# ---- block 1 ----
[src/rtl/sfx_sequencer.sv]
// ============================================================================
// Module   : sfx_sequencer
// Purpose  : Turns game-judgement events (perfect/good/miss/combo) into a
//            timed sequence of notes for the downstream square-wave tone
//            generator. Holds a fixed 4-effect note ROM, a 1 ms tick
//            prescaler, a per-note duration counter and a one-deep
//            pending-trigger slot (last trigger wins).
// Ports    :
//   clk              in   system clock
//   rst              in   asynchronous reset, active low (0 = reset)
//   trig_valid       in   one-cycle pulse: play effect trig_id
//   trig_id[1:0]     in   0=PERFECT 1=GOOD 2=MISS 3=COMBO
//   mute             in   gates tone_en only; timing unaffected
//   tone_half_period out  half-period of current note in clk cycles
//   tone_en          out  high while a note sounds and mute=0
//   busy             out  high in any state but IDLE
//   effect_id        out  effect currently playing
//   note_idx         out  index of current note within the effect
//   done             out  one-cycle pulse when an effect's last note ends
// Revision : 1.0 - initial release
// ============================================================================
`timescale 1ns/1ps
`default_nettype none

module sfx_sequencer #(
  parameter int TICK_CYC    = 50000,
  parameter int NOTE_GAP_MS = 5
) (
  input  logic        clk,
  input  logic        rst,
  input  logic        trig_valid,
  input  logic [1:0]  trig_id,
  input  logic        mute,
  output logic [16:0] tone_half_period,
  output logic        tone_en,
  output logic        busy,
  output logic [1:0]  effect_id,
  output logic [1:0]  note_idx,
  output logic        done
);

  localparam int             PW         = (TICK_CYC > 1) ? $clog2(TICK_CYC) : 1;
  localparam logic [PW-1:0]  PRESC_LAST = PW'(TICK_CYC - 1);
  localparam logic [15:0]    GAP_MS     = 16'(NOTE_GAP_MS);
  localparam bit             GAP_ZERO   = (NOTE_GAP_MS == 0);

  typedef enum logic [1:0] {
    S_IDLE = 2'd0,
    S_LOAD = 2'd1,
    S_PLAY = 2'd2,
    S_GAP  = 2'd3
  } state_t;

  state_t        state_q, state_d;
  logic [PW-1:0] presc_q, presc_d;
  logic [15:0]   dur_q, dur_d;
  logic [16:0]   half_period_q, half_period_d;
  logic [1:0]    effect_id_q, effect_id_d;
  logic [1:0]    note_idx_q, note_idx_d;
  logic          done_q, done_d;
  logic          pend_valid_q, pend_valid_d;
  logic [1:0]    pend_id_q, pend_id_d;

  logic [16:0]   rom_half_period;
  logic [7:0]    rom_ms;
  logic [1:0]    last_idx;
  logic          tick;
  logic          count_end;

  // Note ROM: {effect, note} -> (half-period in clk cycles, duration in ms)
  always_comb begin
    rom_half_period = 17'd0;
    rom_ms          = 8'd0;
    case ({effect_id_q, note_idx_q})
      4'b00_00: begin rom_half_period = 17'd47778;  rom_ms = 8'd60;  end
      4'b00_01: begin rom_half_period = 17'd37922;  rom_ms = 8'd60;  end
      4'b00_10: begin rom_half_period = 17'd31888;  rom_ms = 8'd120; end
      4'b01_00: begin rom_half_period = 17'd37922;  rom_ms = 8'd80;  end
      4'b01_01: begin rom_half_period = 17'd31888;  rom_ms = 8'd80;  end
      4'b10_00: begin rom_half_period = 17'd113636; rom_ms = 8'd200; end
      4'b11_00: begin rom_half_period = 17'd47778;  rom_ms = 8'd40;  end
      4'b11_01: begin rom_half_period = 17'd37922;  rom_ms = 8'd40;  end
      4'b11_10: begin rom_half_period = 17'd31888;  rom_ms = 8'd40;  end
      4'b11_11: begin rom_half_period = 17'd23889;  rom_ms = 8'd160; end
      default:  begin rom_half_period = 17'd0;      rom_ms = 8'd0;   end
    endcase
  end

  always_comb begin
    last_idx = 2'd0;
    case (effect_id_q)
      2'd0:    last_idx = 2'd2;
      2'd1:    last_idx = 2'd1;
      2'd2:    last_idx = 2'd0;
      default: last_idx = 2'd3;
    endcase
  end

  // One ms has elapsed on this cycle; the duration counter expires on the
  // tick that consumes its final ms (counter holds remaining ms incl. current).
  assign tick      = (presc_q == PRESC_LAST);
  assign count_end = tick && (dur_q <= 16'd1);

  always_comb begin
    state_d       = state_q;
    presc_d       = presc_q;
    dur_d         = dur_q;
    half_period_d = half_period_q;
    effect_id_d   = effect_id_q;
    note_idx_d    = note_idx_q;
    done_d        = 1'b0;
    pend_valid_d  = pend_valid_q;
    pend_id_d     = pend_id_q;

    // Any trigger while busy lands in the pending slot; newest overwrites.
    if (trig_valid && (state_q != S_IDLE)) begin
      pend_valid_d = 1'b1;
      pend_id_d    = trig_id;
    end

    case (state_q)
      S_IDLE: begin
        if (trig_valid) begin
          effect_id_d = trig_id;
          note_idx_d  = 2'd0;
          state_d     = S_LOAD;
        end
      end

      S_LOAD: begin
        half_period_d = rom_half_period;
        dur_d         = {8'd0, rom_ms};
        presc_d       = '0;
        state_d       = S_PLAY;
      end

      S_PLAY: begin
        presc_d = tick ? '0 : presc_q + PW'(1);
        if (tick && !count_end) begin
          dur_d = dur_q - 16'd1;
        end
        if (count_end) begin
          if (note_idx_q != last_idx) begin
            note_idx_d = note_idx_q + 2'd1;
          end else begin
            done_d = 1'b1;
            // A trigger arriving on this very cycle counts as pending.
            if (trig_valid || pend_valid_q) begin
              effect_id_d  = trig_valid ? trig_id : pend_id_q;
              note_idx_d   = 2'd0;
              pend_valid_d = 1'b0;
            end
          end
          if ((note_idx_q == last_idx) && !trig_valid && !pend_valid_q) begin
            state_d = S_IDLE;
          end else if (GAP_ZERO) begin
            state_d = S_LOAD;
          end else begin
            state_d = S_GAP;
            dur_d   = GAP_MS;
            presc_d = '0;
          end
        end
      end

      S_GAP: begin
        presc_d = tick ? '0 : presc_q + PW'(1);
        if (tick && !count_end) begin
          dur_d = dur_q - 16'd1;
        end
        if (count_end) begin
          state_d = S_LOAD;
        end
      end

      default: state_d = S_IDLE;
    endcase
  end

  always_ff @(posedge clk or negedge rst) begin
    if (!rst) begin
      state_q       <= S_IDLE;
      presc_q       <= '0;
      dur_q         <= 16'd0;
      half_period_q <= 17'd0;
      effect_id_q   <= 2'd0;
      note_idx_q    <= 2'd0;
      done_q        <= 1'b0;
      pend_valid_q  <= 1'b0;
      pend_id_q     <= 2'd0;
    end else begin
      state_q       <= state_d;
      presc_q       <= presc_d;
      dur_q         <= dur_d;
      half_period_q <= half_period_d;
      effect_id_q   <= effect_id_d;
      note_idx_q    <= note_idx_d;
      done_q        <= done_d;
      pend_valid_q  <= pend_valid_d;
      pend_id_q     <= pend_id_d;
    end
  end

  assign tone_half_period = half_period_q;
  assign tone_en          = (state_q == S_PLAY) && !mute;
  assign busy             = (state_q != S_IDLE);
  assign effect_id        = effect_id_q;
  assign note_idx         = note_idx_q;
  assign done             = done_q;

endmodule

`default_nettype wire

[config.mk]
export PLATFORM = sky130hd
export DESIGN_NAME = sfx_sequencer
export DESIGN_NICKNAME = d
export VERILOG_FILES = /design/src/rtl/sfx_sequencer.sv
export SDC_FILE = /design/constraint.sdc
export NUM_CORES = 1
export LEC_CHECK = 0
export CORE_MARGIN = 4
export CORE_UTILIZATION = 35
export DETAILED_ROUTE_END_ITERATION = 8
export DONT_BUFFER_PORTS = 1
export SYNTH_ARGS = -nofsm -noshare
export SYNTH_HDL_FRONTEND = slang
export SYNTH_SLANG_ARGS = --single-unit
[constraint.sdc]
create_clock -name clk -period 2.45 [get_ports clk]
set_input_delay 0.3675 -clock clk [delete_from_list [all_inputs] [get_ports clk]]
set_output_delay 0.3675 -clock clk [all_outputs]
set_load 0.01 [all_outputs]
# ---- block 2 ----
**config.mk**
```make
export PLATFORM = sky130hd
export DESIGN_NAME = fx_host_master_flat
export DESIGN_NICKNAME = d
export VERILOG_FILES = /design/src/rtl/fx_host_master_if.sv /design/src/rtl/fx_host_master.sv /design/src/flat_wrapper.sv
export SDC_FILE = /design/constraint.sdc
export NUM_CORES = 1
export LEC_CHECK = 0
export ABC_AREA = 1
export CORE_MARGIN = 2
export CORE_UTILIZATION = 61
export CTS_BUF_LIST = sky130_fd_sc_hd__clkbuf_8
export DETAILED_ROUTE_END_ITERATION = 10
export PLACE_DENSITY = 0.87
export SYNTH_ARGS = -nofsm -noshare
export SYNTH_HDL_FRONTEND = slang
export SYNTH_SLANG_ARGS = --single-unit
```
**constraint.sdc**
```tcl
create_clock -name clk_sys -period 3.6 [get_ports clk_sys]
set_input_delay 1.08 -clock clk_sys [delete_from_list [all_inputs] [get_ports clk_sys]]
set_output_delay 1.08 -clock clk_sys [all_outputs]
set_load 0.01 [all_outputs]
```
**src/rtl/fx_host_master_if.sv**
```systemverilog
// fx host master bundle: host byte link (rx/tx) plus the fx register bus.
// The master modport is the initiator side; slave is the host/responder side.
interface fx_host_master_if;
    logic [7:0]  rx_data;
    logic        rx_vld;
    logic [7:0]  tx_data;
    logic        tx_vld;
    logic        tx_rdy;
    logic [21:0] fx_waddr;
    logic        fx_wr;
    logic [7:0]  fx_data;
    logic [21:0] fx_raddr;
    logic        fx_rd;
    logic [7:0]  fx_q;
    logic        busy;
    logic        err;

    modport master (
        input  rx_data, rx_vld, tx_rdy, fx_q,
        output tx_data, tx_vld, fx_waddr, fx_wr, fx_data, fx_raddr, fx_rd, busy, err
    );

    modport slave (
        output rx_data, rx_vld, tx_rdy, fx_q,
        input  tx_data, tx_vld, fx_waddr, fx_wr, fx_data, fx_raddr, fx_rd, busy, err
    );
endinterface

```
**src/rtl/fx_host_master.sv**
```systemverilog
// fx host master: parses host frames (cmd, 3 address bytes, count, data)
// into fx write/read cycles with 22-bit address auto-increment, and returns
// read bytes on a valid/ready stream. One read outstanding at a time.
module fx_host_master #(
    parameter int unsigned RD_LAT  = 2,        // fx_rd pulse -> fx_q sample cycle (1..7)
    parameter logic [15:0] TIMEOUT = 16'd50000 // idle cycles allowed between frame bytes
) (
    input  logic              clk_sys,
    input  logic              rst_n,
    fx_host_master_if.master  bus
);

    typedef enum logic [3:0] {
        IDLE, A2, A1, A0, LEN, WDAT, RISS, RWAIT, RSEND
    } state_t;

    localparam logic [7:0] CMD_WR = 8'h57;
    localparam logic [7:0] CMD_RD = 8'h52;

    state_t      state, state_nxt;
    logic        is_rd;
    logic [21:0] addr, addr_nxt;
    logic [8:0]  cnt, cnt_nxt;
    logic [15:0] gap;
    logic [RD_LAT:1] vld_pipe;

    // control strobes from the next-state logic
    logic ld_cmd, wr_go, samp, accept, tmo, drop, timed;

    // registered outputs
    logic [7:0]  tx_data_q;
    logic        tx_vld_q;
    logic [21:0] fx_waddr_q;
    logic        fx_wr_q;
    logic [7:0]  fx_data_q;
    logic [21:0] fx_raddr_q;
    logic        fx_rd_q;
    logic        err_q;

    wire       rx = bus.rx_vld;
    wire [7:0] b  = bus.rx_data;

    assign bus.tx_data  = tx_data_q;
    assign bus.tx_vld   = tx_vld_q;
    assign bus.fx_waddr = fx_waddr_q;
    assign bus.fx_wr    = fx_wr_q;
    assign bus.fx_data  = fx_data_q;
    assign bus.fx_raddr = fx_raddr_q;
    assign bus.fx_rd    = fx_rd_q;
    assign bus.err      = err_q;
    assign bus.busy     = (state != IDLE);

    // Only the frame-receiving states are guarded by the gap timer; the read
    // states wait on the responder and the host and may stall indefinitely.
    assign timed = (state inside {A2, A1, A0, LEN, WDAT});

    // FSM state register
    always_ff @(posedge clk_sys or negedge rst_n) begin
        if (!rst_n) state <= IDLE;
        else        state <= state_nxt;
    end

    // Next-state, address/count update and per-cycle strobes
    always_comb begin
        state_nxt = state;
        addr_nxt  = addr;
        cnt_nxt   = cnt;
        ld_cmd    = 1'b0;
        wr_go     = 1'b0;
        samp      = 1'b0;
        accept    = 1'b0;
        tmo       = 1'b0;
        drop      = 1'b0;
        case (state)
            IDLE: begin
                // Non-command bytes between frames are silently discarded.
                if (rx && (b == CMD_WR || b == CMD_RD)) begin
                    ld_cmd    = 1'b1;
                    state_nxt = A2;
                end
            end
            A2: if (rx) begin
                addr_nxt[21:16] = b[5:0];
                state_nxt       = A1;
            end
            A1: if (rx) begin
                addr_nxt[15:8] = b;
                state_nxt      = A0;
            end
            A0: if (rx) begin
                addr_nxt[7:0] = b;
                state_nxt     = LEN;
            end
            LEN: if (rx) begin
                cnt_nxt   = (b == 8'd0) ? 9'd256 : {1'b0, b};
                state_nxt = is_rd ? RISS : WDAT;
            end
            WDAT: if (rx) begin
                wr_go     = 1'b1;
                addr_nxt  = addr + 22'd1;
                cnt_nxt   = cnt - 9'd1;
                if (cnt == 9'd1) state_nxt = IDLE;
            end
            RISS: state_nxt = RWAIT;
            RWAIT: if (vld_pipe[RD_LAT]) begin
                samp      = 1'b1;
                state_nxt = RSEND;
            end
            RSEND: if (tx_vld_q && bus.tx_rdy) begin
                accept    = 1'b1;
                addr_nxt  = addr + 22'd1;
                cnt_nxt   = cnt - 9'd1;
                state_nxt = (cnt == 9'd1) ? IDLE : RISS;
            end
            default: state_nxt = IDLE;
        endcase
        // A byte arriving in the expiry cycle keeps the frame alive.
        if (timed && !rx && gap == TIMEOUT - 16'd1) begin
            tmo       = 1'b1;
            state_nxt = IDLE;
        end
        // Host must not push bytes while a read is in flight.
        if (rx && (state inside {RISS, RWAIT, RSEND})) drop = 1'b1;
    end

    // Frame context: command type, address, remaining count, gap timer
    always_ff @(posedge clk_sys or negedge rst_n) begin
        if (!rst_n) begin
            is_rd <= 1'b0;
            addr  <= '0;
            cnt   <= '0;
            gap   <= '0;
        end else begin
            if (ld_cmd) is_rd <= (b == CMD_RD);
            addr <= addr_nxt;
            cnt  <= cnt_nxt;
            if (rx || !timed || state_nxt != state) gap <= '0;
            else                                    gap <= gap + 16'd1;
        end
    end

    // fx bus strobes; address/data hold between strobes
    always_ff @(posedge clk_sys or negedge rst_n) begin
        if (!rst_n) begin
            fx_wr_q    <= 1'b0;
            fx_waddr_q <= '0;
            fx_data_q  <= '0;
            fx_rd_q    <= 1'b0;
            fx_raddr_q <= '0;
        end else begin
            fx_wr_q <= wr_go;
            if (wr_go) begin
                fx_waddr_q <= addr;
                fx_data_q  <= b;
            end
            // RISS lasts exactly one cycle, so fx_rd is high exactly in RISS.
            fx_rd_q <= (state_nxt == RISS);
            if (state_nxt == RISS) fx_raddr_q <= addr_nxt;
        end
    end

    // Read latency tracker: vld_pipe[k] is high k cycles after the fx_rd pulse
    always_ff @(posedge clk_sys or negedge rst_n) begin
        if (!rst_n) begin
            vld_pipe <= '0;
        end else begin
            vld_pipe[1] <= fx_rd_q;
            for (int i = 2; i <= int'(RD_LAT); i++) vld_pipe[i] <= vld_pipe[i-1];
        end
    end

    // Host return byte: capture fx_q, hold until accepted
    always_ff @(posedge clk_sys or negedge rst_n) begin
        if (!rst_n) begin
            tx_data_q <= '0;
            tx_vld_q  <= 1'b0;
        end else if (samp) begin
            tx_data_q <= bus.fx_q;
            tx_vld_q  <= 1'b1;
        end else if (accept) begin
            tx_vld_q  <= 1'b0;
        end
    end

    // Error pulse for dropped bytes and frame timeouts
    always_ff @(posedge clk_sys or negedge rst_n) begin
        if (!rst_n) err_q <= 1'b0;
        else        err_q <= drop | tmo;
    end

endmodule

```
**src/flat_wrapper.sv**
```systemverilog
// flat-port wrapper written by rule: the top's interface ports become plain ports
module fx_host_master_flat 
#(
    parameter int unsigned RD_LAT  = 2,                                                  
    parameter logic [15:0] TIMEOUT = 16'd50000                                           
)
  (clk_sys, rst_n, bus_rx_data, bus_rx_vld, bus_tx_rdy, bus_fx_q, bus_tx_data, bus_tx_vld, bus_fx_waddr, bus_fx_wr, bus_fx_data, bus_fx_raddr, bus_fx_rd, bus_busy, bus_err);
  fx_host_master_if bus_i ();
  input  logic clk_sys;
  input  logic rst_n;
  input wire logic [$bits(bus_i.rx_data)-1:0] bus_rx_data;
  input wire logic [$bits(bus_i.rx_vld)-1:0] bus_rx_vld;
  input wire logic [$bits(bus_i.tx_rdy)-1:0] bus_tx_rdy;
  input wire logic [$bits(bus_i.fx_q)-1:0] bus_fx_q;
  output wire logic [$bits(bus_i.tx_data)-1:0] bus_tx_data;
  output wire logic [$bits(bus_i.tx_vld)-1:0] bus_tx_vld;
  output wire logic [$bits(bus_i.fx_waddr)-1:0] bus_fx_waddr;
  output wire logic [$bits(bus_i.fx_wr)-1:0] bus_fx_wr;
  output wire logic [$bits(bus_i.fx_data)-1:0] bus_fx_data;
  output wire logic [$bits(bus_i.fx_raddr)-1:0] bus_fx_raddr;
  output wire logic [$bits(bus_i.fx_rd)-1:0] bus_fx_rd;
  output wire logic [$bits(bus_i.busy)-1:0] bus_busy;
  output wire logic [$bits(bus_i.err)-1:0] bus_err;
  assign bus_i.rx_data = bus_rx_data;
  assign bus_i.rx_vld = bus_rx_vld;
  assign bus_i.tx_rdy = bus_tx_rdy;
  assign bus_i.fx_q = bus_fx_q;
  assign bus_tx_data = bus_i.tx_data;
  assign bus_tx_vld = bus_i.tx_vld;
  assign bus_fx_waddr = bus_i.fx_waddr;
  assign bus_fx_wr = bus_i.fx_wr;
  assign bus_fx_data = bus_i.fx_data;
  assign bus_fx_raddr = bus_i.fx_raddr;
  assign bus_fx_rd = bus_i.fx_rd;
  assign bus_busy = bus_i.busy;
  assign bus_err = bus_i.err;
  fx_host_master #(.RD_LAT(RD_LAT), .TIMEOUT(TIMEOUT)) u_core (.clk_sys(clk_sys), .rst_n(rst_n), .bus(bus_i));
endmodule
```
Fig. 1: block 1, cell sizes after repair
The bar under the picture is 20 um long.
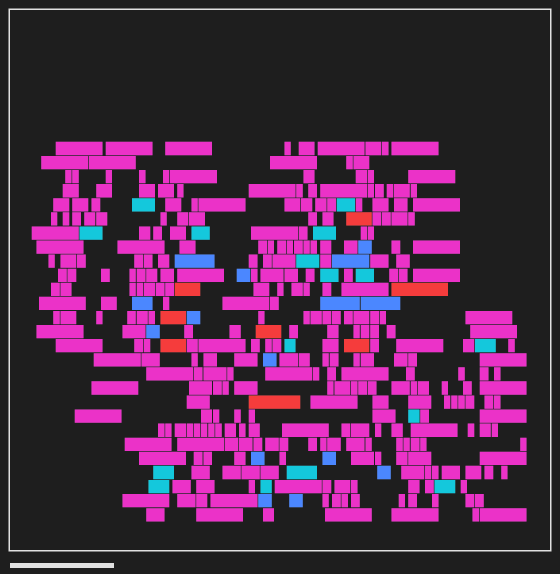
Key: blue = x3 and x4 [cells 15, share 4.2%]; magenta = x1 and smaller [cells 322, share 89%]; cyan = x2 [cells 16, share 4.4%]; red = x6 and larger [cells 8, share 2.2%]
Buffers, non-clock: 12
area growth from synthesis to layout: 8.53%
cell area after layout: 0.00352 mm^2
fin worst setup slack: 286 ps

Fig. 2: block 1, metal 2
Cells faint in the background.
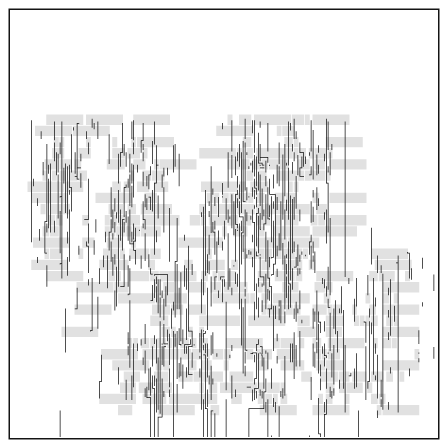
The longest straight run is 38.1 um. The layer holds 46% of the routed length. 313 nets have wire on it. The layer carries 3200 um of wire.
final wirelength: 7.03 mm
Via Count: 2610
met2 Use GR: 21.5%

==> impl_metrics.toml, block 1 <==
# physical design summary
[run_status]
outcome = "completed"

[cells_and_area]
num-multi-input-gates = 272
n_fill_cell = 888
seqCellArea_mm2 = 0.00133

[clock_network]
post_cts_resized = 0
hold_buffers = 2
cts_tree = "yes"

[worst_setup_path]
crit_arrival_ps = 2410
r2r-end = "note_idx[1]$_DFFE_PN0P_"
r2r_cells = 7
critPathMaxFanout = 7
startpoint = "presc_q[0]$_DFFE_PN0P_"

[grt]
grt-ovfl-total = 0
grt_max_degree = 54

[routing]
ant_nets = 0
routedWlPerCell_um = 15.0
first_iter_violations = 136
vias_per_cell = 5.57

[pwr]
leakagePower_nw = 1.50
peakVddDrop_mv = 0.361
sequentialPowerShare_pct = 37.2
power_mw = 3.54

[logic_synthesis]
yosysUniqueCellTypes = 60
top_cells_by_count = "dfrtp_1, nor2_1, nand2_1"

[hold_path]
whs_path_depth = 1

[floorplan]
core_area_mm2 = 0.00885

[timing]
timing_worst_slew_pin_value_ps = 561
Fig. 3: block 2, cell sizes after repair
The bar under the picture is 20 um long.
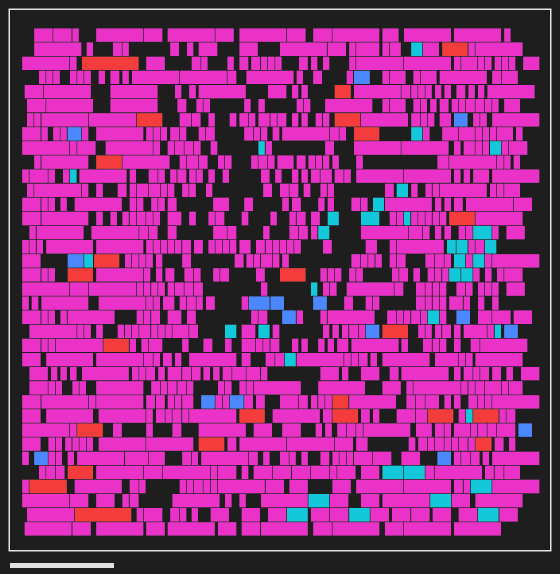
Key: magenta = x1 and smaller [cells 833, share 92%]; cyan = x2 [cells 35, share 3.9%]; blue = x3 and x4 [cells 16, share 1.8%]; red = x6 and larger [cells 24, share 2.6%]
Buffers, non-clock: 92
area growth from synthesis to layout: 22.4%
fin worst setup slack: 606 ps

==> impl_metrics.toml, block 2 <==
# physical design summary
[cells_and_area]
comb_share_pct = 36.3
nNonClkInverters = 91
n_fill_cell = 727

[pwr]
powerDensity_mw_per_mm2 = 759
comb-power_mw = 2.38
power_leader = "combinational cells"
p_sw_mw = 2.35
power_mw = 5.68

[routing]
first_pass_iters = 5
wl_met1_mm = 7.01

[logic_synthesis]
ys_cells = 803
synthTopLogicFamily = "simple AND/OR/NAND/NOR gates"
ys_sh_mux_pct = 1.47
postSynthCellCount = 803
ff_type = "dfrtp_1"

[grt]
gr-usage-met3_pct = 7.39
top_usage_layer = "met2"

[worst_setup_path]
r2r-end = "u_core.bus.fx_raddr[15]$_DFFE_PN0P_"

[placed_design]
io_buffers = 84
placed_cells = 1009
hpwl_mm = 12.5

[hold_path]
min_to = "u_core.vld_pipe[2]$_DFF_PN0_"

[timing]
tns_ps = 0
hold_viol_final = 0

[clock_network]
clockRootBuffer = "clkbuf_8"
postCtsSetupRepairBufs = 0

[run_status]
outcome = "completed"

[floorplan]
fp.dieW_um = 104

## Gallery

Signal wires by layer.
Two of the layers only.
image #1
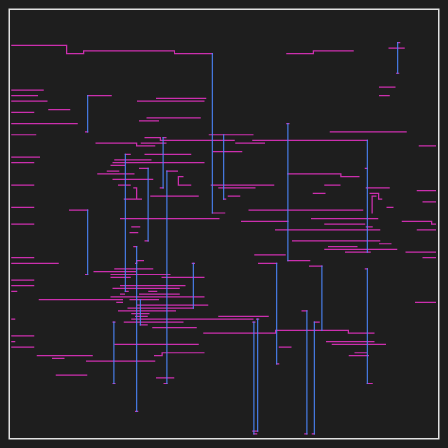
image #2
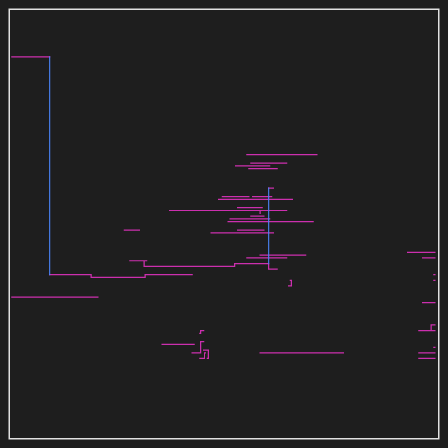
block 2 -> image #1
block 1 -> image #2
Of these, most wire: image #1

Key to image #2:
Key: blue = M4 [wire length 71.4 um]; magenta = M3 [wire length 363 um]


# ---- block 3 ----
`config.mk`:
```
export PLATFORM = sky130hd
export DESIGN_NAME = i2c_ram_arbiter
export DESIGN_NICKNAME = d
export VERILOG_FILES = /design/src/rtl/i2c_ram_arbiter.sv
export SDC_FILE = /design/constraint.sdc
export NUM_CORES = 1
export LEC_CHECK = 0
export CAP_MARGIN = 40
export CORE_UTILIZATION = 31
export DETAILED_ROUTE_END_ITERATION = 10
export GPL_TIMING_DRIVEN = 0
export PLACE_DENSITY = 0.76
export SLEW_MARGIN = 10
export SYNTH_ARGS = -nofsm -noshare
export SYNTH_HDL_FRONTEND = slang
export SYNTH_SLANG_ARGS = --single-unit
export TNS_END_PERCENT = 50
```
`constraint.sdc`:
```
create_clock -name clock_in -period 1.4 [get_ports clock_in]
set_clock_uncertainty 0.15 [all_clocks]
set_input_delay 0.21 -clock clock_in [delete_from_list [all_inputs] [get_ports clock_in]]
set_output_delay 0.21 -clock clock_in [all_outputs]
set_load 0.1 [all_outputs]
```
`src/rtl/i2c_ram_arbiter.sv`:
```
// i2c_ram_arbiter
// Shares the single RAM port between the bus-clocked I2C slave FSM (port S)
// and a local host (port H). The slave always wins and is never stalled. The
// host is granted every cycle the slave leaves idle. Registered RAM read data
// is steered back to whichever port issued the read. A saturating counter
// reports when the host has been kept waiting too long.

module i2c_ram_arbiter #(
  parameter int ADDR_W       = 7,
  parameter int DATA_W       = 8,
  parameter int CNT_W        = 4,
  parameter int STARVE_LIMIT = 8
) (
  input  logic              clock_in,
  input  logic              reset_in,

  input  logic              s_wr_en_in,
  input  logic              s_rd_en_in,
  input  logic [ADDR_W-1:0] s_addr_in,
  input  logic [DATA_W-1:0] s_data_in,
  output logic [DATA_W-1:0] s_data_out,

  input  logic              h_req_in,
  input  logic              h_we_in,
  input  logic [ADDR_W-1:0] h_addr_in,
  input  logic [DATA_W-1:0] h_wdata_in,
  output logic              h_gnt_out,
  output logic [DATA_W-1:0] h_rdata_out,
  output logic              h_rvalid_out,
  output logic              h_starve_out,

  output logic              ram_wr_en_out,
  output logic              ram_rd_en_out,
  output logic [ADDR_W-1:0] ram_addr_out,
  output logic [DATA_W-1:0] ram_data_out,
  input  logic [DATA_W-1:0] ram_data_in
);

  // The read-return state records which port owns the RAM data arriving
  // this cycle (the RAM returns data one clock after its read strobe).
  typedef enum logic [1:0] {
    IDLE = 2'd0,
    RD_S = 2'd1,
    RD_H = 2'd2
  } rdState_e;

  localparam logic [CNT_W-1:0] CNT_MAX   = '1;
  localparam logic [CNT_W-1:0] CNT_LIMIT = CNT_W'(STARVE_LIMIT);

  rdState_e          state_q, state_d;
  logic [DATA_W-1:0] sData_q, sData_d;
  logic [DATA_W-1:0] hData_q, hData_d;
  logic [CNT_W-1:0]  starveCnt_q, starveCnt_d;
  logic              starve_q, starve_d;

  logic slaveActive;
  logic slaveRead;
  logic hostGrant;
  logic hostRead;

  // Request decode: a simultaneous write+read strobe from the slave is a
  // write only; the host is granted only on slave-idle cycles outside reset.
  always_comb begin
    slaveActive = s_wr_en_in | s_rd_en_in;
    slaveRead   = s_rd_en_in & ~s_wr_en_in;
    hostGrant   = reset_in & ~slaveActive & h_req_in;
    hostRead    = hostGrant & ~h_we_in;
  end

  // RAM port mux: slave has zero added latency, host fills idle cycles.
  // Address/data default to the host values when nobody is accessing.
  always_comb begin
    ram_wr_en_out = 1'b0;
    ram_rd_en_out = 1'b0;
    ram_addr_out  = h_addr_in;
    ram_data_out  = h_wdata_in;
    if (reset_in) begin
      if (slaveActive) begin
        ram_wr_en_out = s_wr_en_in;
        ram_rd_en_out = slaveRead;
        ram_addr_out  = s_addr_in;
        ram_data_out  = s_data_in;
      end else begin
        ram_wr_en_out = hostGrant & h_we_in;
        ram_rd_en_out = hostRead;
      end
    end
  end

  // Next read-return owner follows the read issued this cycle, so
  // back-to-back reads chain RD_x -> RD_y without an idle bubble.
  always_comb begin
    state_d = IDLE;
    if (slaveRead) begin
      state_d = RD_S;
    end else if (hostRead) begin
      state_d = RD_H;
    end
  end

  // Held read-data registers capture the RAM word in their return cycle.
  always_comb begin
    sData_d = sData_q;
    hData_d = hData_q;
    case (state_q)
      RD_S:    sData_d = ram_data_in;
      RD_H:    hData_d = ram_data_in;
      default: ;
    endcase
  end

  // Starvation counter: counts consecutive cycles the host waits, saturating,
  // and clears on any grant or when the host stops requesting. The flag is
  // registered from the updated count so it is aligned with the counter.
  always_comb begin
    starveCnt_d = starveCnt_q;
    if (!h_req_in || hostGrant) begin
      starveCnt_d = '0;
    end else if (starveCnt_q != CNT_MAX) begin
      starveCnt_d = starveCnt_q + 1'b1;
    end
    starve_d = (starveCnt_d >= CNT_LIMIT);
  end

  // State and held-data registers; reset drops any pending read return.
  always_ff @(posedge clock_in or negedge reset_in) begin
    if (!reset_in) begin
      state_q     <= IDLE;
      sData_q     <= '0;
      hData_q     <= '0;
      starveCnt_q <= '0;
      starve_q    <= 1'b0;
    end else begin
      state_q     <= state_d;
      sData_q     <= sData_d;
      hData_q     <= hData_d;
      starveCnt_q <= starveCnt_d;
      starve_q    <= starve_d;
    end
  end

  // Read data is forwarded straight from the RAM in the return cycle and
  // held from the register afterwards, so each port sees its word one clock
  // after the strobe.
  assign s_data_out   = (state_q == RD_S) ? ram_data_in : sData_q;
  assign h_rdata_out  = (state_q == RD_H) ? ram_data_in : hData_q;
  assign h_rvalid_out = (state_q == RD_H);
  assign h_gnt_out    = hostGrant;
  assign h_starve_out = starve_q;

endmodule

```
# ---- block 4 ----
### src/rtl/qsp_issue_scoreboard.sv
// ---------------------------------------------------------------------------
// qspa_pkg
//   Shared QSP core constants: datapath width and the ALU operation codes.
// ---------------------------------------------------------------------------
package qspa_pkg;
   localparam int DATA_WIDTH = 32;

   typedef enum logic [3:0] {
      OP_NOP   = 4'd0,
      OP_ADD   = 4'd1,
      OP_SUB   = 4'd2,
      OP_AND   = 4'd3,
      OP_OR    = 4'd4,
      OP_XOR   = 4'd5,
      OP_SLL   = 4'd6,
      OP_SRL   = 4'd7,
      OP_SRA   = 4'd8,
      OP_SLT   = 4'd9,
      OP_SLTU  = 4'd10,
      OP_PASSB = 4'd11
   } op_t;
endpackage

// ---------------------------------------------------------------------------
// qsp_issue_scoreboard
//   Issue stage of the QSP core, i.e. the producer side of the ISS->EX
//   pipeline register. Accepts decoded instructions over the dec interface,
//   reads register-file operands, tracks in-flight destination registers in
//   a 16-entry pending bitmap and stalls on RAW/WAW hazards. When nothing
//   issues it drives a NOP bubble (all iss_* zero, iss_alu_op = OP_NOP).
//
//   Build option
//     QSP_ISS_FWD_EN  when defined, a writeback in the current cycle is
//                     bypassed straight into the issued operands, so a
//                     consumer issues in the writeback cycle. When undefined
//                     the consumer issues one cycle later and reads the
//                     already-updated register file.
//
//   Parameters
//     CNT_W  width of the saturating stall counter
//
//   Ports
//     clk, rst_n        clock, asynchronous active-low reset
//     dec               decode handshake (slave side)
//     rf_rs1/2_addr     register-file read addresses (= dec source fields)
//     rf_rs1/2_data     register-file read data (combinational)
//     wb_we/rd/data     writeback port
//     ex_hold/ex_flush  ISS->EX register stall / flush
//     iss_*             fields captured by the ISS->EX register
//     sb_pending        pending bitmap, bit n = write to r<n> in flight
//     stall_cnt         cycles with dec_valid=1 and dec_ready=0 (saturating)
//     dbg_last_rd/we    destination / write-enable of the instruction in EX
// ---------------------------------------------------------------------------
module qsp_issue_scoreboard
   import qspa_pkg::*;
#(
   parameter int CNT_W = 16
) (
   input  logic                  clk,
   input  logic                  rst_n,

   qsp_issue_scoreboard_if.slave dec,

   output logic [3:0]            rf_rs1_addr,
   output logic [3:0]            rf_rs2_addr,
   input  logic [DATA_WIDTH-1:0] rf_rs1_data,
   input  logic [DATA_WIDTH-1:0] rf_rs2_data,

   input  logic                  wb_we,
   input  logic [3:0]            wb_rd_addr,
   input  logic [DATA_WIDTH-1:0] wb_data,

   input  logic                  ex_hold,
   input  logic                  ex_flush,

   output op_t                   iss_alu_op,
   output logic [3:0]            iss_rd_addr,
   output logic                  iss_we,
   output logic [DATA_WIDTH-1:0] iss_imm_ext,
   output logic                  iss_use_imm,
   output logic [DATA_WIDTH-1:0] iss_rs1_data,
   output logic [DATA_WIDTH-1:0] iss_rs2_data,
   output logic [3:0]            iss_rs1_addr,
   output logic [3:0]            iss_rs2_addr,

   output logic [15:0]           sb_pending,
   output logic [CNT_W-1:0]      stall_cnt,

   output logic [3:0]            dbg_last_rd,
   output logic                  dbg_last_we
);

   // ------------------------------------------------------------------------
   // State
   // ------------------------------------------------------------------------
   logic [15:0]      sb_pending_q, sb_pending_d;
   logic [3:0]       last_rd_q,    last_rd_d;
   logic             last_we_q,    last_we_d;
   logic [CNT_W-1:0] stall_cnt_q,  stall_cnt_d;

   // ------------------------------------------------------------------------
   // Hazard detection and handshake
   // ------------------------------------------------------------------------
   logic byp1;
   logic byp2;
   logic wb_hits_rd;
   logic haz_rs1;
   logic haz_rs2;
   logic haz_rd;
   logic hazard;
   logic ready;
   logic fire;

   always_comb begin
      byp1 = 1'b0;
      byp2 = 1'b0;
`ifdef QSP_ISS_FWD_EN
      byp1 = wb_we && (wb_rd_addr == dec.dec_rs1_addr);
      byp2 = wb_we && (wb_rd_addr == dec.dec_rs2_addr);
`endif
      // A writeback to rd releases the WAW stall in every build: the set of
      // the new pending bit wins over the clear at the same edge, so the
      // ordering of the two writes to rd is preserved without a bypass.
      wb_hits_rd = wb_we && (wb_rd_addr == dec.dec_rd_addr);

      haz_rs1 = sb_pending_q[dec.dec_rs1_addr] && !byp1;
      haz_rs2 = !dec.dec_use_imm && sb_pending_q[dec.dec_rs2_addr] && !byp2;
      haz_rd  = dec.dec_we && sb_pending_q[dec.dec_rd_addr] && !wb_hits_rd;
      hazard  = haz_rs1 || haz_rs2 || haz_rd;

      // ready does not depend on dec_valid, keeping the handshake free of
      // combinational loops through the decoder.
      ready = !hazard && !ex_hold && !ex_flush;
      fire  = dec.dec_valid && ready;
   end

   assign dec.dec_ready = ready;

   assign rf_rs1_addr = dec.dec_rs1_addr;
   assign rf_rs2_addr = dec.dec_rs2_addr;

   // ------------------------------------------------------------------------
   // Issue fields: either the accepted instruction or a NOP bubble
   // ------------------------------------------------------------------------
   always_comb begin
      iss_alu_op   = OP_NOP;
      iss_rd_addr  = '0;
      iss_we       = 1'b0;
      iss_imm_ext  = '0;
      iss_use_imm  = 1'b0;
      iss_rs1_data = '0;
      iss_rs2_data = '0;
      iss_rs1_addr = '0;
      iss_rs2_addr = '0;
      if (fire) begin
         iss_alu_op   = op_t'(dec.dec_alu_op);
         iss_rd_addr  = dec.dec_rd_addr;
         iss_we       = dec.dec_we;
         iss_imm_ext  = dec.dec_imm_ext;
         iss_use_imm  = dec.dec_use_imm;
         iss_rs1_data = byp1 ? wb_data : rf_rs1_data;
         iss_rs2_data = byp2 ? wb_data : rf_rs2_data;
         iss_rs1_addr = dec.dec_rs1_addr;
         iss_rs2_addr = dec.dec_rs2_addr;
      end
   end

   // ------------------------------------------------------------------------
   // Next-state: pending bitmap, EX tracking, stall counter
   // ------------------------------------------------------------------------
   always_comb begin
      sb_pending_d = sb_pending_q;
      // Writeback of a register that is not pending is legal and harmless.
      if (wb_we) begin
         sb_pending_d[wb_rd_addr] = 1'b0;
      end
      // The instruction being flushed out of EX will never write back, so
      // its pending bit has to be dropped here or its readers deadlock.
      if (ex_flush && last_we_q) begin
         sb_pending_d[last_rd_q] = 1'b0;
      end
      // Applied last so a new writer wins over a same-cycle clear.
      if (fire && dec.dec_we) begin
         sb_pending_d[dec.dec_rd_addr] = 1'b1;
      end
   end

   // last_rd/last_we follow the ISS->EX register: flush beats hold.
   always_comb begin
      last_rd_d = last_rd_q;
      last_we_d = last_we_q;
      if (ex_flush) begin
         last_we_d = 1'b0;
      end else if (!ex_hold) begin
         last_we_d = fire && dec.dec_we;
         last_rd_d = dec.dec_rd_addr;
      end
   end

   always_comb begin
      stall_cnt_d = stall_cnt_q;
      if (dec.dec_valid && !ready && (stall_cnt_q != {CNT_W{1'b1}})) begin
         stall_cnt_d = stall_cnt_q + CNT_W'(1);
      end
   end

   always_ff @(posedge clk or negedge rst_n) begin
      if (!rst_n) begin
         sb_pending_q <= '0;
         last_rd_q    <= '0;
         last_we_q    <= 1'b0;
         stall_cnt_q  <= '0;
      end else begin
         sb_pending_q <= sb_pending_d;
         last_rd_q    <= last_rd_d;
         last_we_q    <= last_we_d;
         stall_cnt_q  <= stall_cnt_d;
      end
   end

   assign sb_pending  = sb_pending_q;
   assign stall_cnt   = stall_cnt_q;
   assign dbg_last_rd = last_rd_q;
   assign dbg_last_we = last_we_q;

endmodule
### src/rtl/qsp_issue_scoreboard_if.sv
// ---------------------------------------------------------------------------
// qsp_issue_scoreboard_if
//   Decode -> issue handshake bundle for the QSP issue stage.
//
//   Handshake: the decoder (master) presents an instruction with dec_valid=1
//   and holds every dec_* field stable until it sees dec_ready=1 in the same
//   cycle; that cycle is the transfer. dec_ready is computed by the issue
//   stage (slave) without looking at dec_valid, so it may be high while no
//   instruction is offered.
//
//   Parameters
//     DATA_WIDTH  width of the extended immediate
//     OP_W        width of the ALU operation code
//
//   Signals
//     dec_valid     master -> slave  instruction present
//     dec_ready     slave  -> master instruction accepted when dec_valid=1
//     dec_alu_op    master -> slave  decoded ALU operation
//     dec_rd_addr   master -> slave  destination register
//     dec_we        master -> slave  instruction writes rd
//     dec_rs1_addr  master -> slave  source register 1
//     dec_rs2_addr  master -> slave  source register 2
//     dec_imm_ext   master -> slave  extended immediate
//     dec_use_imm   master -> slave  operand B is the immediate
// ---------------------------------------------------------------------------
interface qsp_issue_scoreboard_if #(
   parameter int DATA_WIDTH = 32,
   parameter int OP_W       = 4
);
   logic                  dec_valid;
   logic                  dec_ready;
   logic [OP_W-1:0]       dec_alu_op;
   logic [3:0]            dec_rd_addr;
   logic                  dec_we;
   logic [3:0]            dec_rs1_addr;
   logic [3:0]            dec_rs2_addr;
   logic [DATA_WIDTH-1:0] dec_imm_ext;
   logic                  dec_use_imm;

   modport master (
      output dec_valid,
      output dec_alu_op,
      output dec_rd_addr,
      output dec_we,
      output dec_rs1_addr,
      output dec_rs2_addr,
      output dec_imm_ext,
      output dec_use_imm,
      input  dec_ready
   );

   modport slave (
      input  dec_valid,
      input  dec_alu_op,
      input  dec_rd_addr,
      input  dec_we,
      input  dec_rs1_addr,
      input  dec_rs2_addr,
      input  dec_imm_ext,
      input  dec_use_imm,
      output dec_ready
   );
endinterface

### src/flat_wrapper.sv
// flat-port wrapper written by rule: the top's interface ports become plain ports
module qsp_issue_scoreboard_flat import qspa_pkg::*;
#(
   parameter int CNT_W = 16
)
  (clk, rst_n, rf_rs1_addr, rf_rs2_addr, rf_rs1_data, rf_rs2_data, wb_we, wb_rd_addr, wb_data, ex_hold, ex_flush, iss_alu_op, iss_rd_addr, iss_we, iss_imm_ext, iss_use_imm, iss_rs1_data, iss_rs2_data, iss_rs1_addr, iss_rs2_addr, sb_pending, stall_cnt, dbg_last_rd, dbg_last_we, dec_dec_valid, dec_dec_alu_op, dec_dec_rd_addr, dec_dec_we, dec_dec_rs1_addr, dec_dec_rs2_addr, dec_dec_imm_ext, dec_dec_use_imm, dec_dec_ready);
  qsp_issue_scoreboard_if dec_i ();
  input  logic clk;
  input  logic rst_n;
  output logic [3:0] rf_rs1_addr;
  output logic [3:0] rf_rs2_addr;
  input  logic [DATA_WIDTH-1:0] rf_rs1_data;
  input  logic [DATA_WIDTH-1:0] rf_rs2_data;
  input  logic wb_we;
  input  logic [3:0] wb_rd_addr;
  input  logic [DATA_WIDTH-1:0] wb_data;
  input  logic ex_hold;
  input  logic ex_flush;
  output op_t iss_alu_op;
  output logic [3:0] iss_rd_addr;
  output logic iss_we;
  output logic [DATA_WIDTH-1:0] iss_imm_ext;
  output logic iss_use_imm;
  output logic [DATA_WIDTH-1:0] iss_rs1_data;
  output logic [DATA_WIDTH-1:0] iss_rs2_data;
  output logic [3:0] iss_rs1_addr;
  output logic [3:0] iss_rs2_addr;
  output logic [15:0] sb_pending;
  output logic [CNT_W-1:0] stall_cnt;
  output logic [3:0] dbg_last_rd;
  output logic dbg_last_we;
  input wire logic [$bits(dec_i.dec_valid)-1:0] dec_dec_valid;
  input wire logic [$bits(dec_i.dec_alu_op)-1:0] dec_dec_alu_op;
  input wire logic [$bits(dec_i.dec_rd_addr)-1:0] dec_dec_rd_addr;
  input wire logic [$bits(dec_i.dec_we)-1:0] dec_dec_we;
  input wire logic [$bits(dec_i.dec_rs1_addr)-1:0] dec_dec_rs1_addr;
  input wire logic [$bits(dec_i.dec_rs2_addr)-1:0] dec_dec_rs2_addr;
  input wire logic [$bits(dec_i.dec_imm_ext)-1:0] dec_dec_imm_ext;
  input wire logic [$bits(dec_i.dec_use_imm)-1:0] dec_dec_use_imm;
  output wire logic [$bits(dec_i.dec_ready)-1:0] dec_dec_ready;
  assign dec_i.dec_valid = dec_dec_valid;
  assign dec_i.dec_alu_op = dec_dec_alu_op;
  assign dec_i.dec_rd_addr = dec_dec_rd_addr;
  assign dec_i.dec_we = dec_dec_we;
  assign dec_i.dec_rs1_addr = dec_dec_rs1_addr;
  assign dec_i.dec_rs2_addr = dec_dec_rs2_addr;
  assign dec_i.dec_imm_ext = dec_dec_imm_ext;
  assign dec_i.dec_use_imm = dec_dec_use_imm;
  assign dec_dec_ready = dec_i.dec_ready;
  qsp_issue_scoreboard #(.CNT_W(CNT_W)) u_core (.clk(clk), .rst_n(rst_n), .dec(dec_i), .rf_rs1_addr(rf_rs1_addr), .rf_rs2_addr(rf_rs2_addr), .rf_rs1_data(rf_rs1_data), .rf_rs2_data(rf_rs2_data), .wb_we(wb_we), .wb_rd_addr(wb_rd_addr), .wb_data(wb_data), .ex_hold(ex_hold), .ex_flush(ex_flush), .iss_alu_op(iss_alu_op), .iss_rd_addr(iss_rd_addr), .iss_we(iss_we), .iss_imm_ext(iss_imm_ext), .iss_use_imm(iss_use_imm), .iss_rs1_data(iss_rs1_data), .iss_rs2_data(iss_rs2_data), .iss_rs1_addr(iss_rs1_addr), .iss_rs2_addr(iss_rs2_addr), .sb_pending(sb_pending), .stall_cnt(stall_cnt), .dbg_last_rd(dbg_last_rd), .dbg_last_we(dbg_last_we));
endmodule
### config.mk
export PLATFORM = sky130hd
export DESIGN_NAME = qsp_issue_scoreboard_flat
export DESIGN_NICKNAME = d
export VERILOG_FILES = /design/src/rtl/qsp_issue_scoreboard.sv /design/src/rtl/qsp_issue_scoreboard_if.sv /design/src/flat_wrapper.sv
export SDC_FILE = /design/constraint.sdc
export NUM_CORES = 1
export LEC_CHECK = 0
export CAP_MARGIN = 20
export CORE_AREA = 2 2 124 126
export CTS_CLUSTER_SIZE = 24
export DETAILED_ROUTE_END_ITERATION = 12
export DIE_AREA = 0 0 126 128
export GPL_TIMING_DRIVEN = 0
export SYNTH_ARGS = -nofsm -noshare
export SYNTH_HDL_FRONTEND = slang
export SYNTH_SLANG_ARGS = --single-unit
### constraint.sdc
create_clock -name clk -period 6.2 [get_ports clk]
set_clock_uncertainty 0.1 [all_clocks]
set_input_delay 0.93 -clock clk [delete_from_list [all_inputs] [get_ports clk]]
set_output_delay 0.93 -clock clk [all_outputs]
set_load 0.01 [all_outputs]
# ---- block 5 ----
## config.mk

```make
export PLATFORM = sky130hd
export DESIGN_NAME = shift_ctrl8
export DESIGN_NICKNAME = d
export VERILOG_FILES = /design/src/rtl/shift_ctrl8.sv
export SDC_FILE = /design/constraint.sdc
export NUM_CORES = 1
export LEC_CHECK = 0
export ABC_AREA = 1
export CORE_UTILIZATION = 65
export CTS_CLUSTER_DIAMETER = 100
export DETAILED_ROUTE_END_ITERATION = 6
export DONT_BUFFER_PORTS = 1
export GPL_ROUTABILITY_DRIVEN = 0
export PLACE_DENSITY_LB_ADDON = 0.3
export SYNTH_ARGS = -nofsm -noshare
export SYNTH_HDL_FRONTEND = slang
export SYNTH_SLANG_ARGS = --single-unit
export TNS_END_PERCENT = 10
```

## constraint.sdc

```tcl
create_clock -name clk -period 3.3 [get_ports clk]
set_input_delay 0.99 -clock clk [delete_from_list [all_inputs] [get_ports clk]]
set_output_delay 0.99 -clock clk [all_outputs]
set_load 0.01 [all_outputs]
```

## src/rtl/shift_ctrl8.sv

```systemverilog
// shift_ctrl8: sequencing controller for an 8-bit mux-based shift register.
// The register is held here. It is updated each cycle through the same 4:1 mux
// selection (sft_sel/sft_sin) that the controller drives out.
// Optional feature macro: SHIFT_CTRL_CARRY_EN adds res_carry, the last bit shifted out.
//
// Handshake contract for both ports:
// - A transfer happens on a rising clock edge where valid and ready are both 1.
// - cmd_op, cmd_amt and cmd_data are sampled only on the accepting edge.
// - res_valid stays at 1 and res_data is held stable until the edge where
//   res_ready=1 retires the result.
// - cmd_ready is high only in IDLE. The controller spends at least one cycle in
//   IDLE after each retirement.
module shift_ctrl8 #(
  parameter int WIDTH = 8,
  parameter int AMT_W = 3
) (
  input  logic             clk,
  input  logic             reset_n,
  input  logic             cmd_valid,
  output logic             cmd_ready,
  input  logic [1:0]       cmd_op,
  input  logic [AMT_W-1:0] cmd_amt,
  input  logic [WIDTH-1:0] cmd_data,
  output logic [1:0]       sft_sel,
  output logic             sft_sin,
  output logic             res_valid,
  input  logic             res_ready,
  output logic [WIDTH-1:0] res_data,
  output logic             busy,
`ifdef SHIFT_CTRL_CARRY_EN
  output logic             res_carry,
`endif
  output logic [1:0]       dbg_state
);

  typedef enum logic [1:0] {
    ST_IDLE  = 2'b00,
    ST_LOAD  = 2'b01,
    ST_SHIFT = 2'b10,
    ST_DONE  = 2'b11
  } state_t;

  localparam logic [1:0] OP_LSL  = 2'b00;
  localparam logic [1:0] OP_LSR  = 2'b01;
  localparam logic [1:0] OP_ASR  = 2'b10;
  localparam logic [1:0] OP_ROR  = 2'b11;

  localparam logic [1:0] SEL_HOLD  = 2'b00;
  localparam logic [1:0] SEL_LOAD  = 2'b01;
  localparam logic [1:0] SEL_LEFT  = 2'b10;
  localparam logic [1:0] SEL_RIGHT = 2'b11;

  localparam logic [AMT_W-1:0] AMT_ONE = AMT_W'(1);

  state_t             state_q, state_d;
  logic [1:0]         op_q, op_d;
  logic [AMT_W-1:0]   amt_q, amt_d;
  logic [AMT_W-1:0]   count_q, count_d;
  logic [WIDTH-1:0]   data_q, data_d;
  logic [WIDTH-1:0]   sreg_q, sreg_d;
  logic               res_valid_q, res_valid_d;

  // Mux select and serial-in bit for the current step, from state, op and register.
  always_comb begin
    sft_sel = SEL_HOLD;
    sft_sin = 1'b0;
    case (state_q)
      ST_LOAD:  sft_sel = SEL_LOAD;
      ST_SHIFT: begin
        case (op_q)
          OP_LSL:  sft_sel = SEL_LEFT;
          OP_LSR:  sft_sel = SEL_RIGHT;
          OP_ASR:  begin sft_sel = SEL_RIGHT; sft_sin = sreg_q[WIDTH-1]; end
          default: begin sft_sel = SEL_RIGHT; sft_sin = sreg_q[0];       end
        endcase
      end
      default: ;
    endcase
  end

  // Shifter datapath: one 4:1 mux per bit.
  always_comb begin
    sreg_d = sreg_q;
    case (sft_sel)
      SEL_HOLD: sreg_d = sreg_q;
      SEL_LOAD: sreg_d = data_q;
      SEL_LEFT: sreg_d = {sreg_q[WIDTH-2:0], sft_sin};
      default:  sreg_d = {sft_sin, sreg_q[WIDTH-1:1]};
    endcase
  end

  // FSM next state: capture the command, load, step `amt` times, then present the result.
  // res_valid is registered, so it rises one cycle after DONE is entered.
  always_comb begin
    state_d     = state_q;
    op_d        = op_q;
    amt_d       = amt_q;
    data_d      = data_q;
    count_d     = count_q;
    res_valid_d = res_valid_q;
    case (state_q)
      ST_IDLE: begin
        if (cmd_valid && cmd_ready) begin
          op_d    = cmd_op;
          amt_d   = cmd_amt;
          data_d  = cmd_data;
          state_d = ST_LOAD;
        end
      end
      ST_LOAD: begin
        count_d = amt_q;
        state_d = (amt_q != '0) ? ST_SHIFT : ST_DONE;
      end
      ST_SHIFT: begin
        count_d = count_q - AMT_ONE;
        if (count_q == AMT_ONE) state_d = ST_DONE;
      end
      default: begin
        if (res_valid_q && res_ready) begin
          res_valid_d = 1'b0;
          state_d     = ST_IDLE;
        end else begin
          res_valid_d = 1'b1;
        end
      end
    endcase
  end

  // State, command capture and shift register flops.
  always_ff @(posedge clk or negedge reset_n) begin
    if (!reset_n) begin
      state_q     <= ST_IDLE;
      op_q        <= OP_LSL;
      amt_q       <= '0;
      count_q     <= '0;
      data_q      <= '0;
      sreg_q      <= '0;
      res_valid_q <= 1'b0;
    end else begin
      state_q     <= state_d;
      op_q        <= op_d;
      amt_q       <= amt_d;
      count_q     <= count_d;
      data_q      <= data_d;
      sreg_q      <= sreg_d;
      res_valid_q <= res_valid_d;
    end
  end

  assign cmd_ready = (state_q == ST_IDLE);
  assign busy      = (state_q != ST_IDLE);
  assign res_valid = res_valid_q;
  assign res_data  = sreg_q;
  assign dbg_state = state_q;

`ifdef SHIFT_CTRL_CARRY_EN
  logic carry_q, carry_d;

  // Carry: cleared on load, then takes the outgoing bit on every shift step.
  always_comb begin
    carry_d = carry_q;
    if (state_q == ST_LOAD) begin
      carry_d = 1'b0;
    end else if (state_q == ST_SHIFT) begin
      carry_d = (op_q == OP_LSL) ? sreg_q[WIDTH-1] : sreg_q[0];
    end
  end

  // Carry flop.
  always_ff @(posedge clk or negedge reset_n) begin
    if (!reset_n) carry_q <= 1'b0;
    else          carry_q <= carry_d;
  end

  assign res_carry = carry_q;
`endif

endmodule
```


==> notes/layouts.md <==
Pictures saved along the way, in no particular order.

Cell sizes after repair.
(a)
The bar under the picture is 10 um long.
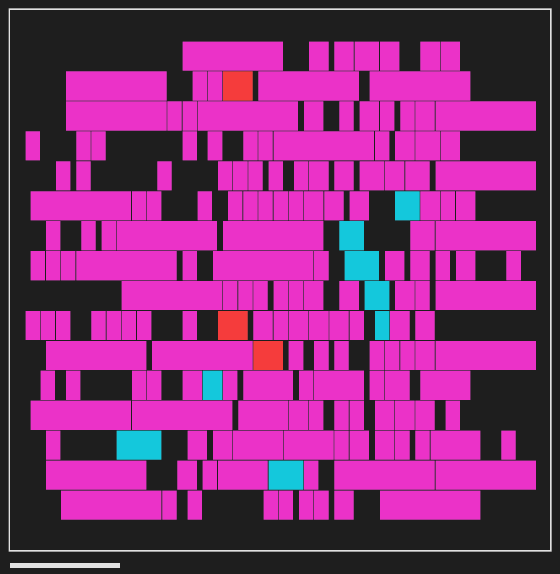
(b)
The bar under the picture is 50 um long.
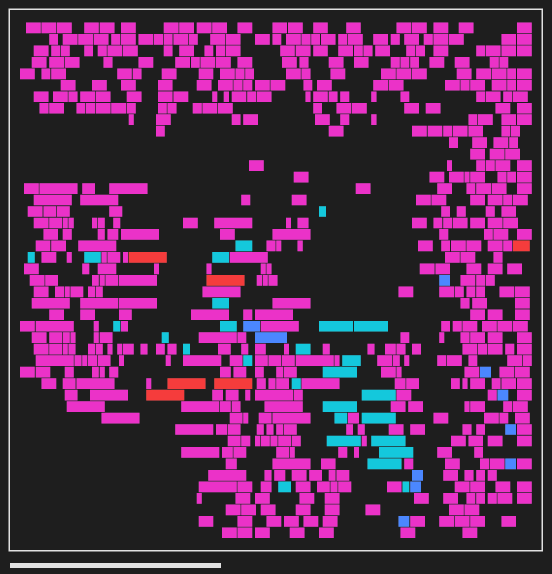
(c)
The bar under the picture is 20 um long.
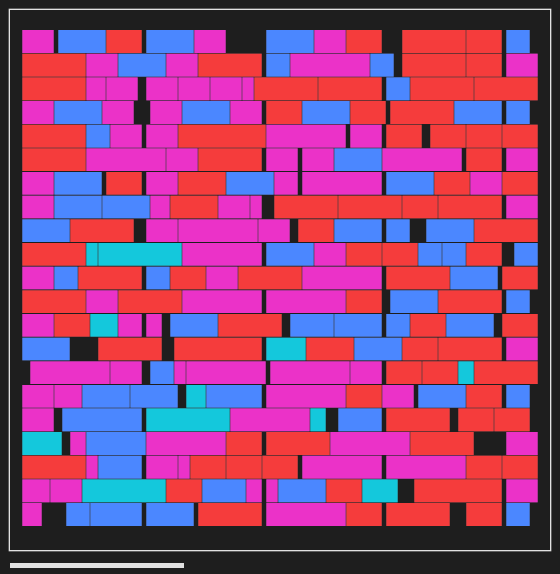
- block 4 = (b)
- block 3 = (c)
- block 5 = (a)

Fig. 4: block 3, clock routing
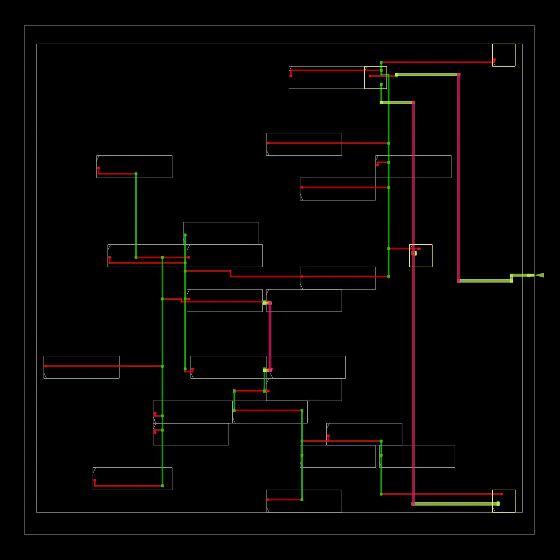
Insertion Delay late pin: 370 ps
clock group total power: 0.392 mW
Flop Count: 23
clk_buf instances: 3
Num CTS Buffers: 3

==> impl_metrics.toml, block 3 <==
# physical design summary
[run_status]
outcome = "finished with violations"
violations = "setup timing"

[floorplan]
die_h_um = 62.1
fp.dieW_um = 62.1
die_area_mm2 = 0.00386

[cells_and_area]
buffer_area_share_pct = 56.9
clkCellAreaFrac_pct = 0.924
nNonClkInverters = 2
final_core_util_pct = 95.9
num-multi-input-gates = 59
logic_area_um2 = 724

[routing]
wirelength_mm = 7.97
routedWlPerCell_um = 28.9

[worst_setup_path]
crit_path_frequent_cell = "buf_6"
r2r-start = "state_q[0]$_DFF_PN0_"
slowest_delay_ps = 480
critPathMaxFanout = 8

[timing]
rsz0062_at_grt = "yes"
finalSetupViolCount = 50
tns_ps = -18150
setup_slack_ps = -821
maxSlewHeadroom_pct = 49.1
slew_violations = 0
hold_viol_final = 0

[logic_synthesis]
avgSynthCellArea_um2 = 13.0
postSynthNetCount = 131
synthTopLogicFamily = "multiplexers"
yosysTopAreaCell = "dfrtp_1"
ff_type = "dfrtp_1"
adder_share_pct = 1.12
ys_sh_mux_pct = 32.1

[placed_design]
io_buffers = 79

[grt]
grt_use_met2_pct = 65.2
grt_max_degree = 16
top_usage_layer = "met2"

[pwr]
p_sw_mw = 1.84
sequentialPowerShare_pct = 21.1
leakagePower_nw = 1.53
p_sw_share_pct = 46.7
power_mw = 3.95

[clock_network]
clk_pin_slew_ps = 170
h-tree-depth = 1
postCtsSetupRepairBufs = 25

[hold_path]
hp-class = "in -> async"
Fig. 5: block 4, signal wires on met4
The bar under the picture is 50 um long. Cells faint in the background.
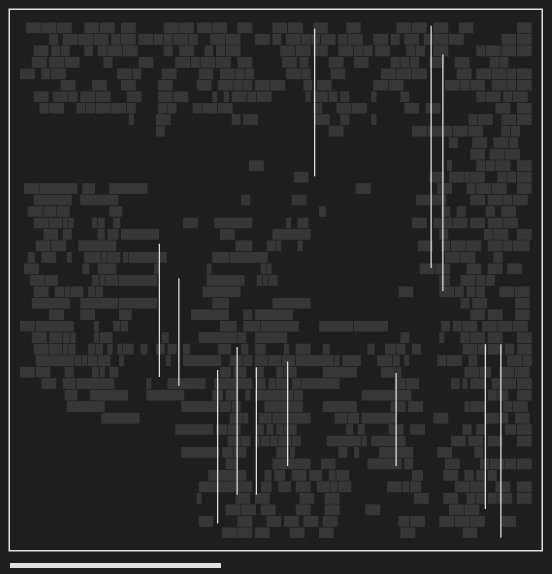
The layer carries 435 um of wire. The layer holds 2.9% of the routed length. 12 nets have wire on it. The wires run mostly vertical. The longest straight run is 57.1 um.
final wirelength: 15.3 mm
Via Count: 3739

Fig. 6: block 4, metal 2
Cells faint in the background.
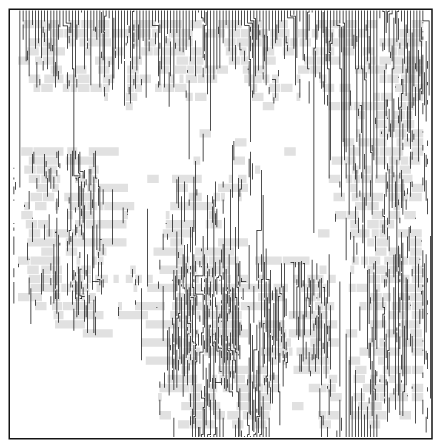
The layer carries 7910 um of wire. The wires run mostly vertical. The layer holds 52% of the routed length. The longest straight run is 60.9 um.
met2 Use GR: 31.4%

==> impl_metrics.toml, block 4 <==
# physical design summary
[timing]
setup_slack_ps = 595
finalSetupViolCount = 0
slew_violations = 0
fin_crit_ps = 5610
fmax_mhz = 178
rsz0062_at_grt = "no"
hold_viol_final = 0

[logic_synthesis]
adder_share_pct = 0.405
syn_area_mm2 = 0.00309
ys_sh_mux_pct = 11.4
ys.flops = 37
simple_gate_area_share_pct = 37.2
avgSynthCellArea_um2 = 8.90

[clock_network]
clkSinkCount = 37
post_cts_resized = 0
h-tree-depth = 2
clk_pin_slew_ps = 50
hold_buffers = 0

[cells_and_area]
final_cells = 825
nNonClkInverters = 4
n_clock_buffer = 8
clkCellAreaFrac_pct = 2.18
syn_to_final_growth_pct = 103
nNetsFinal = 791

[floorplan]
fp_util_pct = 20.8

[worst_setup_path]
path_cells = "clkdlybuf4s50_1 > clkbuf_1 > nor2_1 > a22oi_2 > nand3_1 > a31o_2 > nor3_2 > buf_2 > clkbuf_1 > and2_1 > clkdlybuf4s50_1"
startpoint = "dec_dec_rd_addr[2]"
crit_buf_inv = 5
r2r_cells = 7
worst-setup-path-type = "in -> out"
r2r-start = "u_core.sb_pending[3]$_DFF_PN0_"
cp_slowest_cell = "clkdlybuf4s50_1"
path_delay_family = "buffers and inverters"

[pwr]
p_sw_mw = 0.287
power_leader = "combinational cells"
seq_power_mw = 0.327
peakVddDrop_mv = 0.226
power_mw = 0.938

[run_status]
outcome = "completed"

[hold_path]
worstHoldStart = "u_core.stall_cnt[9]$_DFFE_PN0P_"
min_to = "u_core.stall_cnt[9]$_DFFE_PN0P_"

[routing]
wl_met2_mm = 7.91
first_pass_iters = 4

[placed_design]
dpl_cell_area_mm2 = 0.00612

[flow_run]
maxCapViolations = 0

[grt]
gr-usage-all-layers_pct = 17.7
Fig. 7: block 5, signal wires by layer
Two of the layers only.
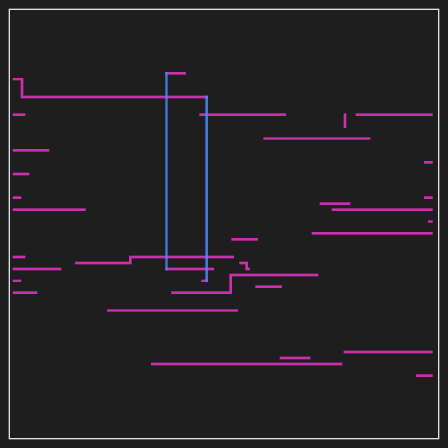
Key: blue = M4 [wire length 43.5 um]; magenta = M3 [wire length 213 um]
final wirelength: 2.78 mm
Via Count: 1173
Overall Global Routing Usage: 27.0%
drt wl/cell: 13.3 um

==> impl_metrics.toml, block 5 <==
# physical design summary
[run_status]
outcome = "completed"

[cells_and_area]
diodes = 0
syn_to_final_growth_pct = 1.82
final_cells = 209
seq_share_pct = 46.1
buffer_area_share_pct = 0
seqCellArea_um2 = 676

[clock_network]
clk_pin_slew_ps = 140
postCtsSetupRepairBufs = 0
post_cts_resized = 0

[logic_synthesis]
ys_sh_mux_pct = 0.782
avgSynthCellArea_um2 = 7.87
area_leaders = "dfrtp_1, nand2_1, ha_1"
aoi_share_pct = 12.1
ys_seq_share_pct = 46.9
yosys_warnings = 0
ys.flops = 27
yosysUniqueCellTypes = 20
synthTopLogicFamily = "simple AND/OR/NAND/NOR gates"

[pwr]
power_leader = "combinational cells"
power_mw = 1.57

[timing]
setup_slack_ps = 483
finalSetupViolCount = 0
fin_crit_sh_pct = 85.4
finClkSkew_ps = 1.84
rsz0062_at_grt = "no"
slew_violations = 0
timing.hold.ws_ps = 335
timing_worst_slew_pin_value_ps = 461

[placed_design]
dpl_cell_area_mm2 = 0.00144

[worst_setup_path]
cp_slowest_cell = "dfrtp_1"
crit_arrival_ps = 1830
r2r-start = "dbg_state[0]$_DFFE_PN0P_"
end_kind = "output port"
path_cells = "inv_1 > ha_1 > nand2_1 > inv_1"

[floorplan]
fp.dieW_um = 49.1
die_area_mm2 = 0.00241
rows = 16
ios = 33

[routing]
first_iter_violations = 40
ant_nets = 0
highest_layer = "met4"

[flow_run]
maxCapViolations = 0

[grt]
grt_use_met2_pct = 42.5

# ---- block 6 ----
Fig. 8: block 6, signal wires on met4
The bar under the picture is 50 um long. Cells faint in the background.
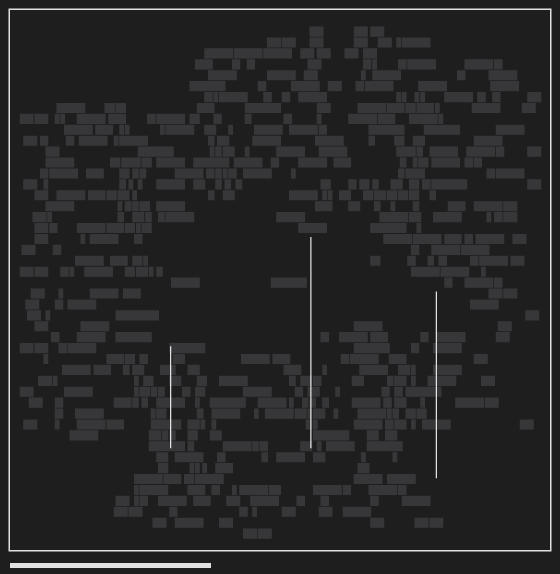

[src/rtl/sub_2p.sv]
// Four-stage pipelined subtractor: diff = (x - y) mod 2^WIDTH, carry broken at segment edges.
// Optional borrow output enabled by defining SUB_2P_BORROW_OUT_EN.
module sub_2p #(
    parameter int WIDTH  = 22,
    parameter int WIDTH1 = 7,
    parameter int WIDTH2 = 7,
    parameter int WIDTH3 = 8
) (
    input  logic             clk,
    input  logic             reset,
    input  logic [WIDTH-1:0] x,
    input  logic [WIDTH-1:0] y,
    input  logic             valid_in,
    output logic [WIDTH-1:0] diff,
    output logic             valid_out
`ifdef SUB_2P_BORROW_OUT_EN
    ,
    output logic             borrow
`endif
);

    // Handshake: valid_in qualifies x/y in the cycle it is high; valid_out qualifies
    // diff exactly four edges later. There is no ready/backpressure, one sample per cycle.

    localparam int L_HI = WIDTH1 - 1;
    localparam int M_LO = WIDTH1;
    localparam int M_HI = WIDTH1 + WIDTH2 - 1;
    localparam int H_LO = WIDTH1 + WIDTH2;

    // stage 0: captured operands, y already bit-inverted
    logic [WIDTH1-1:0] xl0, yl0;
    logic [WIDTH2-1:0] xm0, ym0;
    logic [WIDTH3-1:0] xh0, yh0;
    logic              v0;

    // stage 1: independent segment sums
    logic [WIDTH1-1:0] l1;
    logic [WIDTH2-1:0] m1;
    logic [WIDTH3-1:0] h1;
    logic              cl1, cm1, v1;

    // stage 2: LSB carry folded into middle, middle carry into MSB
    logic [WIDTH1-1:0] l2;
    logic [WIDTH2-1:0] m2;
    logic [WIDTH3-1:0] h2;
    logic              cm2, v2;

    // stage 3: output registers
    logic [WIDTH1-1:0] l3;
    logic [WIDTH2-1:0] m3;
    logic [WIDTH3-1:0] h3;
    logic              v3;

    logic [WIDTH1:0] sum_l1;
    logic [WIDTH2:0] sum_m1;
    logic [WIDTH3:0] sum_h1;
    logic [WIDTH2:0] sum_m2;
    logic [WIDTH3:0] sum_h2;
    logic [WIDTH3:0] sum_h3;

    // The +1 on the LSB segment completes the two's complement of y.
    assign sum_l1 = {1'b0, xl0} + {1'b0, yl0} + {{WIDTH1{1'b0}}, 1'b1};
    assign sum_m1 = {1'b0, xm0} + {1'b0, ym0};
    assign sum_h1 = {1'b0, xh0} + {1'b0, yh0};
    assign sum_m2 = {1'b0, m1} + {{WIDTH2{1'b0}}, cl1};
    assign sum_h2 = {1'b0, h1} + {{WIDTH3{1'b0}}, cm1};
    assign sum_h3 = {1'b0, h2} + {{WIDTH3{1'b0}}, cm2};

    always_ff @(posedge clk) begin
        if (reset) begin
            xl0 <= '0;
            yl0 <= '0;
            xm0 <= '0;
            ym0 <= '0;
            xh0 <= '0;
            yh0 <= '0;
            v0  <= 1'b0;
            l1  <= '0;
            m1  <= '0;
            h1  <= '0;
            cl1 <= 1'b0;
            cm1 <= 1'b0;
            v1  <= 1'b0;
            l2  <= '0;
            m2  <= '0;
            h2  <= '0;
            cm2 <= 1'b0;
            v2  <= 1'b0;
            l3  <= '0;
            m3  <= '0;
            h3  <= '0;
            v3  <= 1'b0;
        end else begin
            xl0 <= x[L_HI:0];
            yl0 <= ~y[L_HI:0];
            xm0 <= x[M_HI:M_LO];
            ym0 <= ~y[M_HI:M_LO];
            xh0 <= x[WIDTH-1:H_LO];
            yh0 <= ~y[WIDTH-1:H_LO];
            v0  <= valid_in;

            l1  <= sum_l1[WIDTH1-1:0];
            cl1 <= sum_l1[WIDTH1];
            m1  <= sum_m1[WIDTH2-1:0];
            cm1 <= sum_m1[WIDTH2];
            h1  <= sum_h1[WIDTH3-1:0];
            v1  <= v0;

            l2  <= l1;
            m2  <= sum_m2[WIDTH2-1:0];
            cm2 <= sum_m2[WIDTH2];
            h2  <= sum_h2[WIDTH3-1:0];
            v2  <= v1;

            l3  <= l2;
            m3  <= m2;
            h3  <= sum_h3[WIDTH3-1:0];
            v3  <= v2;
        end
    end

    assign diff      = {h3, m3, l3};
    assign valid_out = v3;

`ifdef SUB_2P_BORROW_OUT_EN
    // At most one of the three MSB additions can carry out (the middle segment
    // delivers at most one carry in total), so OR-ing them gives the true carry-out.
    logic hc1, hc2, borrow_q;

    always_ff @(posedge clk) begin
        if (reset) begin
            hc1      <= 1'b0;
            hc2      <= 1'b0;
            borrow_q <= 1'b0;
        end else begin
            hc1      <= sum_h1[WIDTH3];
            hc2      <= hc1 | sum_h2[WIDTH3];
            borrow_q <= ~(hc2 | sum_h3[WIDTH3]);
        end
    end

    assign borrow = borrow_q;
`else
    // MSB carry-outs are discarded: the result wraps modulo 2^WIDTH.
    logic unused_carries;
    assign unused_carries = sum_h1[WIDTH3] ^ sum_h2[WIDTH3] ^ sum_h3[WIDTH3];
`endif

endmodule
[config.mk]
export PLATFORM = sky130hd
export DESIGN_NAME = sub_2p
export DESIGN_NICKNAME = d
export VERILOG_FILES = /design/src/rtl/sub_2p.sv
export SDC_FILE = /design/constraint.sdc
export NUM_CORES = 1
export LEC_CHECK = 0
export ABC_CLOCK_PERIOD_IN_PS = 2400
export CAP_MARGIN = 15
export CORE_MARGIN = 2
export CORE_UTILIZATION = 25
export DETAILED_ROUTE_END_ITERATION = 7
export PLACE_DENSITY = 0.46
export RECOVER_POWER = 25
export SLEW_MARGIN = 20
export SYNTH_ARGS = -nofsm -noshare
export SYNTH_HDL_FRONTEND = slang
export SYNTH_SLANG_ARGS = --single-unit
[constraint.sdc]
create_clock -name clk -period 2.4 [get_ports clk]
set_input_delay 0.24 -clock clk [delete_from_list [all_inputs] [get_ports clk]]
set_output_delay 0.24 -clock clk [all_outputs]
set_load 0.005 [all_outputs]
# ---- block 7 ----
`config.mk`:
```
export PLATFORM = sky130hd
export DESIGN_NAME = serial_sub_flat
export DESIGN_NICKNAME = d
export VERILOG_FILES = /design/src/rtl/sub_pkg.sv /design/src/rtl/serial_sub_if.sv /design/src/rtl/sub_slice.sv /design/src/rtl/serial_sub.sv /design/src/flat_wrapper.sv
export SDC_FILE = /design/constraint.sdc
export NUM_CORES = 1
export LEC_CHECK = 0
export CORE_UTILIZATION = 55
export DETAILED_ROUTE_END_ITERATION = 8
export PLACE_DENSITY_LB_ADDON = 0.15
export SETUP_SLACK_MARGIN = 0.1
export SYNTH_ARGS = -nofsm -noshare
export SYNTH_HDL_FRONTEND = slang
export SYNTH_SLANG_ARGS = --single-unit
```
`constraint.sdc`:
```
create_clock -name clk -period 3.1 [get_ports clk]
set_input_delay 0.31 -clock clk [delete_from_list [all_inputs] [get_ports clk]]
set_output_delay 0.31 -clock clk [all_outputs]
set_load 0.1 [all_outputs]
```
`src/rtl/sub_pkg.sv`:
```
// Shared definitions for the serial subtractor: FSM state encoding and
// counter sizing helper.
package sub_pkg;

  typedef enum logic {
    IDLE = 1'b0,
    RUN  = 1'b1
  } state_t;

  // clog2(n) with a floor of one bit so a single-slice build still has a counter
  function automatic int cnt_width(input int n);
    int w;
    w = 1;
    while ((2 ** w) < n) begin
      w = w + 1;
    end
    return w;
  endfunction

endpackage

```
`src/rtl/serial_sub_if.sv`:
```
// Request/result bundle between a client and the serial subtractor.
interface serial_sub_if #(
  parameter int WIDTH = 8
);

  logic             start;
  logic [WIDTH-1:0] a;
  logic [WIDTH-1:0] b;
  logic             bin;
  logic             busy;
  logic             done;
  logic [WIDTH-1:0] dif;
  logic             bout;
  logic             ovf;

  modport master (
    output start, a, b, bin,
    input  busy, done, dif, bout, ovf
  );

  modport slave (
    input  start, a, b, bin,
    output busy, done, dif, bout, ovf
  );

endinterface

```
`src/rtl/sub_slice.sv`:
```
// Combinational B-bit ripple-borrow subtractor slice (x - y - br_in).
module sub_slice
  import sub_pkg::*;
#(
  parameter int B = 1
) (
  input  logic [B-1:0] x,
  input  logic [B-1:0] y,
  input  logic         br_in,
  output logic [B-1:0] d,
  output logic         br_out
);

  logic [B:0] br_s;

  assign br_s[0] = br_in;

  for (genvar i = 0; i < B; i++) begin : g_bit
    assign d[i]      = x[i] ^ y[i] ^ br_s[i];
    assign br_s[i+1] = (~x[i] & y[i]) | (~(x[i] ^ y[i]) & br_s[i]);
  end

  assign br_out = br_s[B];

endmodule

```
`src/rtl/serial_sub.sv`:
```
// Multi-cycle subtractor: dif = a - b - bin, BITS_PER_CYC bits per clock,
// LSB slice first, with start/done handshake and signed-overflow flag.
module serial_sub
  import sub_pkg::*;
#(
  parameter int WIDTH        = 8,
  parameter int BITS_PER_CYC = 1
) (
  input logic        clk,
  input logic        rst,
  serial_sub_if.slave bus
);

  localparam int N     = WIDTH / BITS_PER_CYC;
  localparam int CNT_W = cnt_width(N);
  localparam logic [CNT_W-1:0] LAST = CNT_W'(N - 1);
  localparam logic [CNT_W-1:0] ONE  = CNT_W'(1);

  if (WIDTH < 2) begin : g_bad_width
    $error("serial_sub: WIDTH must be at least 2");
  end
  if ((BITS_PER_CYC < 1) || ((WIDTH % BITS_PER_CYC) != 0)) begin : g_bad_slice
    $error("serial_sub: BITS_PER_CYC must divide WIDTH");
  end

  state_t                 state_r;
  state_t                 state_nx_s;
  logic                   accept_s;
  logic                   last_s;
  logic [CNT_W-1:0]       cnt_r;
  logic [WIDTH-1:0]       a_sh_r;
  logic [WIDTH-1:0]       b_sh_r;
  logic                   a_msb_r;
  logic                   b_msb_r;
  logic                   br_r;
  logic [WIDTH-1:0]       dif_r;
  logic                   bout_r;
  logic                   ovf_r;
  logic                   busy_r;
  logic                   done_r;
  logic [BITS_PER_CYC-1:0] d_s;
  logic                   br_s;

  // Operands shift right each cycle so the active slice is always the low bits
  sub_slice #(
    .B(BITS_PER_CYC)
  ) u_slice (
    .x     (a_sh_r[BITS_PER_CYC-1:0]),
    .y     (b_sh_r[BITS_PER_CYC-1:0]),
    .br_in (br_r),
    .d     (d_s),
    .br_out(br_s)
  );

  // FSM state register
  always_ff @(posedge clk or posedge rst) begin
    if (rst) begin
      state_r <= IDLE;
    end else begin
      state_r <= state_nx_s;
    end
  end

  // Next-state decode plus accept/last-slice strobes
  always_comb begin
    state_nx_s = state_r;
    accept_s   = 1'b0;
    last_s     = 1'b0;
    case (state_r)
      IDLE: begin
        if (bus.start) begin
          state_nx_s = RUN;
          accept_s   = 1'b1;
        end else begin
          state_nx_s = IDLE;
        end
      end
      RUN: begin
        if (cnt_r == LAST) begin
          state_nx_s = IDLE;
          last_s     = 1'b1;
        end else begin
          state_nx_s = RUN;
        end
      end
      default: begin
        state_nx_s = IDLE;
      end
    endcase
  end

  // Operand latch, slice datapath and registered result/flags
  always_ff @(posedge clk or posedge rst) begin
    if (rst) begin
      cnt_r   <= {CNT_W{1'b0}};
      a_sh_r  <= {WIDTH{1'b0}};
      b_sh_r  <= {WIDTH{1'b0}};
      a_msb_r <= 1'b0;
      b_msb_r <= 1'b0;
      br_r    <= 1'b0;
      dif_r   <= {WIDTH{1'b0}};
      bout_r  <= 1'b0;
      ovf_r   <= 1'b0;
      busy_r  <= 1'b0;
      done_r  <= 1'b0;
    end else begin
      busy_r <= (state_nx_s == RUN);
      done_r <= last_s;
      if (accept_s) begin
        cnt_r   <= {CNT_W{1'b0}};
        a_sh_r  <= bus.a;
        b_sh_r  <= bus.b;
        a_msb_r <= bus.a[WIDTH-1];
        b_msb_r <= bus.b[WIDTH-1];
        br_r    <= bus.bin;
      end else if (state_r == RUN) begin
        cnt_r  <= cnt_r + ONE;
        a_sh_r <= a_sh_r >> BITS_PER_CYC;
        b_sh_r <= b_sh_r >> BITS_PER_CYC;
        br_r   <= br_s;
        dif_r[cnt_r*BITS_PER_CYC +: BITS_PER_CYC] <= d_s;
        // The top slice carries the result MSB, so overflow is decided here
        if (last_s) begin
          bout_r <= br_s;
          ovf_r  <= (a_msb_r ^ b_msb_r) & (d_s[BITS_PER_CYC-1] ^ a_msb_r);
        end
      end
    end
  end

  assign bus.busy = busy_r;
  assign bus.done = done_r;
  assign bus.dif  = dif_r;
  assign bus.bout = bout_r;
  assign bus.ovf  = ovf_r;

endmodule
```
`src/flat_wrapper.sv`:
```
// flat-port wrapper written by rule: the top's interface ports become plain ports
module serial_sub_flat import sub_pkg::*;
#(
  parameter int WIDTH        = 8,
  parameter int BITS_PER_CYC = 1
)
  (clk, rst, bus_start, bus_a, bus_b, bus_bin, bus_busy, bus_done, bus_dif, bus_bout, bus_ovf);
  serial_sub_if #(.WIDTH(WIDTH)) bus_i ();
  input logic clk;
  input logic rst;
  input wire logic [$bits(bus_i.start)-1:0] bus_start;
  input wire logic [$bits(bus_i.a)-1:0] bus_a;
  input wire logic [$bits(bus_i.b)-1:0] bus_b;
  input wire logic [$bits(bus_i.bin)-1:0] bus_bin;
  output wire logic [$bits(bus_i.busy)-1:0] bus_busy;
  output wire logic [$bits(bus_i.done)-1:0] bus_done;
  output wire logic [$bits(bus_i.dif)-1:0] bus_dif;
  output wire logic [$bits(bus_i.bout)-1:0] bus_bout;
  output wire logic [$bits(bus_i.ovf)-1:0] bus_ovf;
  assign bus_i.start = bus_start;
  assign bus_i.a = bus_a;
  assign bus_i.b = bus_b;
  assign bus_i.bin = bus_bin;
  assign bus_busy = bus_i.busy;
  assign bus_done = bus_i.done;
  assign bus_dif = bus_i.dif;
  assign bus_bout = bus_i.bout;
  assign bus_ovf = bus_i.ovf;
  serial_sub #(.WIDTH(WIDTH), .BITS_PER_CYC(BITS_PER_CYC)) u_core (.clk(clk), .rst(rst), .bus(bus_i));
endmodule
```
# ---- block 8 ----
--- src/rtl/hazard_ctrl_pkg.sv ---
// hazard_ctrl_pkg: opcodes, funct codes, MDU state encoding and decode helpers for hazard_ctrl
package hazard_ctrl_pkg;

    localparam logic [5:0] OP_LW     = 6'h23;
    localparam logic [5:0] OP_RTYPE  = 6'h00;
    localparam logic [5:0] FN_MULT   = 6'h18;
    localparam logic [5:0] FN_MULTU  = 6'h19;
    localparam logic [5:0] FN_DIV    = 6'h1A;
    localparam logic [5:0] FN_DIVU   = 6'h1B;
    localparam logic [5:0] FN_MFHI   = 6'h10;
    localparam logic [5:0] FN_MFLO   = 6'h12;

    localparam int MULT_CYCLES_DEF = 5;
    localparam int DIV_CYCLES_DEF  = 10;

    typedef enum logic {IDLE = 1'b0, BUSY = 1'b1} mdu_state_e;

    function automatic logic is_rtype_fn(input logic [31:0] ins, input logic [5:0] a, input logic [5:0] b);
        return (ins[31:26] == OP_RTYPE) && (ins[5:0] == a || ins[5:0] == b);
    endfunction

    function automatic logic is_div(input logic [31:0] ins);
        return is_rtype_fn(ins, FN_DIV, FN_DIVU);
    endfunction

    function automatic logic is_mdu(input logic [31:0] ins);
        return is_rtype_fn(ins, FN_MULT, FN_MULTU) || is_div(ins);
    endfunction

    function automatic logic is_mfhilo(input logic [31:0] ins);
        return is_rtype_fn(ins, FN_MFHI, FN_MFLO);
    endfunction

endpackage

--- src/rtl/hazard_ctrl_mdu_seq.sv ---
// mdu_seq: tracks MDU occupancy after a mult/div leaves execute and pulses done once it drains
module mdu_seq
    import hazard_ctrl_pkg::*;
#(
    parameter int MULT_CYCLES = MULT_CYCLES_DEF,
    parameter int DIV_CYCLES  = DIV_CYCLES_DEF
) (
    input  logic        clk,
    input  logic        reset,
    input  logic [31:0] ins_e,
    output logic        busy,
    output logic        done
);

    mdu_state_e  state_q, state_d;
    logic [31:0] cnt_q, cnt_d;
    logic        done_q, done_d;

    always_comb begin
        state_d = state_q;
        cnt_d   = cnt_q;
        done_d  = 1'b0;
        if (state_q == IDLE) begin
            if (is_mdu(ins_e)) begin
                state_d = BUSY;
                cnt_d   = is_div(ins_e) ? 32'(DIV_CYCLES - 1) : 32'(MULT_CYCLES - 1);
            end
        end else if (cnt_q == '0) begin
            state_d = IDLE;
            done_d  = 1'b1;
        end else begin
            cnt_d = cnt_q - 32'd1;
        end
    end

    always_ff @(posedge clk or negedge reset) begin
        if (!reset) begin
            state_q <= IDLE;
            cnt_q   <= '0;
            done_q  <= 1'b0;
        end else begin
            state_q <= state_d;
            cnt_q   <= cnt_d;
            done_q  <= done_d;
        end
    end

    assign busy = (state_q == BUSY);
    assign done = done_q;

endmodule

--- src/rtl/hazard_ctrl.sv ---
// hazard_ctrl: load-use and MDU stall detection, branch flushing and a saturating stall counter
module hazard_ctrl
    import hazard_ctrl_pkg::*;
#(
    parameter int MULT_CYCLES = MULT_CYCLES_DEF,
    parameter int DIV_CYCLES  = DIV_CYCLES_DEF
) (
    input  logic        clk,
    input  logic        reset,
    input  logic [31:0] ins_d,
    input  logic [31:0] ins_e,
    input  logic        branch_taken_e,
    output logic        stall_f,
    output logic        stall_d,
    output logic        flush_d,
    output logic        flush_e,
    output logic        mdu_busy,
    output logic        mdu_done,
    output logic [31:0] stall_cnt
);

    logic        load_use, mdu_hz, stall;
    logic [31:0] stall_cnt_q, stall_cnt_d;

    mdu_seq #(
        .MULT_CYCLES(MULT_CYCLES),
        .DIV_CYCLES (DIV_CYCLES)
    ) u_mdu_seq (
        .clk  (clk),
        .reset(reset),
        .ins_e(ins_e),
        .busy (mdu_busy),
        .done (mdu_done)
    );

    always_comb begin
        load_use    = (ins_e[31:26] == OP_LW) && (ins_e[20:16] != 5'd0) &&
                      (ins_e[20:16] == ins_d[25:21] || ins_e[20:16] == ins_d[20:16]);
        mdu_hz      = (is_mdu(ins_d) || is_mfhilo(ins_d)) && mdu_busy;
        // a taken branch squashes the dependent instruction, so it overrides any stall
        stall       = (load_use || mdu_hz) && !branch_taken_e;
        stall_cnt_d = (stall && stall_cnt_q != '1) ? stall_cnt_q + 32'd1 : stall_cnt_q;
    end

    always_ff @(posedge clk or negedge reset) begin
        if (!reset) stall_cnt_q <= '0;
        else        stall_cnt_q <= stall_cnt_d;
    end

    assign stall_f   = stall;
    assign stall_d   = stall;
    assign flush_d   = branch_taken_e;
    assign flush_e   = stall || branch_taken_e;
    assign stall_cnt = stall_cnt_q;

endmodule

--- config.mk ---
export PLATFORM = sky130hd
export DESIGN_NAME = hazard_ctrl
export DESIGN_NICKNAME = d
export VERILOG_FILES = /design/src/rtl/hazard_ctrl_pkg.sv /design/src/rtl/hazard_ctrl_mdu_seq.sv /design/src/rtl/hazard_ctrl.sv
export SDC_FILE = /design/constraint.sdc
export NUM_CORES = 1
export LEC_CHECK = 0
export ABC_AREA = 1
export CAP_MARGIN = 20
export CORE_ASPECT_RATIO = 1.2
export CORE_MARGIN = 3
export CORE_UTILIZATION = 25
export CTS_BUF_LIST = sky130_fd_sc_hd__clkbuf_4
export CTS_CLUSTER_SIZE = 24
export DETAILED_ROUTE_END_ITERATION = 8
export PLACE_DENSITY = 0.55
export SYNTH_ARGS = -nofsm -noshare
export SYNTH_HDL_FRONTEND = slang
export SYNTH_SLANG_ARGS = --single-unit
--- constraint.sdc ---
create_clock -name clk -period 2.7 [get_ports clk]
set_input_delay 0.54 -clock clk [delete_from_list [all_inputs] [get_ports clk]]
set_output_delay 0.54 -clock clk [all_outputs]
set_load 0.02 [all_outputs]
# ---- block 9 ----
## config.mk

```make
export PLATFORM = sky130hd
export DESIGN_NAME = fetch_stage
export DESIGN_NICKNAME = d
export VERILOG_FILES = /design/src/rtl/fetch_stage.sv
export SDC_FILE = /design/constraint.sdc
export NUM_CORES = 1
export LEC_CHECK = 0
export ABC_AREA = 1
export CAP_MARGIN = 10
export CORE_MARGIN = 2
export CORE_UTILIZATION = 51
export DETAILED_ROUTE_END_ITERATION = 6
export HOLD_SLACK_MARGIN = 0.03
export PLACE_DENSITY_LB_ADDON = 0.25
export SYNTH_ARGS = -nofsm -noshare
export SYNTH_HDL_FRONTEND = slang
export SYNTH_SLANG_ARGS = --single-unit
export TNS_END_PERCENT = 30
```

## constraint.sdc

```tcl
create_clock -name clk_i -period 1.97 [get_ports clk_i]
set_input_delay 0.2955 -clock clk_i [delete_from_list [all_inputs] [get_ports clk_i]]
set_output_delay 0.2955 -clock clk_i [all_outputs]
set_load 0.03 [all_outputs]
```

## src/rtl/fetch_stage.sv

```systemverilog
// -----------------------------------------------------------------------------
// fetch_stage
//   Instruction fetch stage with an IF/ID pipeline register and a one-entry
//   skid buffer. It keeps at most one instruction-memory request outstanding.
//   With a 1-cycle memory and no stalls it delivers one instruction per cycle
//   by issuing the next request in the same cycle a response is accepted.
//
// Ports
//   clk_i          : clock, all state updates on the rising edge
//   reset_i        : asynchronous active-low reset
//   stall_i        : decode cannot accept a new instruction this cycle
//   redirect_i     : taken branch/jump; kills IF/ID and any in-flight fetch
//   redirect_pc_i  : redirect target, bits [1:0] forced to zero
//   imem_req_o     : fetch request, accepted by memory in the same cycle
//   imem_addr_o    : fetch address (zero when no request)
//   imem_rvalid_i  : response valid, at least one cycle after the request
//   imem_rdata_i   : fetched instruction word
//   if_id_valid_o  : IF/ID holds a live instruction
//   if_id_instr_o  : IF/ID instruction (NOP_INSTR on bubbles)
//   if_id_pc_o     : PC of if_id_instr_o
//   if_id_pc4_o    : if_id_pc_o + 4, wrapping
// -----------------------------------------------------------------------------
module fetch_stage #(
  parameter logic [31:0] RESET_PC  = 32'h0000_0000,
  parameter logic [31:0] NOP_INSTR = 32'h0000_0013
) (
  input  logic        clk_i,
  input  logic        reset_i,
  input  logic        stall_i,
  input  logic        redirect_i,
  input  logic [31:0] redirect_pc_i,
  output logic        imem_req_o,
  output logic [31:0] imem_addr_o,
  input  logic        imem_rvalid_i,
  input  logic [31:0] imem_rdata_i,
  output logic        if_id_valid_o,
  output logic [31:0] if_id_instr_o,
  output logic [31:0] if_id_pc_o,
  output logic [31:0] if_id_pc4_o
);

  // ISSUE : nothing outstanding, request pc_q
  // WAIT  : request for pc_q outstanding
  // HOLD  : skid buffer full, waiting for decode to accept it
  // DRAIN : a killed request is still outstanding; swallow its response
  typedef enum logic [1:0] {
    ST_ISSUE = 2'd0,
    ST_WAIT  = 2'd1,
    ST_HOLD  = 2'd2,
    ST_DRAIN = 2'd3
  } state_e;

  state_e      state_q, state_d;
  logic [31:0] pc_q;
  logic [31:0] pc_plus4;
  logic [31:0] skid_instr_q, skid_pc_q;
  logic        valid_q;
  logic [31:0] instr_q, id_pc_q;

  logic        load_fetch;    // response goes straight into IF/ID
  logic        skid_capture;  // response parked in the skid buffer
  logic        load_skid;     // skid entry moves into IF/ID

  assign pc_plus4 = pc_q + 32'd4;

  // ---------------------------------------------------------------------------
  // State register
  // ---------------------------------------------------------------------------
  // NOTE: sequential state is written with non-blocking assignments so every
  // register samples pre-edge values regardless of statement order.
  always_ff @(posedge clk_i or negedge reset_i) begin
    if (!reset_i) state_q <= ST_ISSUE;
    else          state_q <= state_d;
  end

  // ---------------------------------------------------------------------------
  // Next-state logic
  // ---------------------------------------------------------------------------
  // NOTE: every combinational output gets a default first so no path leaves it
  // unassigned, which would otherwise infer a latch.
  always_comb begin
    state_d = state_q;
    if (redirect_i) begin
      // A request still in flight must be drained before issuing again. A
      // response arriving together with the redirect retires that request.
      if ((state_q == ST_WAIT || state_q == ST_DRAIN) && !imem_rvalid_i)
        state_d = ST_DRAIN;
      else
        state_d = ST_ISSUE;
    end else begin
      case (state_q)
        ST_ISSUE: state_d = ST_WAIT;
        ST_WAIT:  if (imem_rvalid_i && stall_i) state_d = ST_HOLD;
        ST_HOLD:  if (!stall_i)                 state_d = ST_ISSUE;
        ST_DRAIN: if (imem_rvalid_i)            state_d = ST_ISSUE;
        default:  state_d = ST_ISSUE;
      endcase
    end
  end

  // ---------------------------------------------------------------------------
  // Output / control decode
  // ---------------------------------------------------------------------------
  always_comb begin
    imem_req_o   = 1'b0;
    imem_addr_o  = 32'h0;
    load_fetch   = 1'b0;
    skid_capture = 1'b0;
    load_skid    = 1'b0;
    // Gating with reset_i keeps the request low while reset is held, even
    // though the state register already reads ISSUE.
    if (reset_i && !redirect_i) begin
      case (state_q)
        ST_ISSUE: begin
          imem_req_o  = 1'b1;
          imem_addr_o = pc_q;
        end
        ST_WAIT: begin
          if (imem_rvalid_i && !stall_i) begin
            load_fetch  = 1'b1;
            // Back-to-back issue of the next sequential address.
            imem_req_o  = 1'b1;
            imem_addr_o = pc_plus4;
          end else if (imem_rvalid_i) begin
            skid_capture = 1'b1;
          end
        end
        ST_HOLD:  load_skid = !stall_i;
        default: ;
      endcase
    end
  end

  // ---------------------------------------------------------------------------
  // Datapath: fetch PC, skid buffer, IF/ID register
  // ---------------------------------------------------------------------------
  always_ff @(posedge clk_i or negedge reset_i) begin
    if (!reset_i) begin
      pc_q         <= RESET_PC;
      skid_instr_q <= NOP_INSTR;
      skid_pc_q    <= 32'h0;
      valid_q      <= 1'b0;
      instr_q      <= NOP_INSTR;
      id_pc_q      <= 32'h0;
    end else begin
      if (redirect_i)
        pc_q <= redirect_pc_i & ~32'h3;
      else if (load_fetch || skid_capture)
        pc_q <= pc_plus4;

      if (skid_capture) begin
        skid_instr_q <= imem_rdata_i;
        skid_pc_q    <= pc_q;
      end

      if (redirect_i) begin
        valid_q <= 1'b0;
        instr_q <= NOP_INSTR;
      end else if (load_fetch) begin
        valid_q <= 1'b1;
        instr_q <= imem_rdata_i;
        id_pc_q <= pc_q;
      end else if (load_skid) begin
        valid_q <= 1'b1;
        instr_q <= skid_instr_q;
        id_pc_q <= skid_pc_q;
      end else if (!stall_i) begin
        // Decode consumed the entry and nothing replaces it: bubble, PC kept.
        valid_q <= 1'b0;
        instr_q <= NOP_INSTR;
      end
    end
  end

  assign if_id_valid_o = valid_q;
  assign if_id_instr_o = instr_q;
  assign if_id_pc_o    = id_pc_q;
  assign if_id_pc4_o   = id_pc_q + 32'd4;

endmodule

```

# ---- block 10 ----
`config.mk`:
```
export PLATFORM = sky130hd
export DESIGN_NAME = phys_free_list
export DESIGN_NICKNAME = d
export VERILOG_FILES = /design/src/rtl/phys_free_list.sv
export SDC_FILE = /design/constraint.sdc
export NUM_CORES = 1
export LEC_CHECK = 0
export CORE_MARGIN = 1
export CORE_UTILIZATION = 45
export DETAILED_ROUTE_END_ITERATION = 16
export DONT_BUFFER_PORTS = 1
export SLEW_MARGIN = 20
export SYNTH_ARGS = -nofsm -noshare
export SYNTH_HDL_FRONTEND = slang
export SYNTH_SLANG_ARGS = --single-unit
export TNS_END_PERCENT = 20
```
`constraint.sdc`:
```
create_clock -name clk -period 7.3 [get_ports clk]
set_input_delay 1.46 -clock clk [delete_from_list [all_inputs] [get_ports clk]]
set_output_delay 1.46 -clock clk [all_outputs]
set_load 0.05 [all_outputs]
```
`src/rtl/phys_free_list.sv`:
```
// Circular FIFO of free physical register numbers feeding rename.
// Restores to the full, architecturally consistent state in one cycle on flush.
module phys_free_list #(
    parameter int unsigned PHYS_REG_BITS = 6,
    parameter int unsigned NUM_PHYS_REGS = 64,
    parameter int unsigned NUM_ARCH_REGS = 32,
    localparam int unsigned DEPTH        = NUM_PHYS_REGS - NUM_ARCH_REGS,
    localparam int unsigned PTR_BITS     = $clog2(DEPTH)
) (
    input  logic                     clk,
    input  logic                     rst,
    input  logic                     dequeue,
    output logic [PHYS_REG_BITS-1:0] phys_reg,
    output logic                     is_free_list_empty,
    output logic                     is_free_list_full,
    input  logic                     enqueue,
    input  logic [PHYS_REG_BITS-1:0] enqueue_reg,
    input  logic                     flush,
    output logic [PTR_BITS:0]        free_count
);

    localparam logic [PTR_BITS:0] DepthCnt = (PTR_BITS + 1)'(DEPTH);

    logic [PHYS_REG_BITS-1:0] mem_q [DEPTH];
    logic [PTR_BITS-1:0]      head_q, head_d;
    logic [PTR_BITS-1:0]      tail_q, tail_d;
    logic [PTR_BITS:0]        count_q, count_d;
    logic                     deq_eff;
    logic                     enq_eff;

    assign phys_reg           = mem_q[head_q];
    assign is_free_list_empty = (count_q == '0);
    assign is_free_list_full  = (count_q == DepthCnt);
    assign free_count         = count_q;

    always_comb begin
        deq_eff = dequeue && !is_free_list_empty && !flush;
        enq_eff = enqueue && (enqueue_reg != '0) && !is_free_list_full;
        tail_d  = tail_q + PTR_BITS'(enq_eff);
        head_d  = head_q + PTR_BITS'(deq_eff);
        count_d = count_q + (PTR_BITS + 1)'(enq_eff) - (PTR_BITS + 1)'(deq_eff);
        // The DEPTH slots behind tail are exactly the regs not held by the retirement RAT.
        if (flush) begin
            head_d  = tail_d;
            count_d = DepthCnt;
        end
    end

    always_ff @(posedge clk) begin
        if (!rst) begin
            for (int i = 0; i < int'(DEPTH); i++) begin
                mem_q[i] <= PHYS_REG_BITS'(NUM_ARCH_REGS + i);
            end
            head_q  <= '0;
            tail_q  <= '0;
            count_q <= DepthCnt;
        end else begin
            if (enq_eff) begin
                mem_q[tail_q] <= enqueue_reg;
            end
            head_q  <= head_d;
            tail_q  <= tail_d;
            count_q <= count_d;
        end
    end

    // Commit should never return a register while every slot is already free.
    assert property (@(posedge clk) disable iff (!rst)
                     !(enqueue && (enqueue_reg != '0) && is_free_list_full))
        else $warning("enqueue into full free list dropped");

endmodule

```
Fig. 9: block 10, signal wires on met4
The bar under the picture is 50 um long. Cells faint in the background.
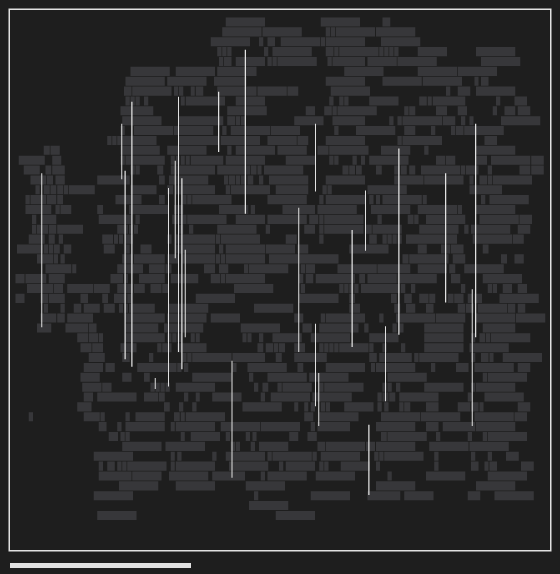
The wires run mostly vertical. The longest straight run is 72.8 um. The layer holds 3.6% of the routed length. The layer carries 869 um of wire. 17 nets have wire on it.
Via Count: 6041
final wirelength: 24.4 mm

==> impl_metrics.toml, block 10 <==
# physical design summary
[run_status]
outcome = "completed"

[pwr]
clkPwrFrac_pct = 34.2
p_sw_share_pct = 28.8

[worst_setup_path]
path_cells = "buf_4 > nand3_1 > o221ai_1 > a211oi_1 > a21oi_1"
slowest_delay_ps = 920

[timing]
setup_slack_ps = 2290
finClkSkew_ps = 10.3
timing_worst_slew_pin_value_ps = 1150
maxSlewHeadroom_pct = 22.8

[clock_network]
clkSinkCount = 208
clk_latency_ps = 510

[cells_and_area]
nNetsFinal = 743

[grt]
grt_pass1_wl_mm = 36.9
gr-usage-all-layers_pct = 22.8
antenna_found_initial = 0

[logic_synthesis]
async_flop_share_pct = 0
ys_seq_share_pct = 62.7
edf_count = 192
yosysUniqueCellTypes = 49

[hold_path]
whs_path_depth = 3
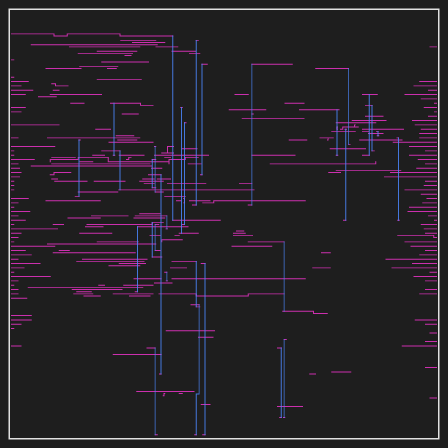
Fig. 10. Signal wires by layer (block 9).
Two of the layers only.
Key: magenta = M3 [wire length 2170 um]; blue = M4 [wire length 770 um]
drt wl/cell: 16.5 um
Via Count: 9075
final wirelength: 27.3 mm
Overall Global Routing Usage: 29.5%

Fig. 11: block 9, cell sizes after repair
The bar under the picture is 50 um long.
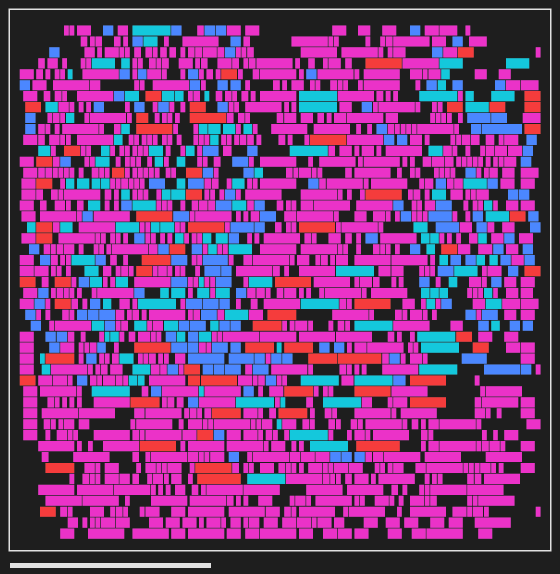
Key: red = x6 and larger [cells 66, share 4.6%]; cyan = x2 [cells 126, share 8.8%]; blue = x3 and x4 [cells 162, share 11%]; magenta = x1 and smaller [cells 1074, share 75%]
fin worst setup slack: -476 ps
Buffers, non-clock: 293
cell area after layout: 0.0127 mm^2
area growth from synthesis to layout: 46.4%

==> impl_metrics.toml, block 9 <==
# physical design summary
[timing]
finalSetupViolCount = 53
tns_ps = -14460
rsz0062_at_grt = "yes"
setup_slack_ps = -476
timing.hold.ws_ps = -19.5
hold_viol_final = 13
timing_worst_slew_pin_value_ps = 854

[placed_design]
placed_cells = 1595
dpl_worst_slack_ps = -195
dpl_cell_area_mm2 = 0.0113

[logic_synthesis]
top_cells_by_count = "nand2_1, dfrtp_1, inv_1"
postSynthCellCount = 1157
ys.flops = 157
aoi_share_pct = 15.9
yosysTopAreaCell = "dfrtp_1"
most_common_cell = "nand2_1"
avgSynthCellArea_um2 = 7.48
yosysUniqueCellTypes = 37
netlist.area_leader.share_pct = 43.6
synth-xor-area-share_pct = 3.64
adder_share_pct = 0.289
synthTopLogicFamily = "simple AND/OR/NAND/NOR gates"
ff_type = "dfrtp_1"

[routing]
wl_met3_mm = 2.17
first_iter_violations = 936
highest_layer = "met4"

[pwr]
powerDensity_mw_per_mm2 = 1200
peakVddDrop_mv = 0.852
power_leader = "combinational cells"
sequentialPowerShare_pct = 34.4
leakagePower_nw = 5.74
p_sw_mw = 6.27

[run_status]
outcome = "finished with violations"
violations = "hold timing, setup timing"

[cells_and_area]
drive_above_1_share_pct = 24.8
lay_top_count = "nand2_1"
seq_share_pct = 31.2
n_clock_buffer = 17
final_cells = 1649
logic_area_mm2 = 0.00453

[clock_network]
cts-buffers-inserted = 17
post_cts_resized = 96

[floorplan]
die_h_um = 134
die_area_mm2 = 0.0180
taps = 220
fp_util_pct = 52.2

[grt]
grt_pass1_wl_mm = 42.3
gr-usage-met3_pct = 4.35

[hold_path]
hp-class = "in -> async"

[worst_setup_path]
r2r-start = "pc_q[2]$_DFFE_PN0N_"
r2r-end = "pc_q[10]$_DFFE_PN0N_"
reg2reg_slack_ps = 230
crit_buf_inv = 1
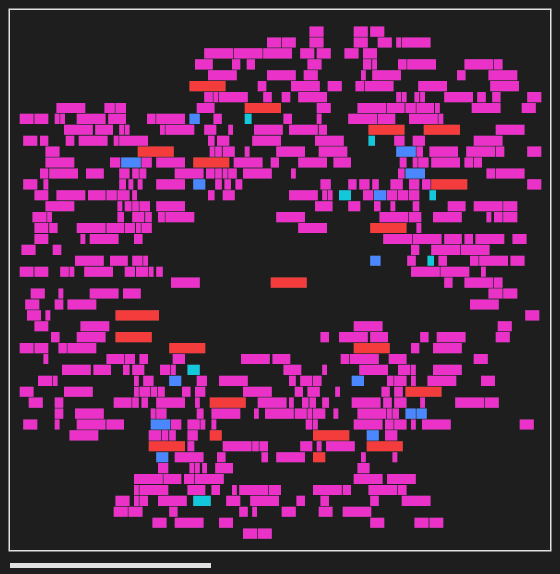
Fig. 12. Cell sizes after repair (block 6).
The bar under the picture is 50 um long.
Key: cyan = x2 [cells 7, share 1.4%]; blue = x3 and x4 [cells 14, share 2.8%]; magenta = x1 and smaller [cells 457, share 92%]; red = x6 and larger [cells 20, share 4.0%]
area growth from synthesis to layout: 34.7%
cell area after layout: 0.00574 mm^2
fin worst setup slack: 623 ps

Notes on Fig. 8 above:
2 nets have wire on it. The wires run mostly vertical. The longest straight run is 52.4 um. The layer carries 124 um of wire.
Via Count: 2920
final wirelength: 7.69 mm

==> impl_metrics.toml, block 6 <==
# physical design summary
[cells_and_area]
logic_area_mm2 = 0.00182
lay_top_count = "dfxtp_1"

[clock_network]
post_cts_resized = 0

[grt]
grt-ovfl-total = 0
grt_max_degree = 68
gr-usage-met3_pct = 4.47

[worst_setup_path]
reg2reg_slack_ps = 620
r2r-end = "l1[6]$_SDFF_PP0_"

[floorplan]
die_h_um = 135
taps = 220
core_area_mm2 = 0.0166
rows = 47

[run_status]
outcome = "completed"

[placed_design]
placed_cells = 686

[pwr]
leakagePower_nw = 2.27
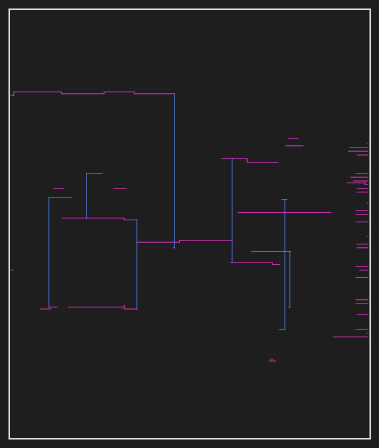
Fig. 13. Signal wires by layer (block 8).
Two of the layers only.
Key: blue = M4 [wire length 252 um]; magenta = M3 [wire length 403 um]
final wirelength: 13.5 mm
Via Count: 4764

==> impl_metrics.toml, block 8 <==
# physical design summary
[logic_synthesis]
edf_count = 0
top_cells_by_count = "nand2_1, nor2_1, dfrtp_1"
ys_sh_mux_pct = 0
yosys_warnings = 0
adder_share_pct = 0.528
ys_seq_share_pct = 34.8
synth-xor-area-share_pct = 7.39
postSynthCellCount = 720
async_flop_share_pct = 100

[clock_network]
hold_buffers = 0
h-tree-depth = 3
clk_latency_ps = 450
cts-buffers-inserted = 9

[floorplan]
ios = 105
taps = 252
fp_util_pct = 25.8

[timing]
finalSetupViolCount = 0
setup_slack_ps = 129
fin_crit_sh_pct = 95.2
finClkSkew_ps = 15.0

[worst_setup_path]
required_ps = 2160
start_kind = "primary input"
r2r-start = "stall_cnt[0]$_DFFE_PN0P_"
reg2reg_slack_ps = 680
crit_end = "flush_e"
crit_buf_inv = 4
path_cells = "clkdlybuf4s50_1 > inv_1 > a211oi_1 > nand4_1 > buf_4 > nand3_1 > clkdlybuf4s15_1"
r2r_cells = 10

[placed_design]
dpl_cell_area_mm2 = 0.00585
gp_congestion = 0.853
dpl_worst_slack_ps = -197

[pwr]
p_sw_mw = 1.09
clkPwrFrac_pct = 24.2
p_sw_share_pct = 38.6
power_leader = "registers"
powerClk_mw = 0.684

[routing]
drc = 0
vias_per_cell = 4.47
wl_met3_um = 402
wl_met2_mm = 7.25

[grt]
grt_max_degree = 35
grt_use_met2_pct = 25.7
grt_use_met1_pct = 14.7

[cells_and_area]
clkCellAreaFrac_pct = 2.30
syn_to_final_growth_pct = 26.1
num-multi-input-gates = 575
signal_buffers = 99
final_core_util_pct = 32.5
drive_above_1_share_pct = 7.51

[run_status]
outcome = "completed"
Fig. 14: block 7, signal wires by layer
Two of the layers only.
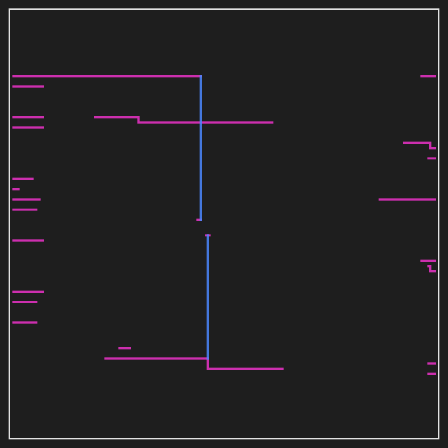
Key: blue = M4 [wire length 35.4 um]; magenta = M3 [wire length 131 um]
Via Count: 1153
drt wl/cell: 13.9 um
Overall Global Routing Usage: 21.1%

Fig. 15: block 7, metal 2
Cells faint in the background.
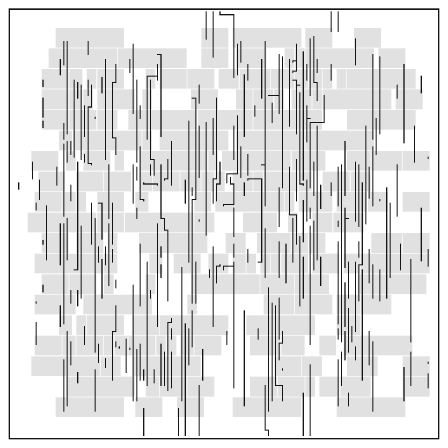
The layer carries 1470 um of wire. 167 nets have wire on it. The wires run mostly vertical. The longest straight run is 23.5 um. The layer holds 50% of the routed length.
met2 Use GR: 38.3%
final wirelength: 2.96 mm

==> impl_metrics.toml, block 7 <==
# physical design summary
[run_status]
outcome = "finished with violations"
violations = "DRC"

[pwr]
power_leader = "combinational cells"
p_sw_share_pct = 47.9
p_sw_mw = 1.09
intPower_mw = 1.18
seq_power_mw = 0.762
leakagePower_nw = 0.978

[grt]
antenna_found_initial = 0
gr-usage-met3_pct = 7.83
top_usage_layer = "met2"
grt_pass1_wl_mm = 5.04
grt_max_degree = 35

[clock_network]
cts-buffers-inserted = 5
clk_latency_ps = 340
post_cts_resized = 0
hold_buffers = 0

[cells_and_area]
final_cells = 212
numSequentialCells = 34
fin_area_mm2 = 0.00206
clkCellAreaFrac_pct = 3.83
nNetsFinal = 208
buffer_area_share_pct = 16.0
signal_buffers = 34
num-multi-input-gates = 97
dominant_cells = "flip-flops and latches"

[timing]
slew_violations = 0
maxSlewHeadroom_pct = 35.0
timing_worst_slew_pin_value_ps = 972
timing.hold.ws_ps = 342
finClkSkew_ps = 11.9

[placed_design]
hpwl_mm = 2.06

[logic_synthesis]
adder_share_pct = 6.53
syn_area_mm2 = 0.00165
yosys_warnings = 0
ys_seq_share_pct = 51.7
ys.flops = 34
yosysUniqueCellTypes = 27
edf_count = 0

[worst_setup_path]
path_delay_family = "buffers and inverters"
slowest_delay_ps = 1130
required_ps = 2790
worst-setup-path-type = "reg -> out"

[routing]
drc = 5
wl_met1_mm = 1.32
first_pass_iters = 6
wl_met2_mm = 1.47

[hold_path]
hp-class = "in -> async"

# ---- block 11 ----
Fig. 16: block 11, cell sizes after repair
The bar under the picture is 20 um long.
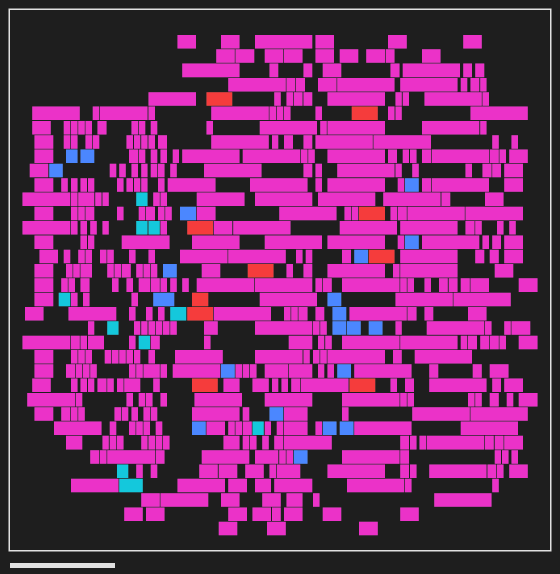
[config.mk]
export PLATFORM = sky130hd
export DESIGN_NAME = alu_result_buffer
export DESIGN_NICKNAME = d
export VERILOG_FILES = /design/src/rtl/alu_result_buffer.sv
export SDC_FILE = /design/constraint.sdc
export NUM_CORES = 1
export LEC_CHECK = 0
export ABC_AREA = 1
export CORE_MARGIN = 2
export CORE_UTILIZATION = 45
export DETAILED_ROUTE_END_ITERATION = 10
export PLACE_DENSITY = 0.66
export SLEW_MARGIN = 10
export SYNTH_ARGS = -nofsm -noshare
export SYNTH_HDL_FRONTEND = slang
export SYNTH_SLANG_ARGS = --single-unit
export TNS_END_PERCENT = 10
[constraint.sdc]
create_clock -name clk -period 3.5 [get_ports clk]
set_input_delay 0.7 -clock clk [delete_from_list [all_inputs] [get_ports clk]]
set_output_delay 0.7 -clock clk [all_outputs]
set_load 0.02 [all_outputs]
[src/rtl/alu_result_buffer.sv]
// alu_result_buffer: registered output stage behind alu_comb.
// Captures valid ALU results (opcode, result, five flags) into a small FIFO
// and presents them to writeback via valid/ready. Also keeps sticky status
// flags and a saturating error counter for software/debug visibility.
module alu_result_buffer #(
    parameter int WIDTH = 8,
    parameter int DEPTH = 4
) (
    input  logic                     clk,
    input  logic                     rst_n,
    input  logic                     in_valid,
    output logic                     in_ready,
    input  logic [3:0]               in_opcode,
    input  logic [WIDTH-1:0]         in_result,
    input  logic                     in_zero,
    input  logic                     in_carry,
    input  logic                     in_overflow,
    input  logic                     in_negative,
    input  logic                     in_div_by_zero,
    input  logic                     in_sticky_clr,
    output logic                     out_valid,
    input  logic                     out_ready,
    output logic [3:0]               out_opcode,
    output logic [WIDTH-1:0]         out_result,
    output logic [4:0]               out_flags,
    output logic [$clog2(DEPTH):0]   out_count,
    output logic [4:0]               out_sticky,
    output logic [15:0]              out_err_count
);

    // Index width and pointer width; the extra pointer bit separates full
    // from empty when the index bits coincide.
    localparam int AW = $clog2(DEPTH);
    localparam int PW = AW + 1;

    typedef struct packed {
        logic [3:0]       opcode;
        logic [WIDTH-1:0] result;
        logic [4:0]       flags;   // {div_by_zero, negative, overflow, carry, zero}
    } entry_t;

    entry_t          mem [DEPTH];
    entry_t          in_entry;
    entry_t          head;
    logic [PW-1:0]   wr_ptr;
    logic [PW-1:0]   rd_ptr;
    logic            empty;
    logic            full;
    logic            push;
    logic            pop;
    logic            err_hit;
    logic [4:0]      sticky;
    logic [4:0]      sticky_next;
    logic [15:0]     err_cnt;
    logic [15:0]     err_base;
    logic [15:0]     err_next;

    assign in_entry = '{opcode: in_opcode,
                        result: in_result,
                        flags:  {in_div_by_zero, in_negative, in_overflow, in_carry, in_zero}};

    // Status depends only on the registered pointers, so there is no
    // combinational path from out_ready to in_ready.
    assign empty = (wr_ptr == rd_ptr);
    assign full  = (wr_ptr[AW-1:0] == rd_ptr[AW-1:0]) && (wr_ptr[AW] != rd_ptr[AW]);

    // A full buffer refuses a push even when a pop happens the same cycle.
    assign push = in_valid && !full;
    assign pop  = out_ready && !empty;

    assign in_ready  = !full;
    assign out_valid = !empty;
    assign out_count = wr_ptr - rd_ptr;

    // Show-ahead head read straight from storage; zeroed while empty so
    // stale storage never leaks out.
    assign head       = mem[rd_ptr[AW-1:0]];
    assign out_opcode = empty ? '0 : head.opcode;
    assign out_result = empty ? '0 : head.result;
    assign out_flags  = empty ? '0 : head.flags;

    assign out_sticky    = sticky;
    assign out_err_count = err_cnt;

    // Storage write at the tail; no reset needed, contents gated by pointers.
    always_ff @(posedge clk) begin
        if (push) begin
            mem[wr_ptr[AW-1:0]] <= in_entry;
        end
    end

    // Head/tail pointers; reset discards all entries at once.
    always_ff @(posedge clk or negedge rst_n) begin
        if (!rst_n) begin
            wr_ptr <= '0;
            rd_ptr <= '0;
        end else begin
            if (push) wr_ptr <= wr_ptr + 1'b1;
            if (pop)  rd_ptr <= rd_ptr + 1'b1;
        end
    end

    // Next sticky / error-count values: clear first, then fold in the push.
    always_comb begin
        err_hit     = push && (in_overflow || in_div_by_zero);
        sticky_next = (in_sticky_clr ? 5'b0 : sticky) | (push ? in_entry.flags : 5'b0);
        err_base    = in_sticky_clr ? 16'h0 : err_cnt;
        err_next    = err_base;
        if (err_hit && (err_base != 16'hFFFF)) begin
            err_next = err_base + 16'h1;
        end
    end

    // Sticky flags and saturating error counter.
    always_ff @(posedge clk or negedge rst_n) begin
        if (!rst_n) begin
            sticky  <= '0;
            err_cnt <= '0;
        end else begin
            sticky  <= sticky_next;
            err_cnt <= err_next;
        end
    end

endmodule

==> impl_metrics.toml <==
# physical design summary
[clock_network]
hold_buffers = 0
clkSinkCount = 95
h-tree-depth = 3
cts_tree = "yes"
clock_path_buffers = 2
cts-buffers-inserted = 9

[run_status]
outcome = "completed"

[floorplan]
die_area_mm2 = 0.0105
die_h_um = 103
fp_util_pct = 46.9
taps = 129
fp.dieW_um = 103
ios = 65

[grt]
gr-usage-met3_pct = 3.66

[placed_design]
placed_cells = 645
gp_congestion = 0.876
dpl_cell_area_mm2 = 0.00522
hpwl_mm = 6.40

[worst_setup_path]
crit_end = "out_result[4]"
crit_cells = 9
crit_path_frequent_cell = "inv_1"
cp_slowest_cell = "clkdlybuf4s50_1"
crit_arrival_ps = 2500
path_cells = "inv_1 > ha_1 > nand2_1 > inv_1 > nand3_1 > clkinv_1 > buf_4 > a21oi_1 > clkdlybuf4s50_1"

[timing]
finClkSkew_ps = 7.10
maxSlewHeadroom_pct = 64.5
tns_ps = 0
slew_violations = 0
fmax_mhz = 312
finalSetupViolCount = 0
timing.hold.ws_ps = 499
fin_crit_sh_pct = 91.5

[cells_and_area]
final_cells = 661
n_clock_buffer = 9
logic_area_mm2 = 0.00143
dominant_cells = "flip-flops and latches"
nNonClkInverters = 39
diodes = 0

[pwr]
p_sw_share_pct = 40.3
intPower_mw = 2.61
leakagePower_nw = 2.09

[flow_run]
maxCapViolations = 0

[routing]
drc = 0

[logic_synthesis]
ys_sh_mux_pct = 0
Notes on Fig. 16 above:
Key: cyan = x2 [cells 10, share 1.9%]; blue = x3 and x4 [cells 21, share 3.9%]; magenta = x1 and smaller [cells 491, share 92%]; red = x6 and larger [cells 10, share 1.9%]
cell area after layout: 0.00539 mm^2
Buffers, non-clock: 79
area growth from synthesis to layout: 23.1%
fin worst setup slack: 298 ps



==> gallery <==
Signal wires on met4.
Plate I
The bar under the picture is 20 um long. Cells faint in the background.
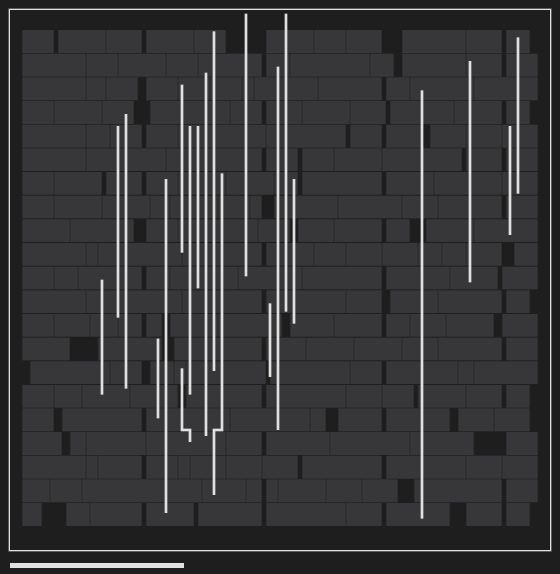
Plate II
The bar under the picture is 50 um long. Cells faint in the background.
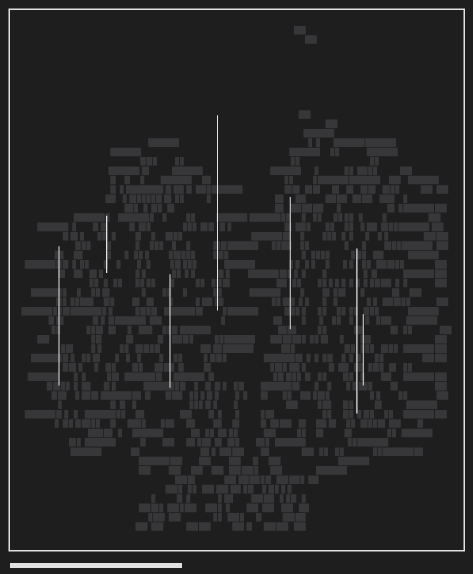
Plate III
The bar under the picture is 20 um long. Cells faint in the background.
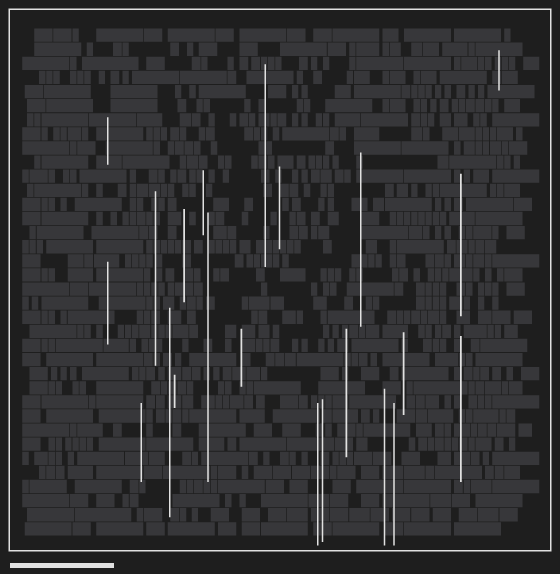
Plate IV
The bar under the picture is 50 um long. Cells faint in the background.
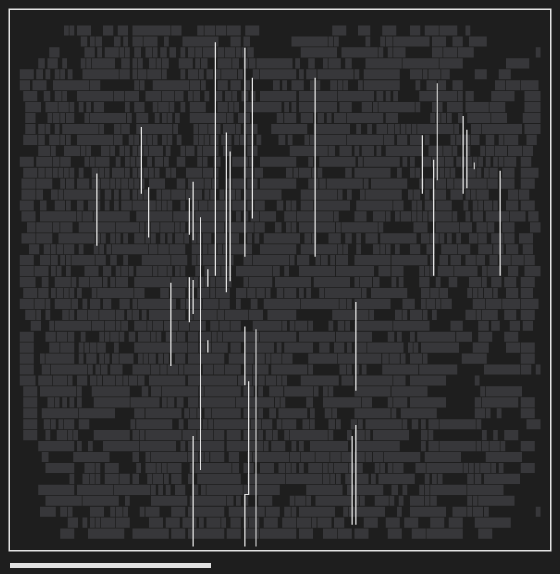
- block 9 = Plate IV
- block 2 = Plate III
- block 8 = Plate II
- block 3 = Plate I
Of these, smallest die: Plate I

Key to Plate II:
The layer carries 252 um of wire. 5 nets have wire on it. The longest straight run is 56.4 um. The wires run mostly vertical. The layer holds 1.9% of the routed length.


==> screenshots <==
Cell sizes after repair.
panel A
The bar under the picture is 50 um long.
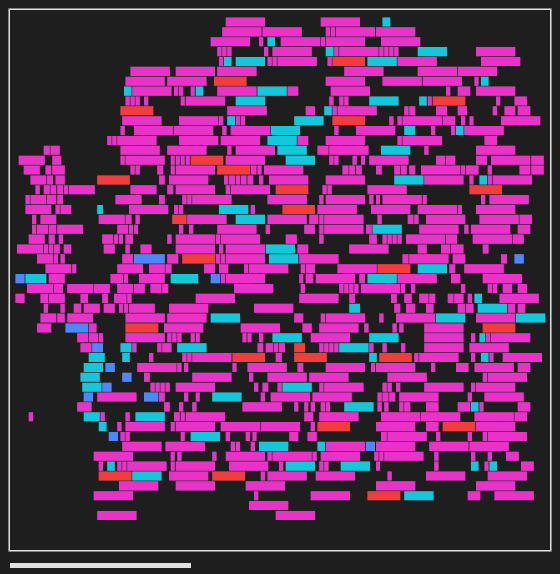
panel B
The bar under the picture is 20 um long.
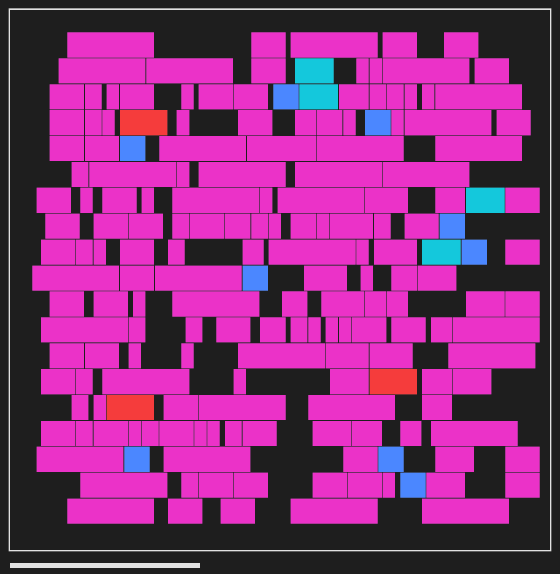
panel C
The bar under the picture is 50 um long.
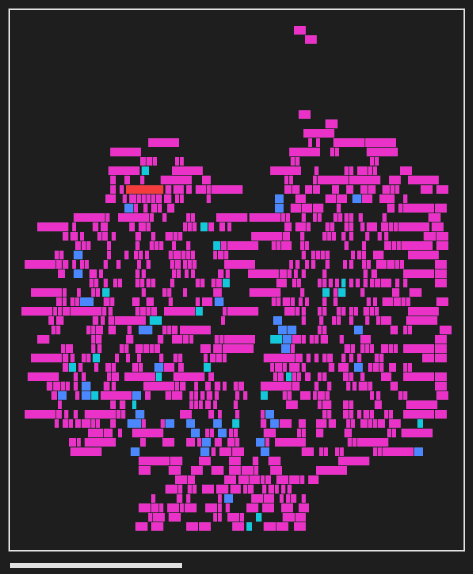
For block 7, see panel B.
For block 8, see panel C.
For block 10, see panel A.

Power and IR drop assume default switching activity.
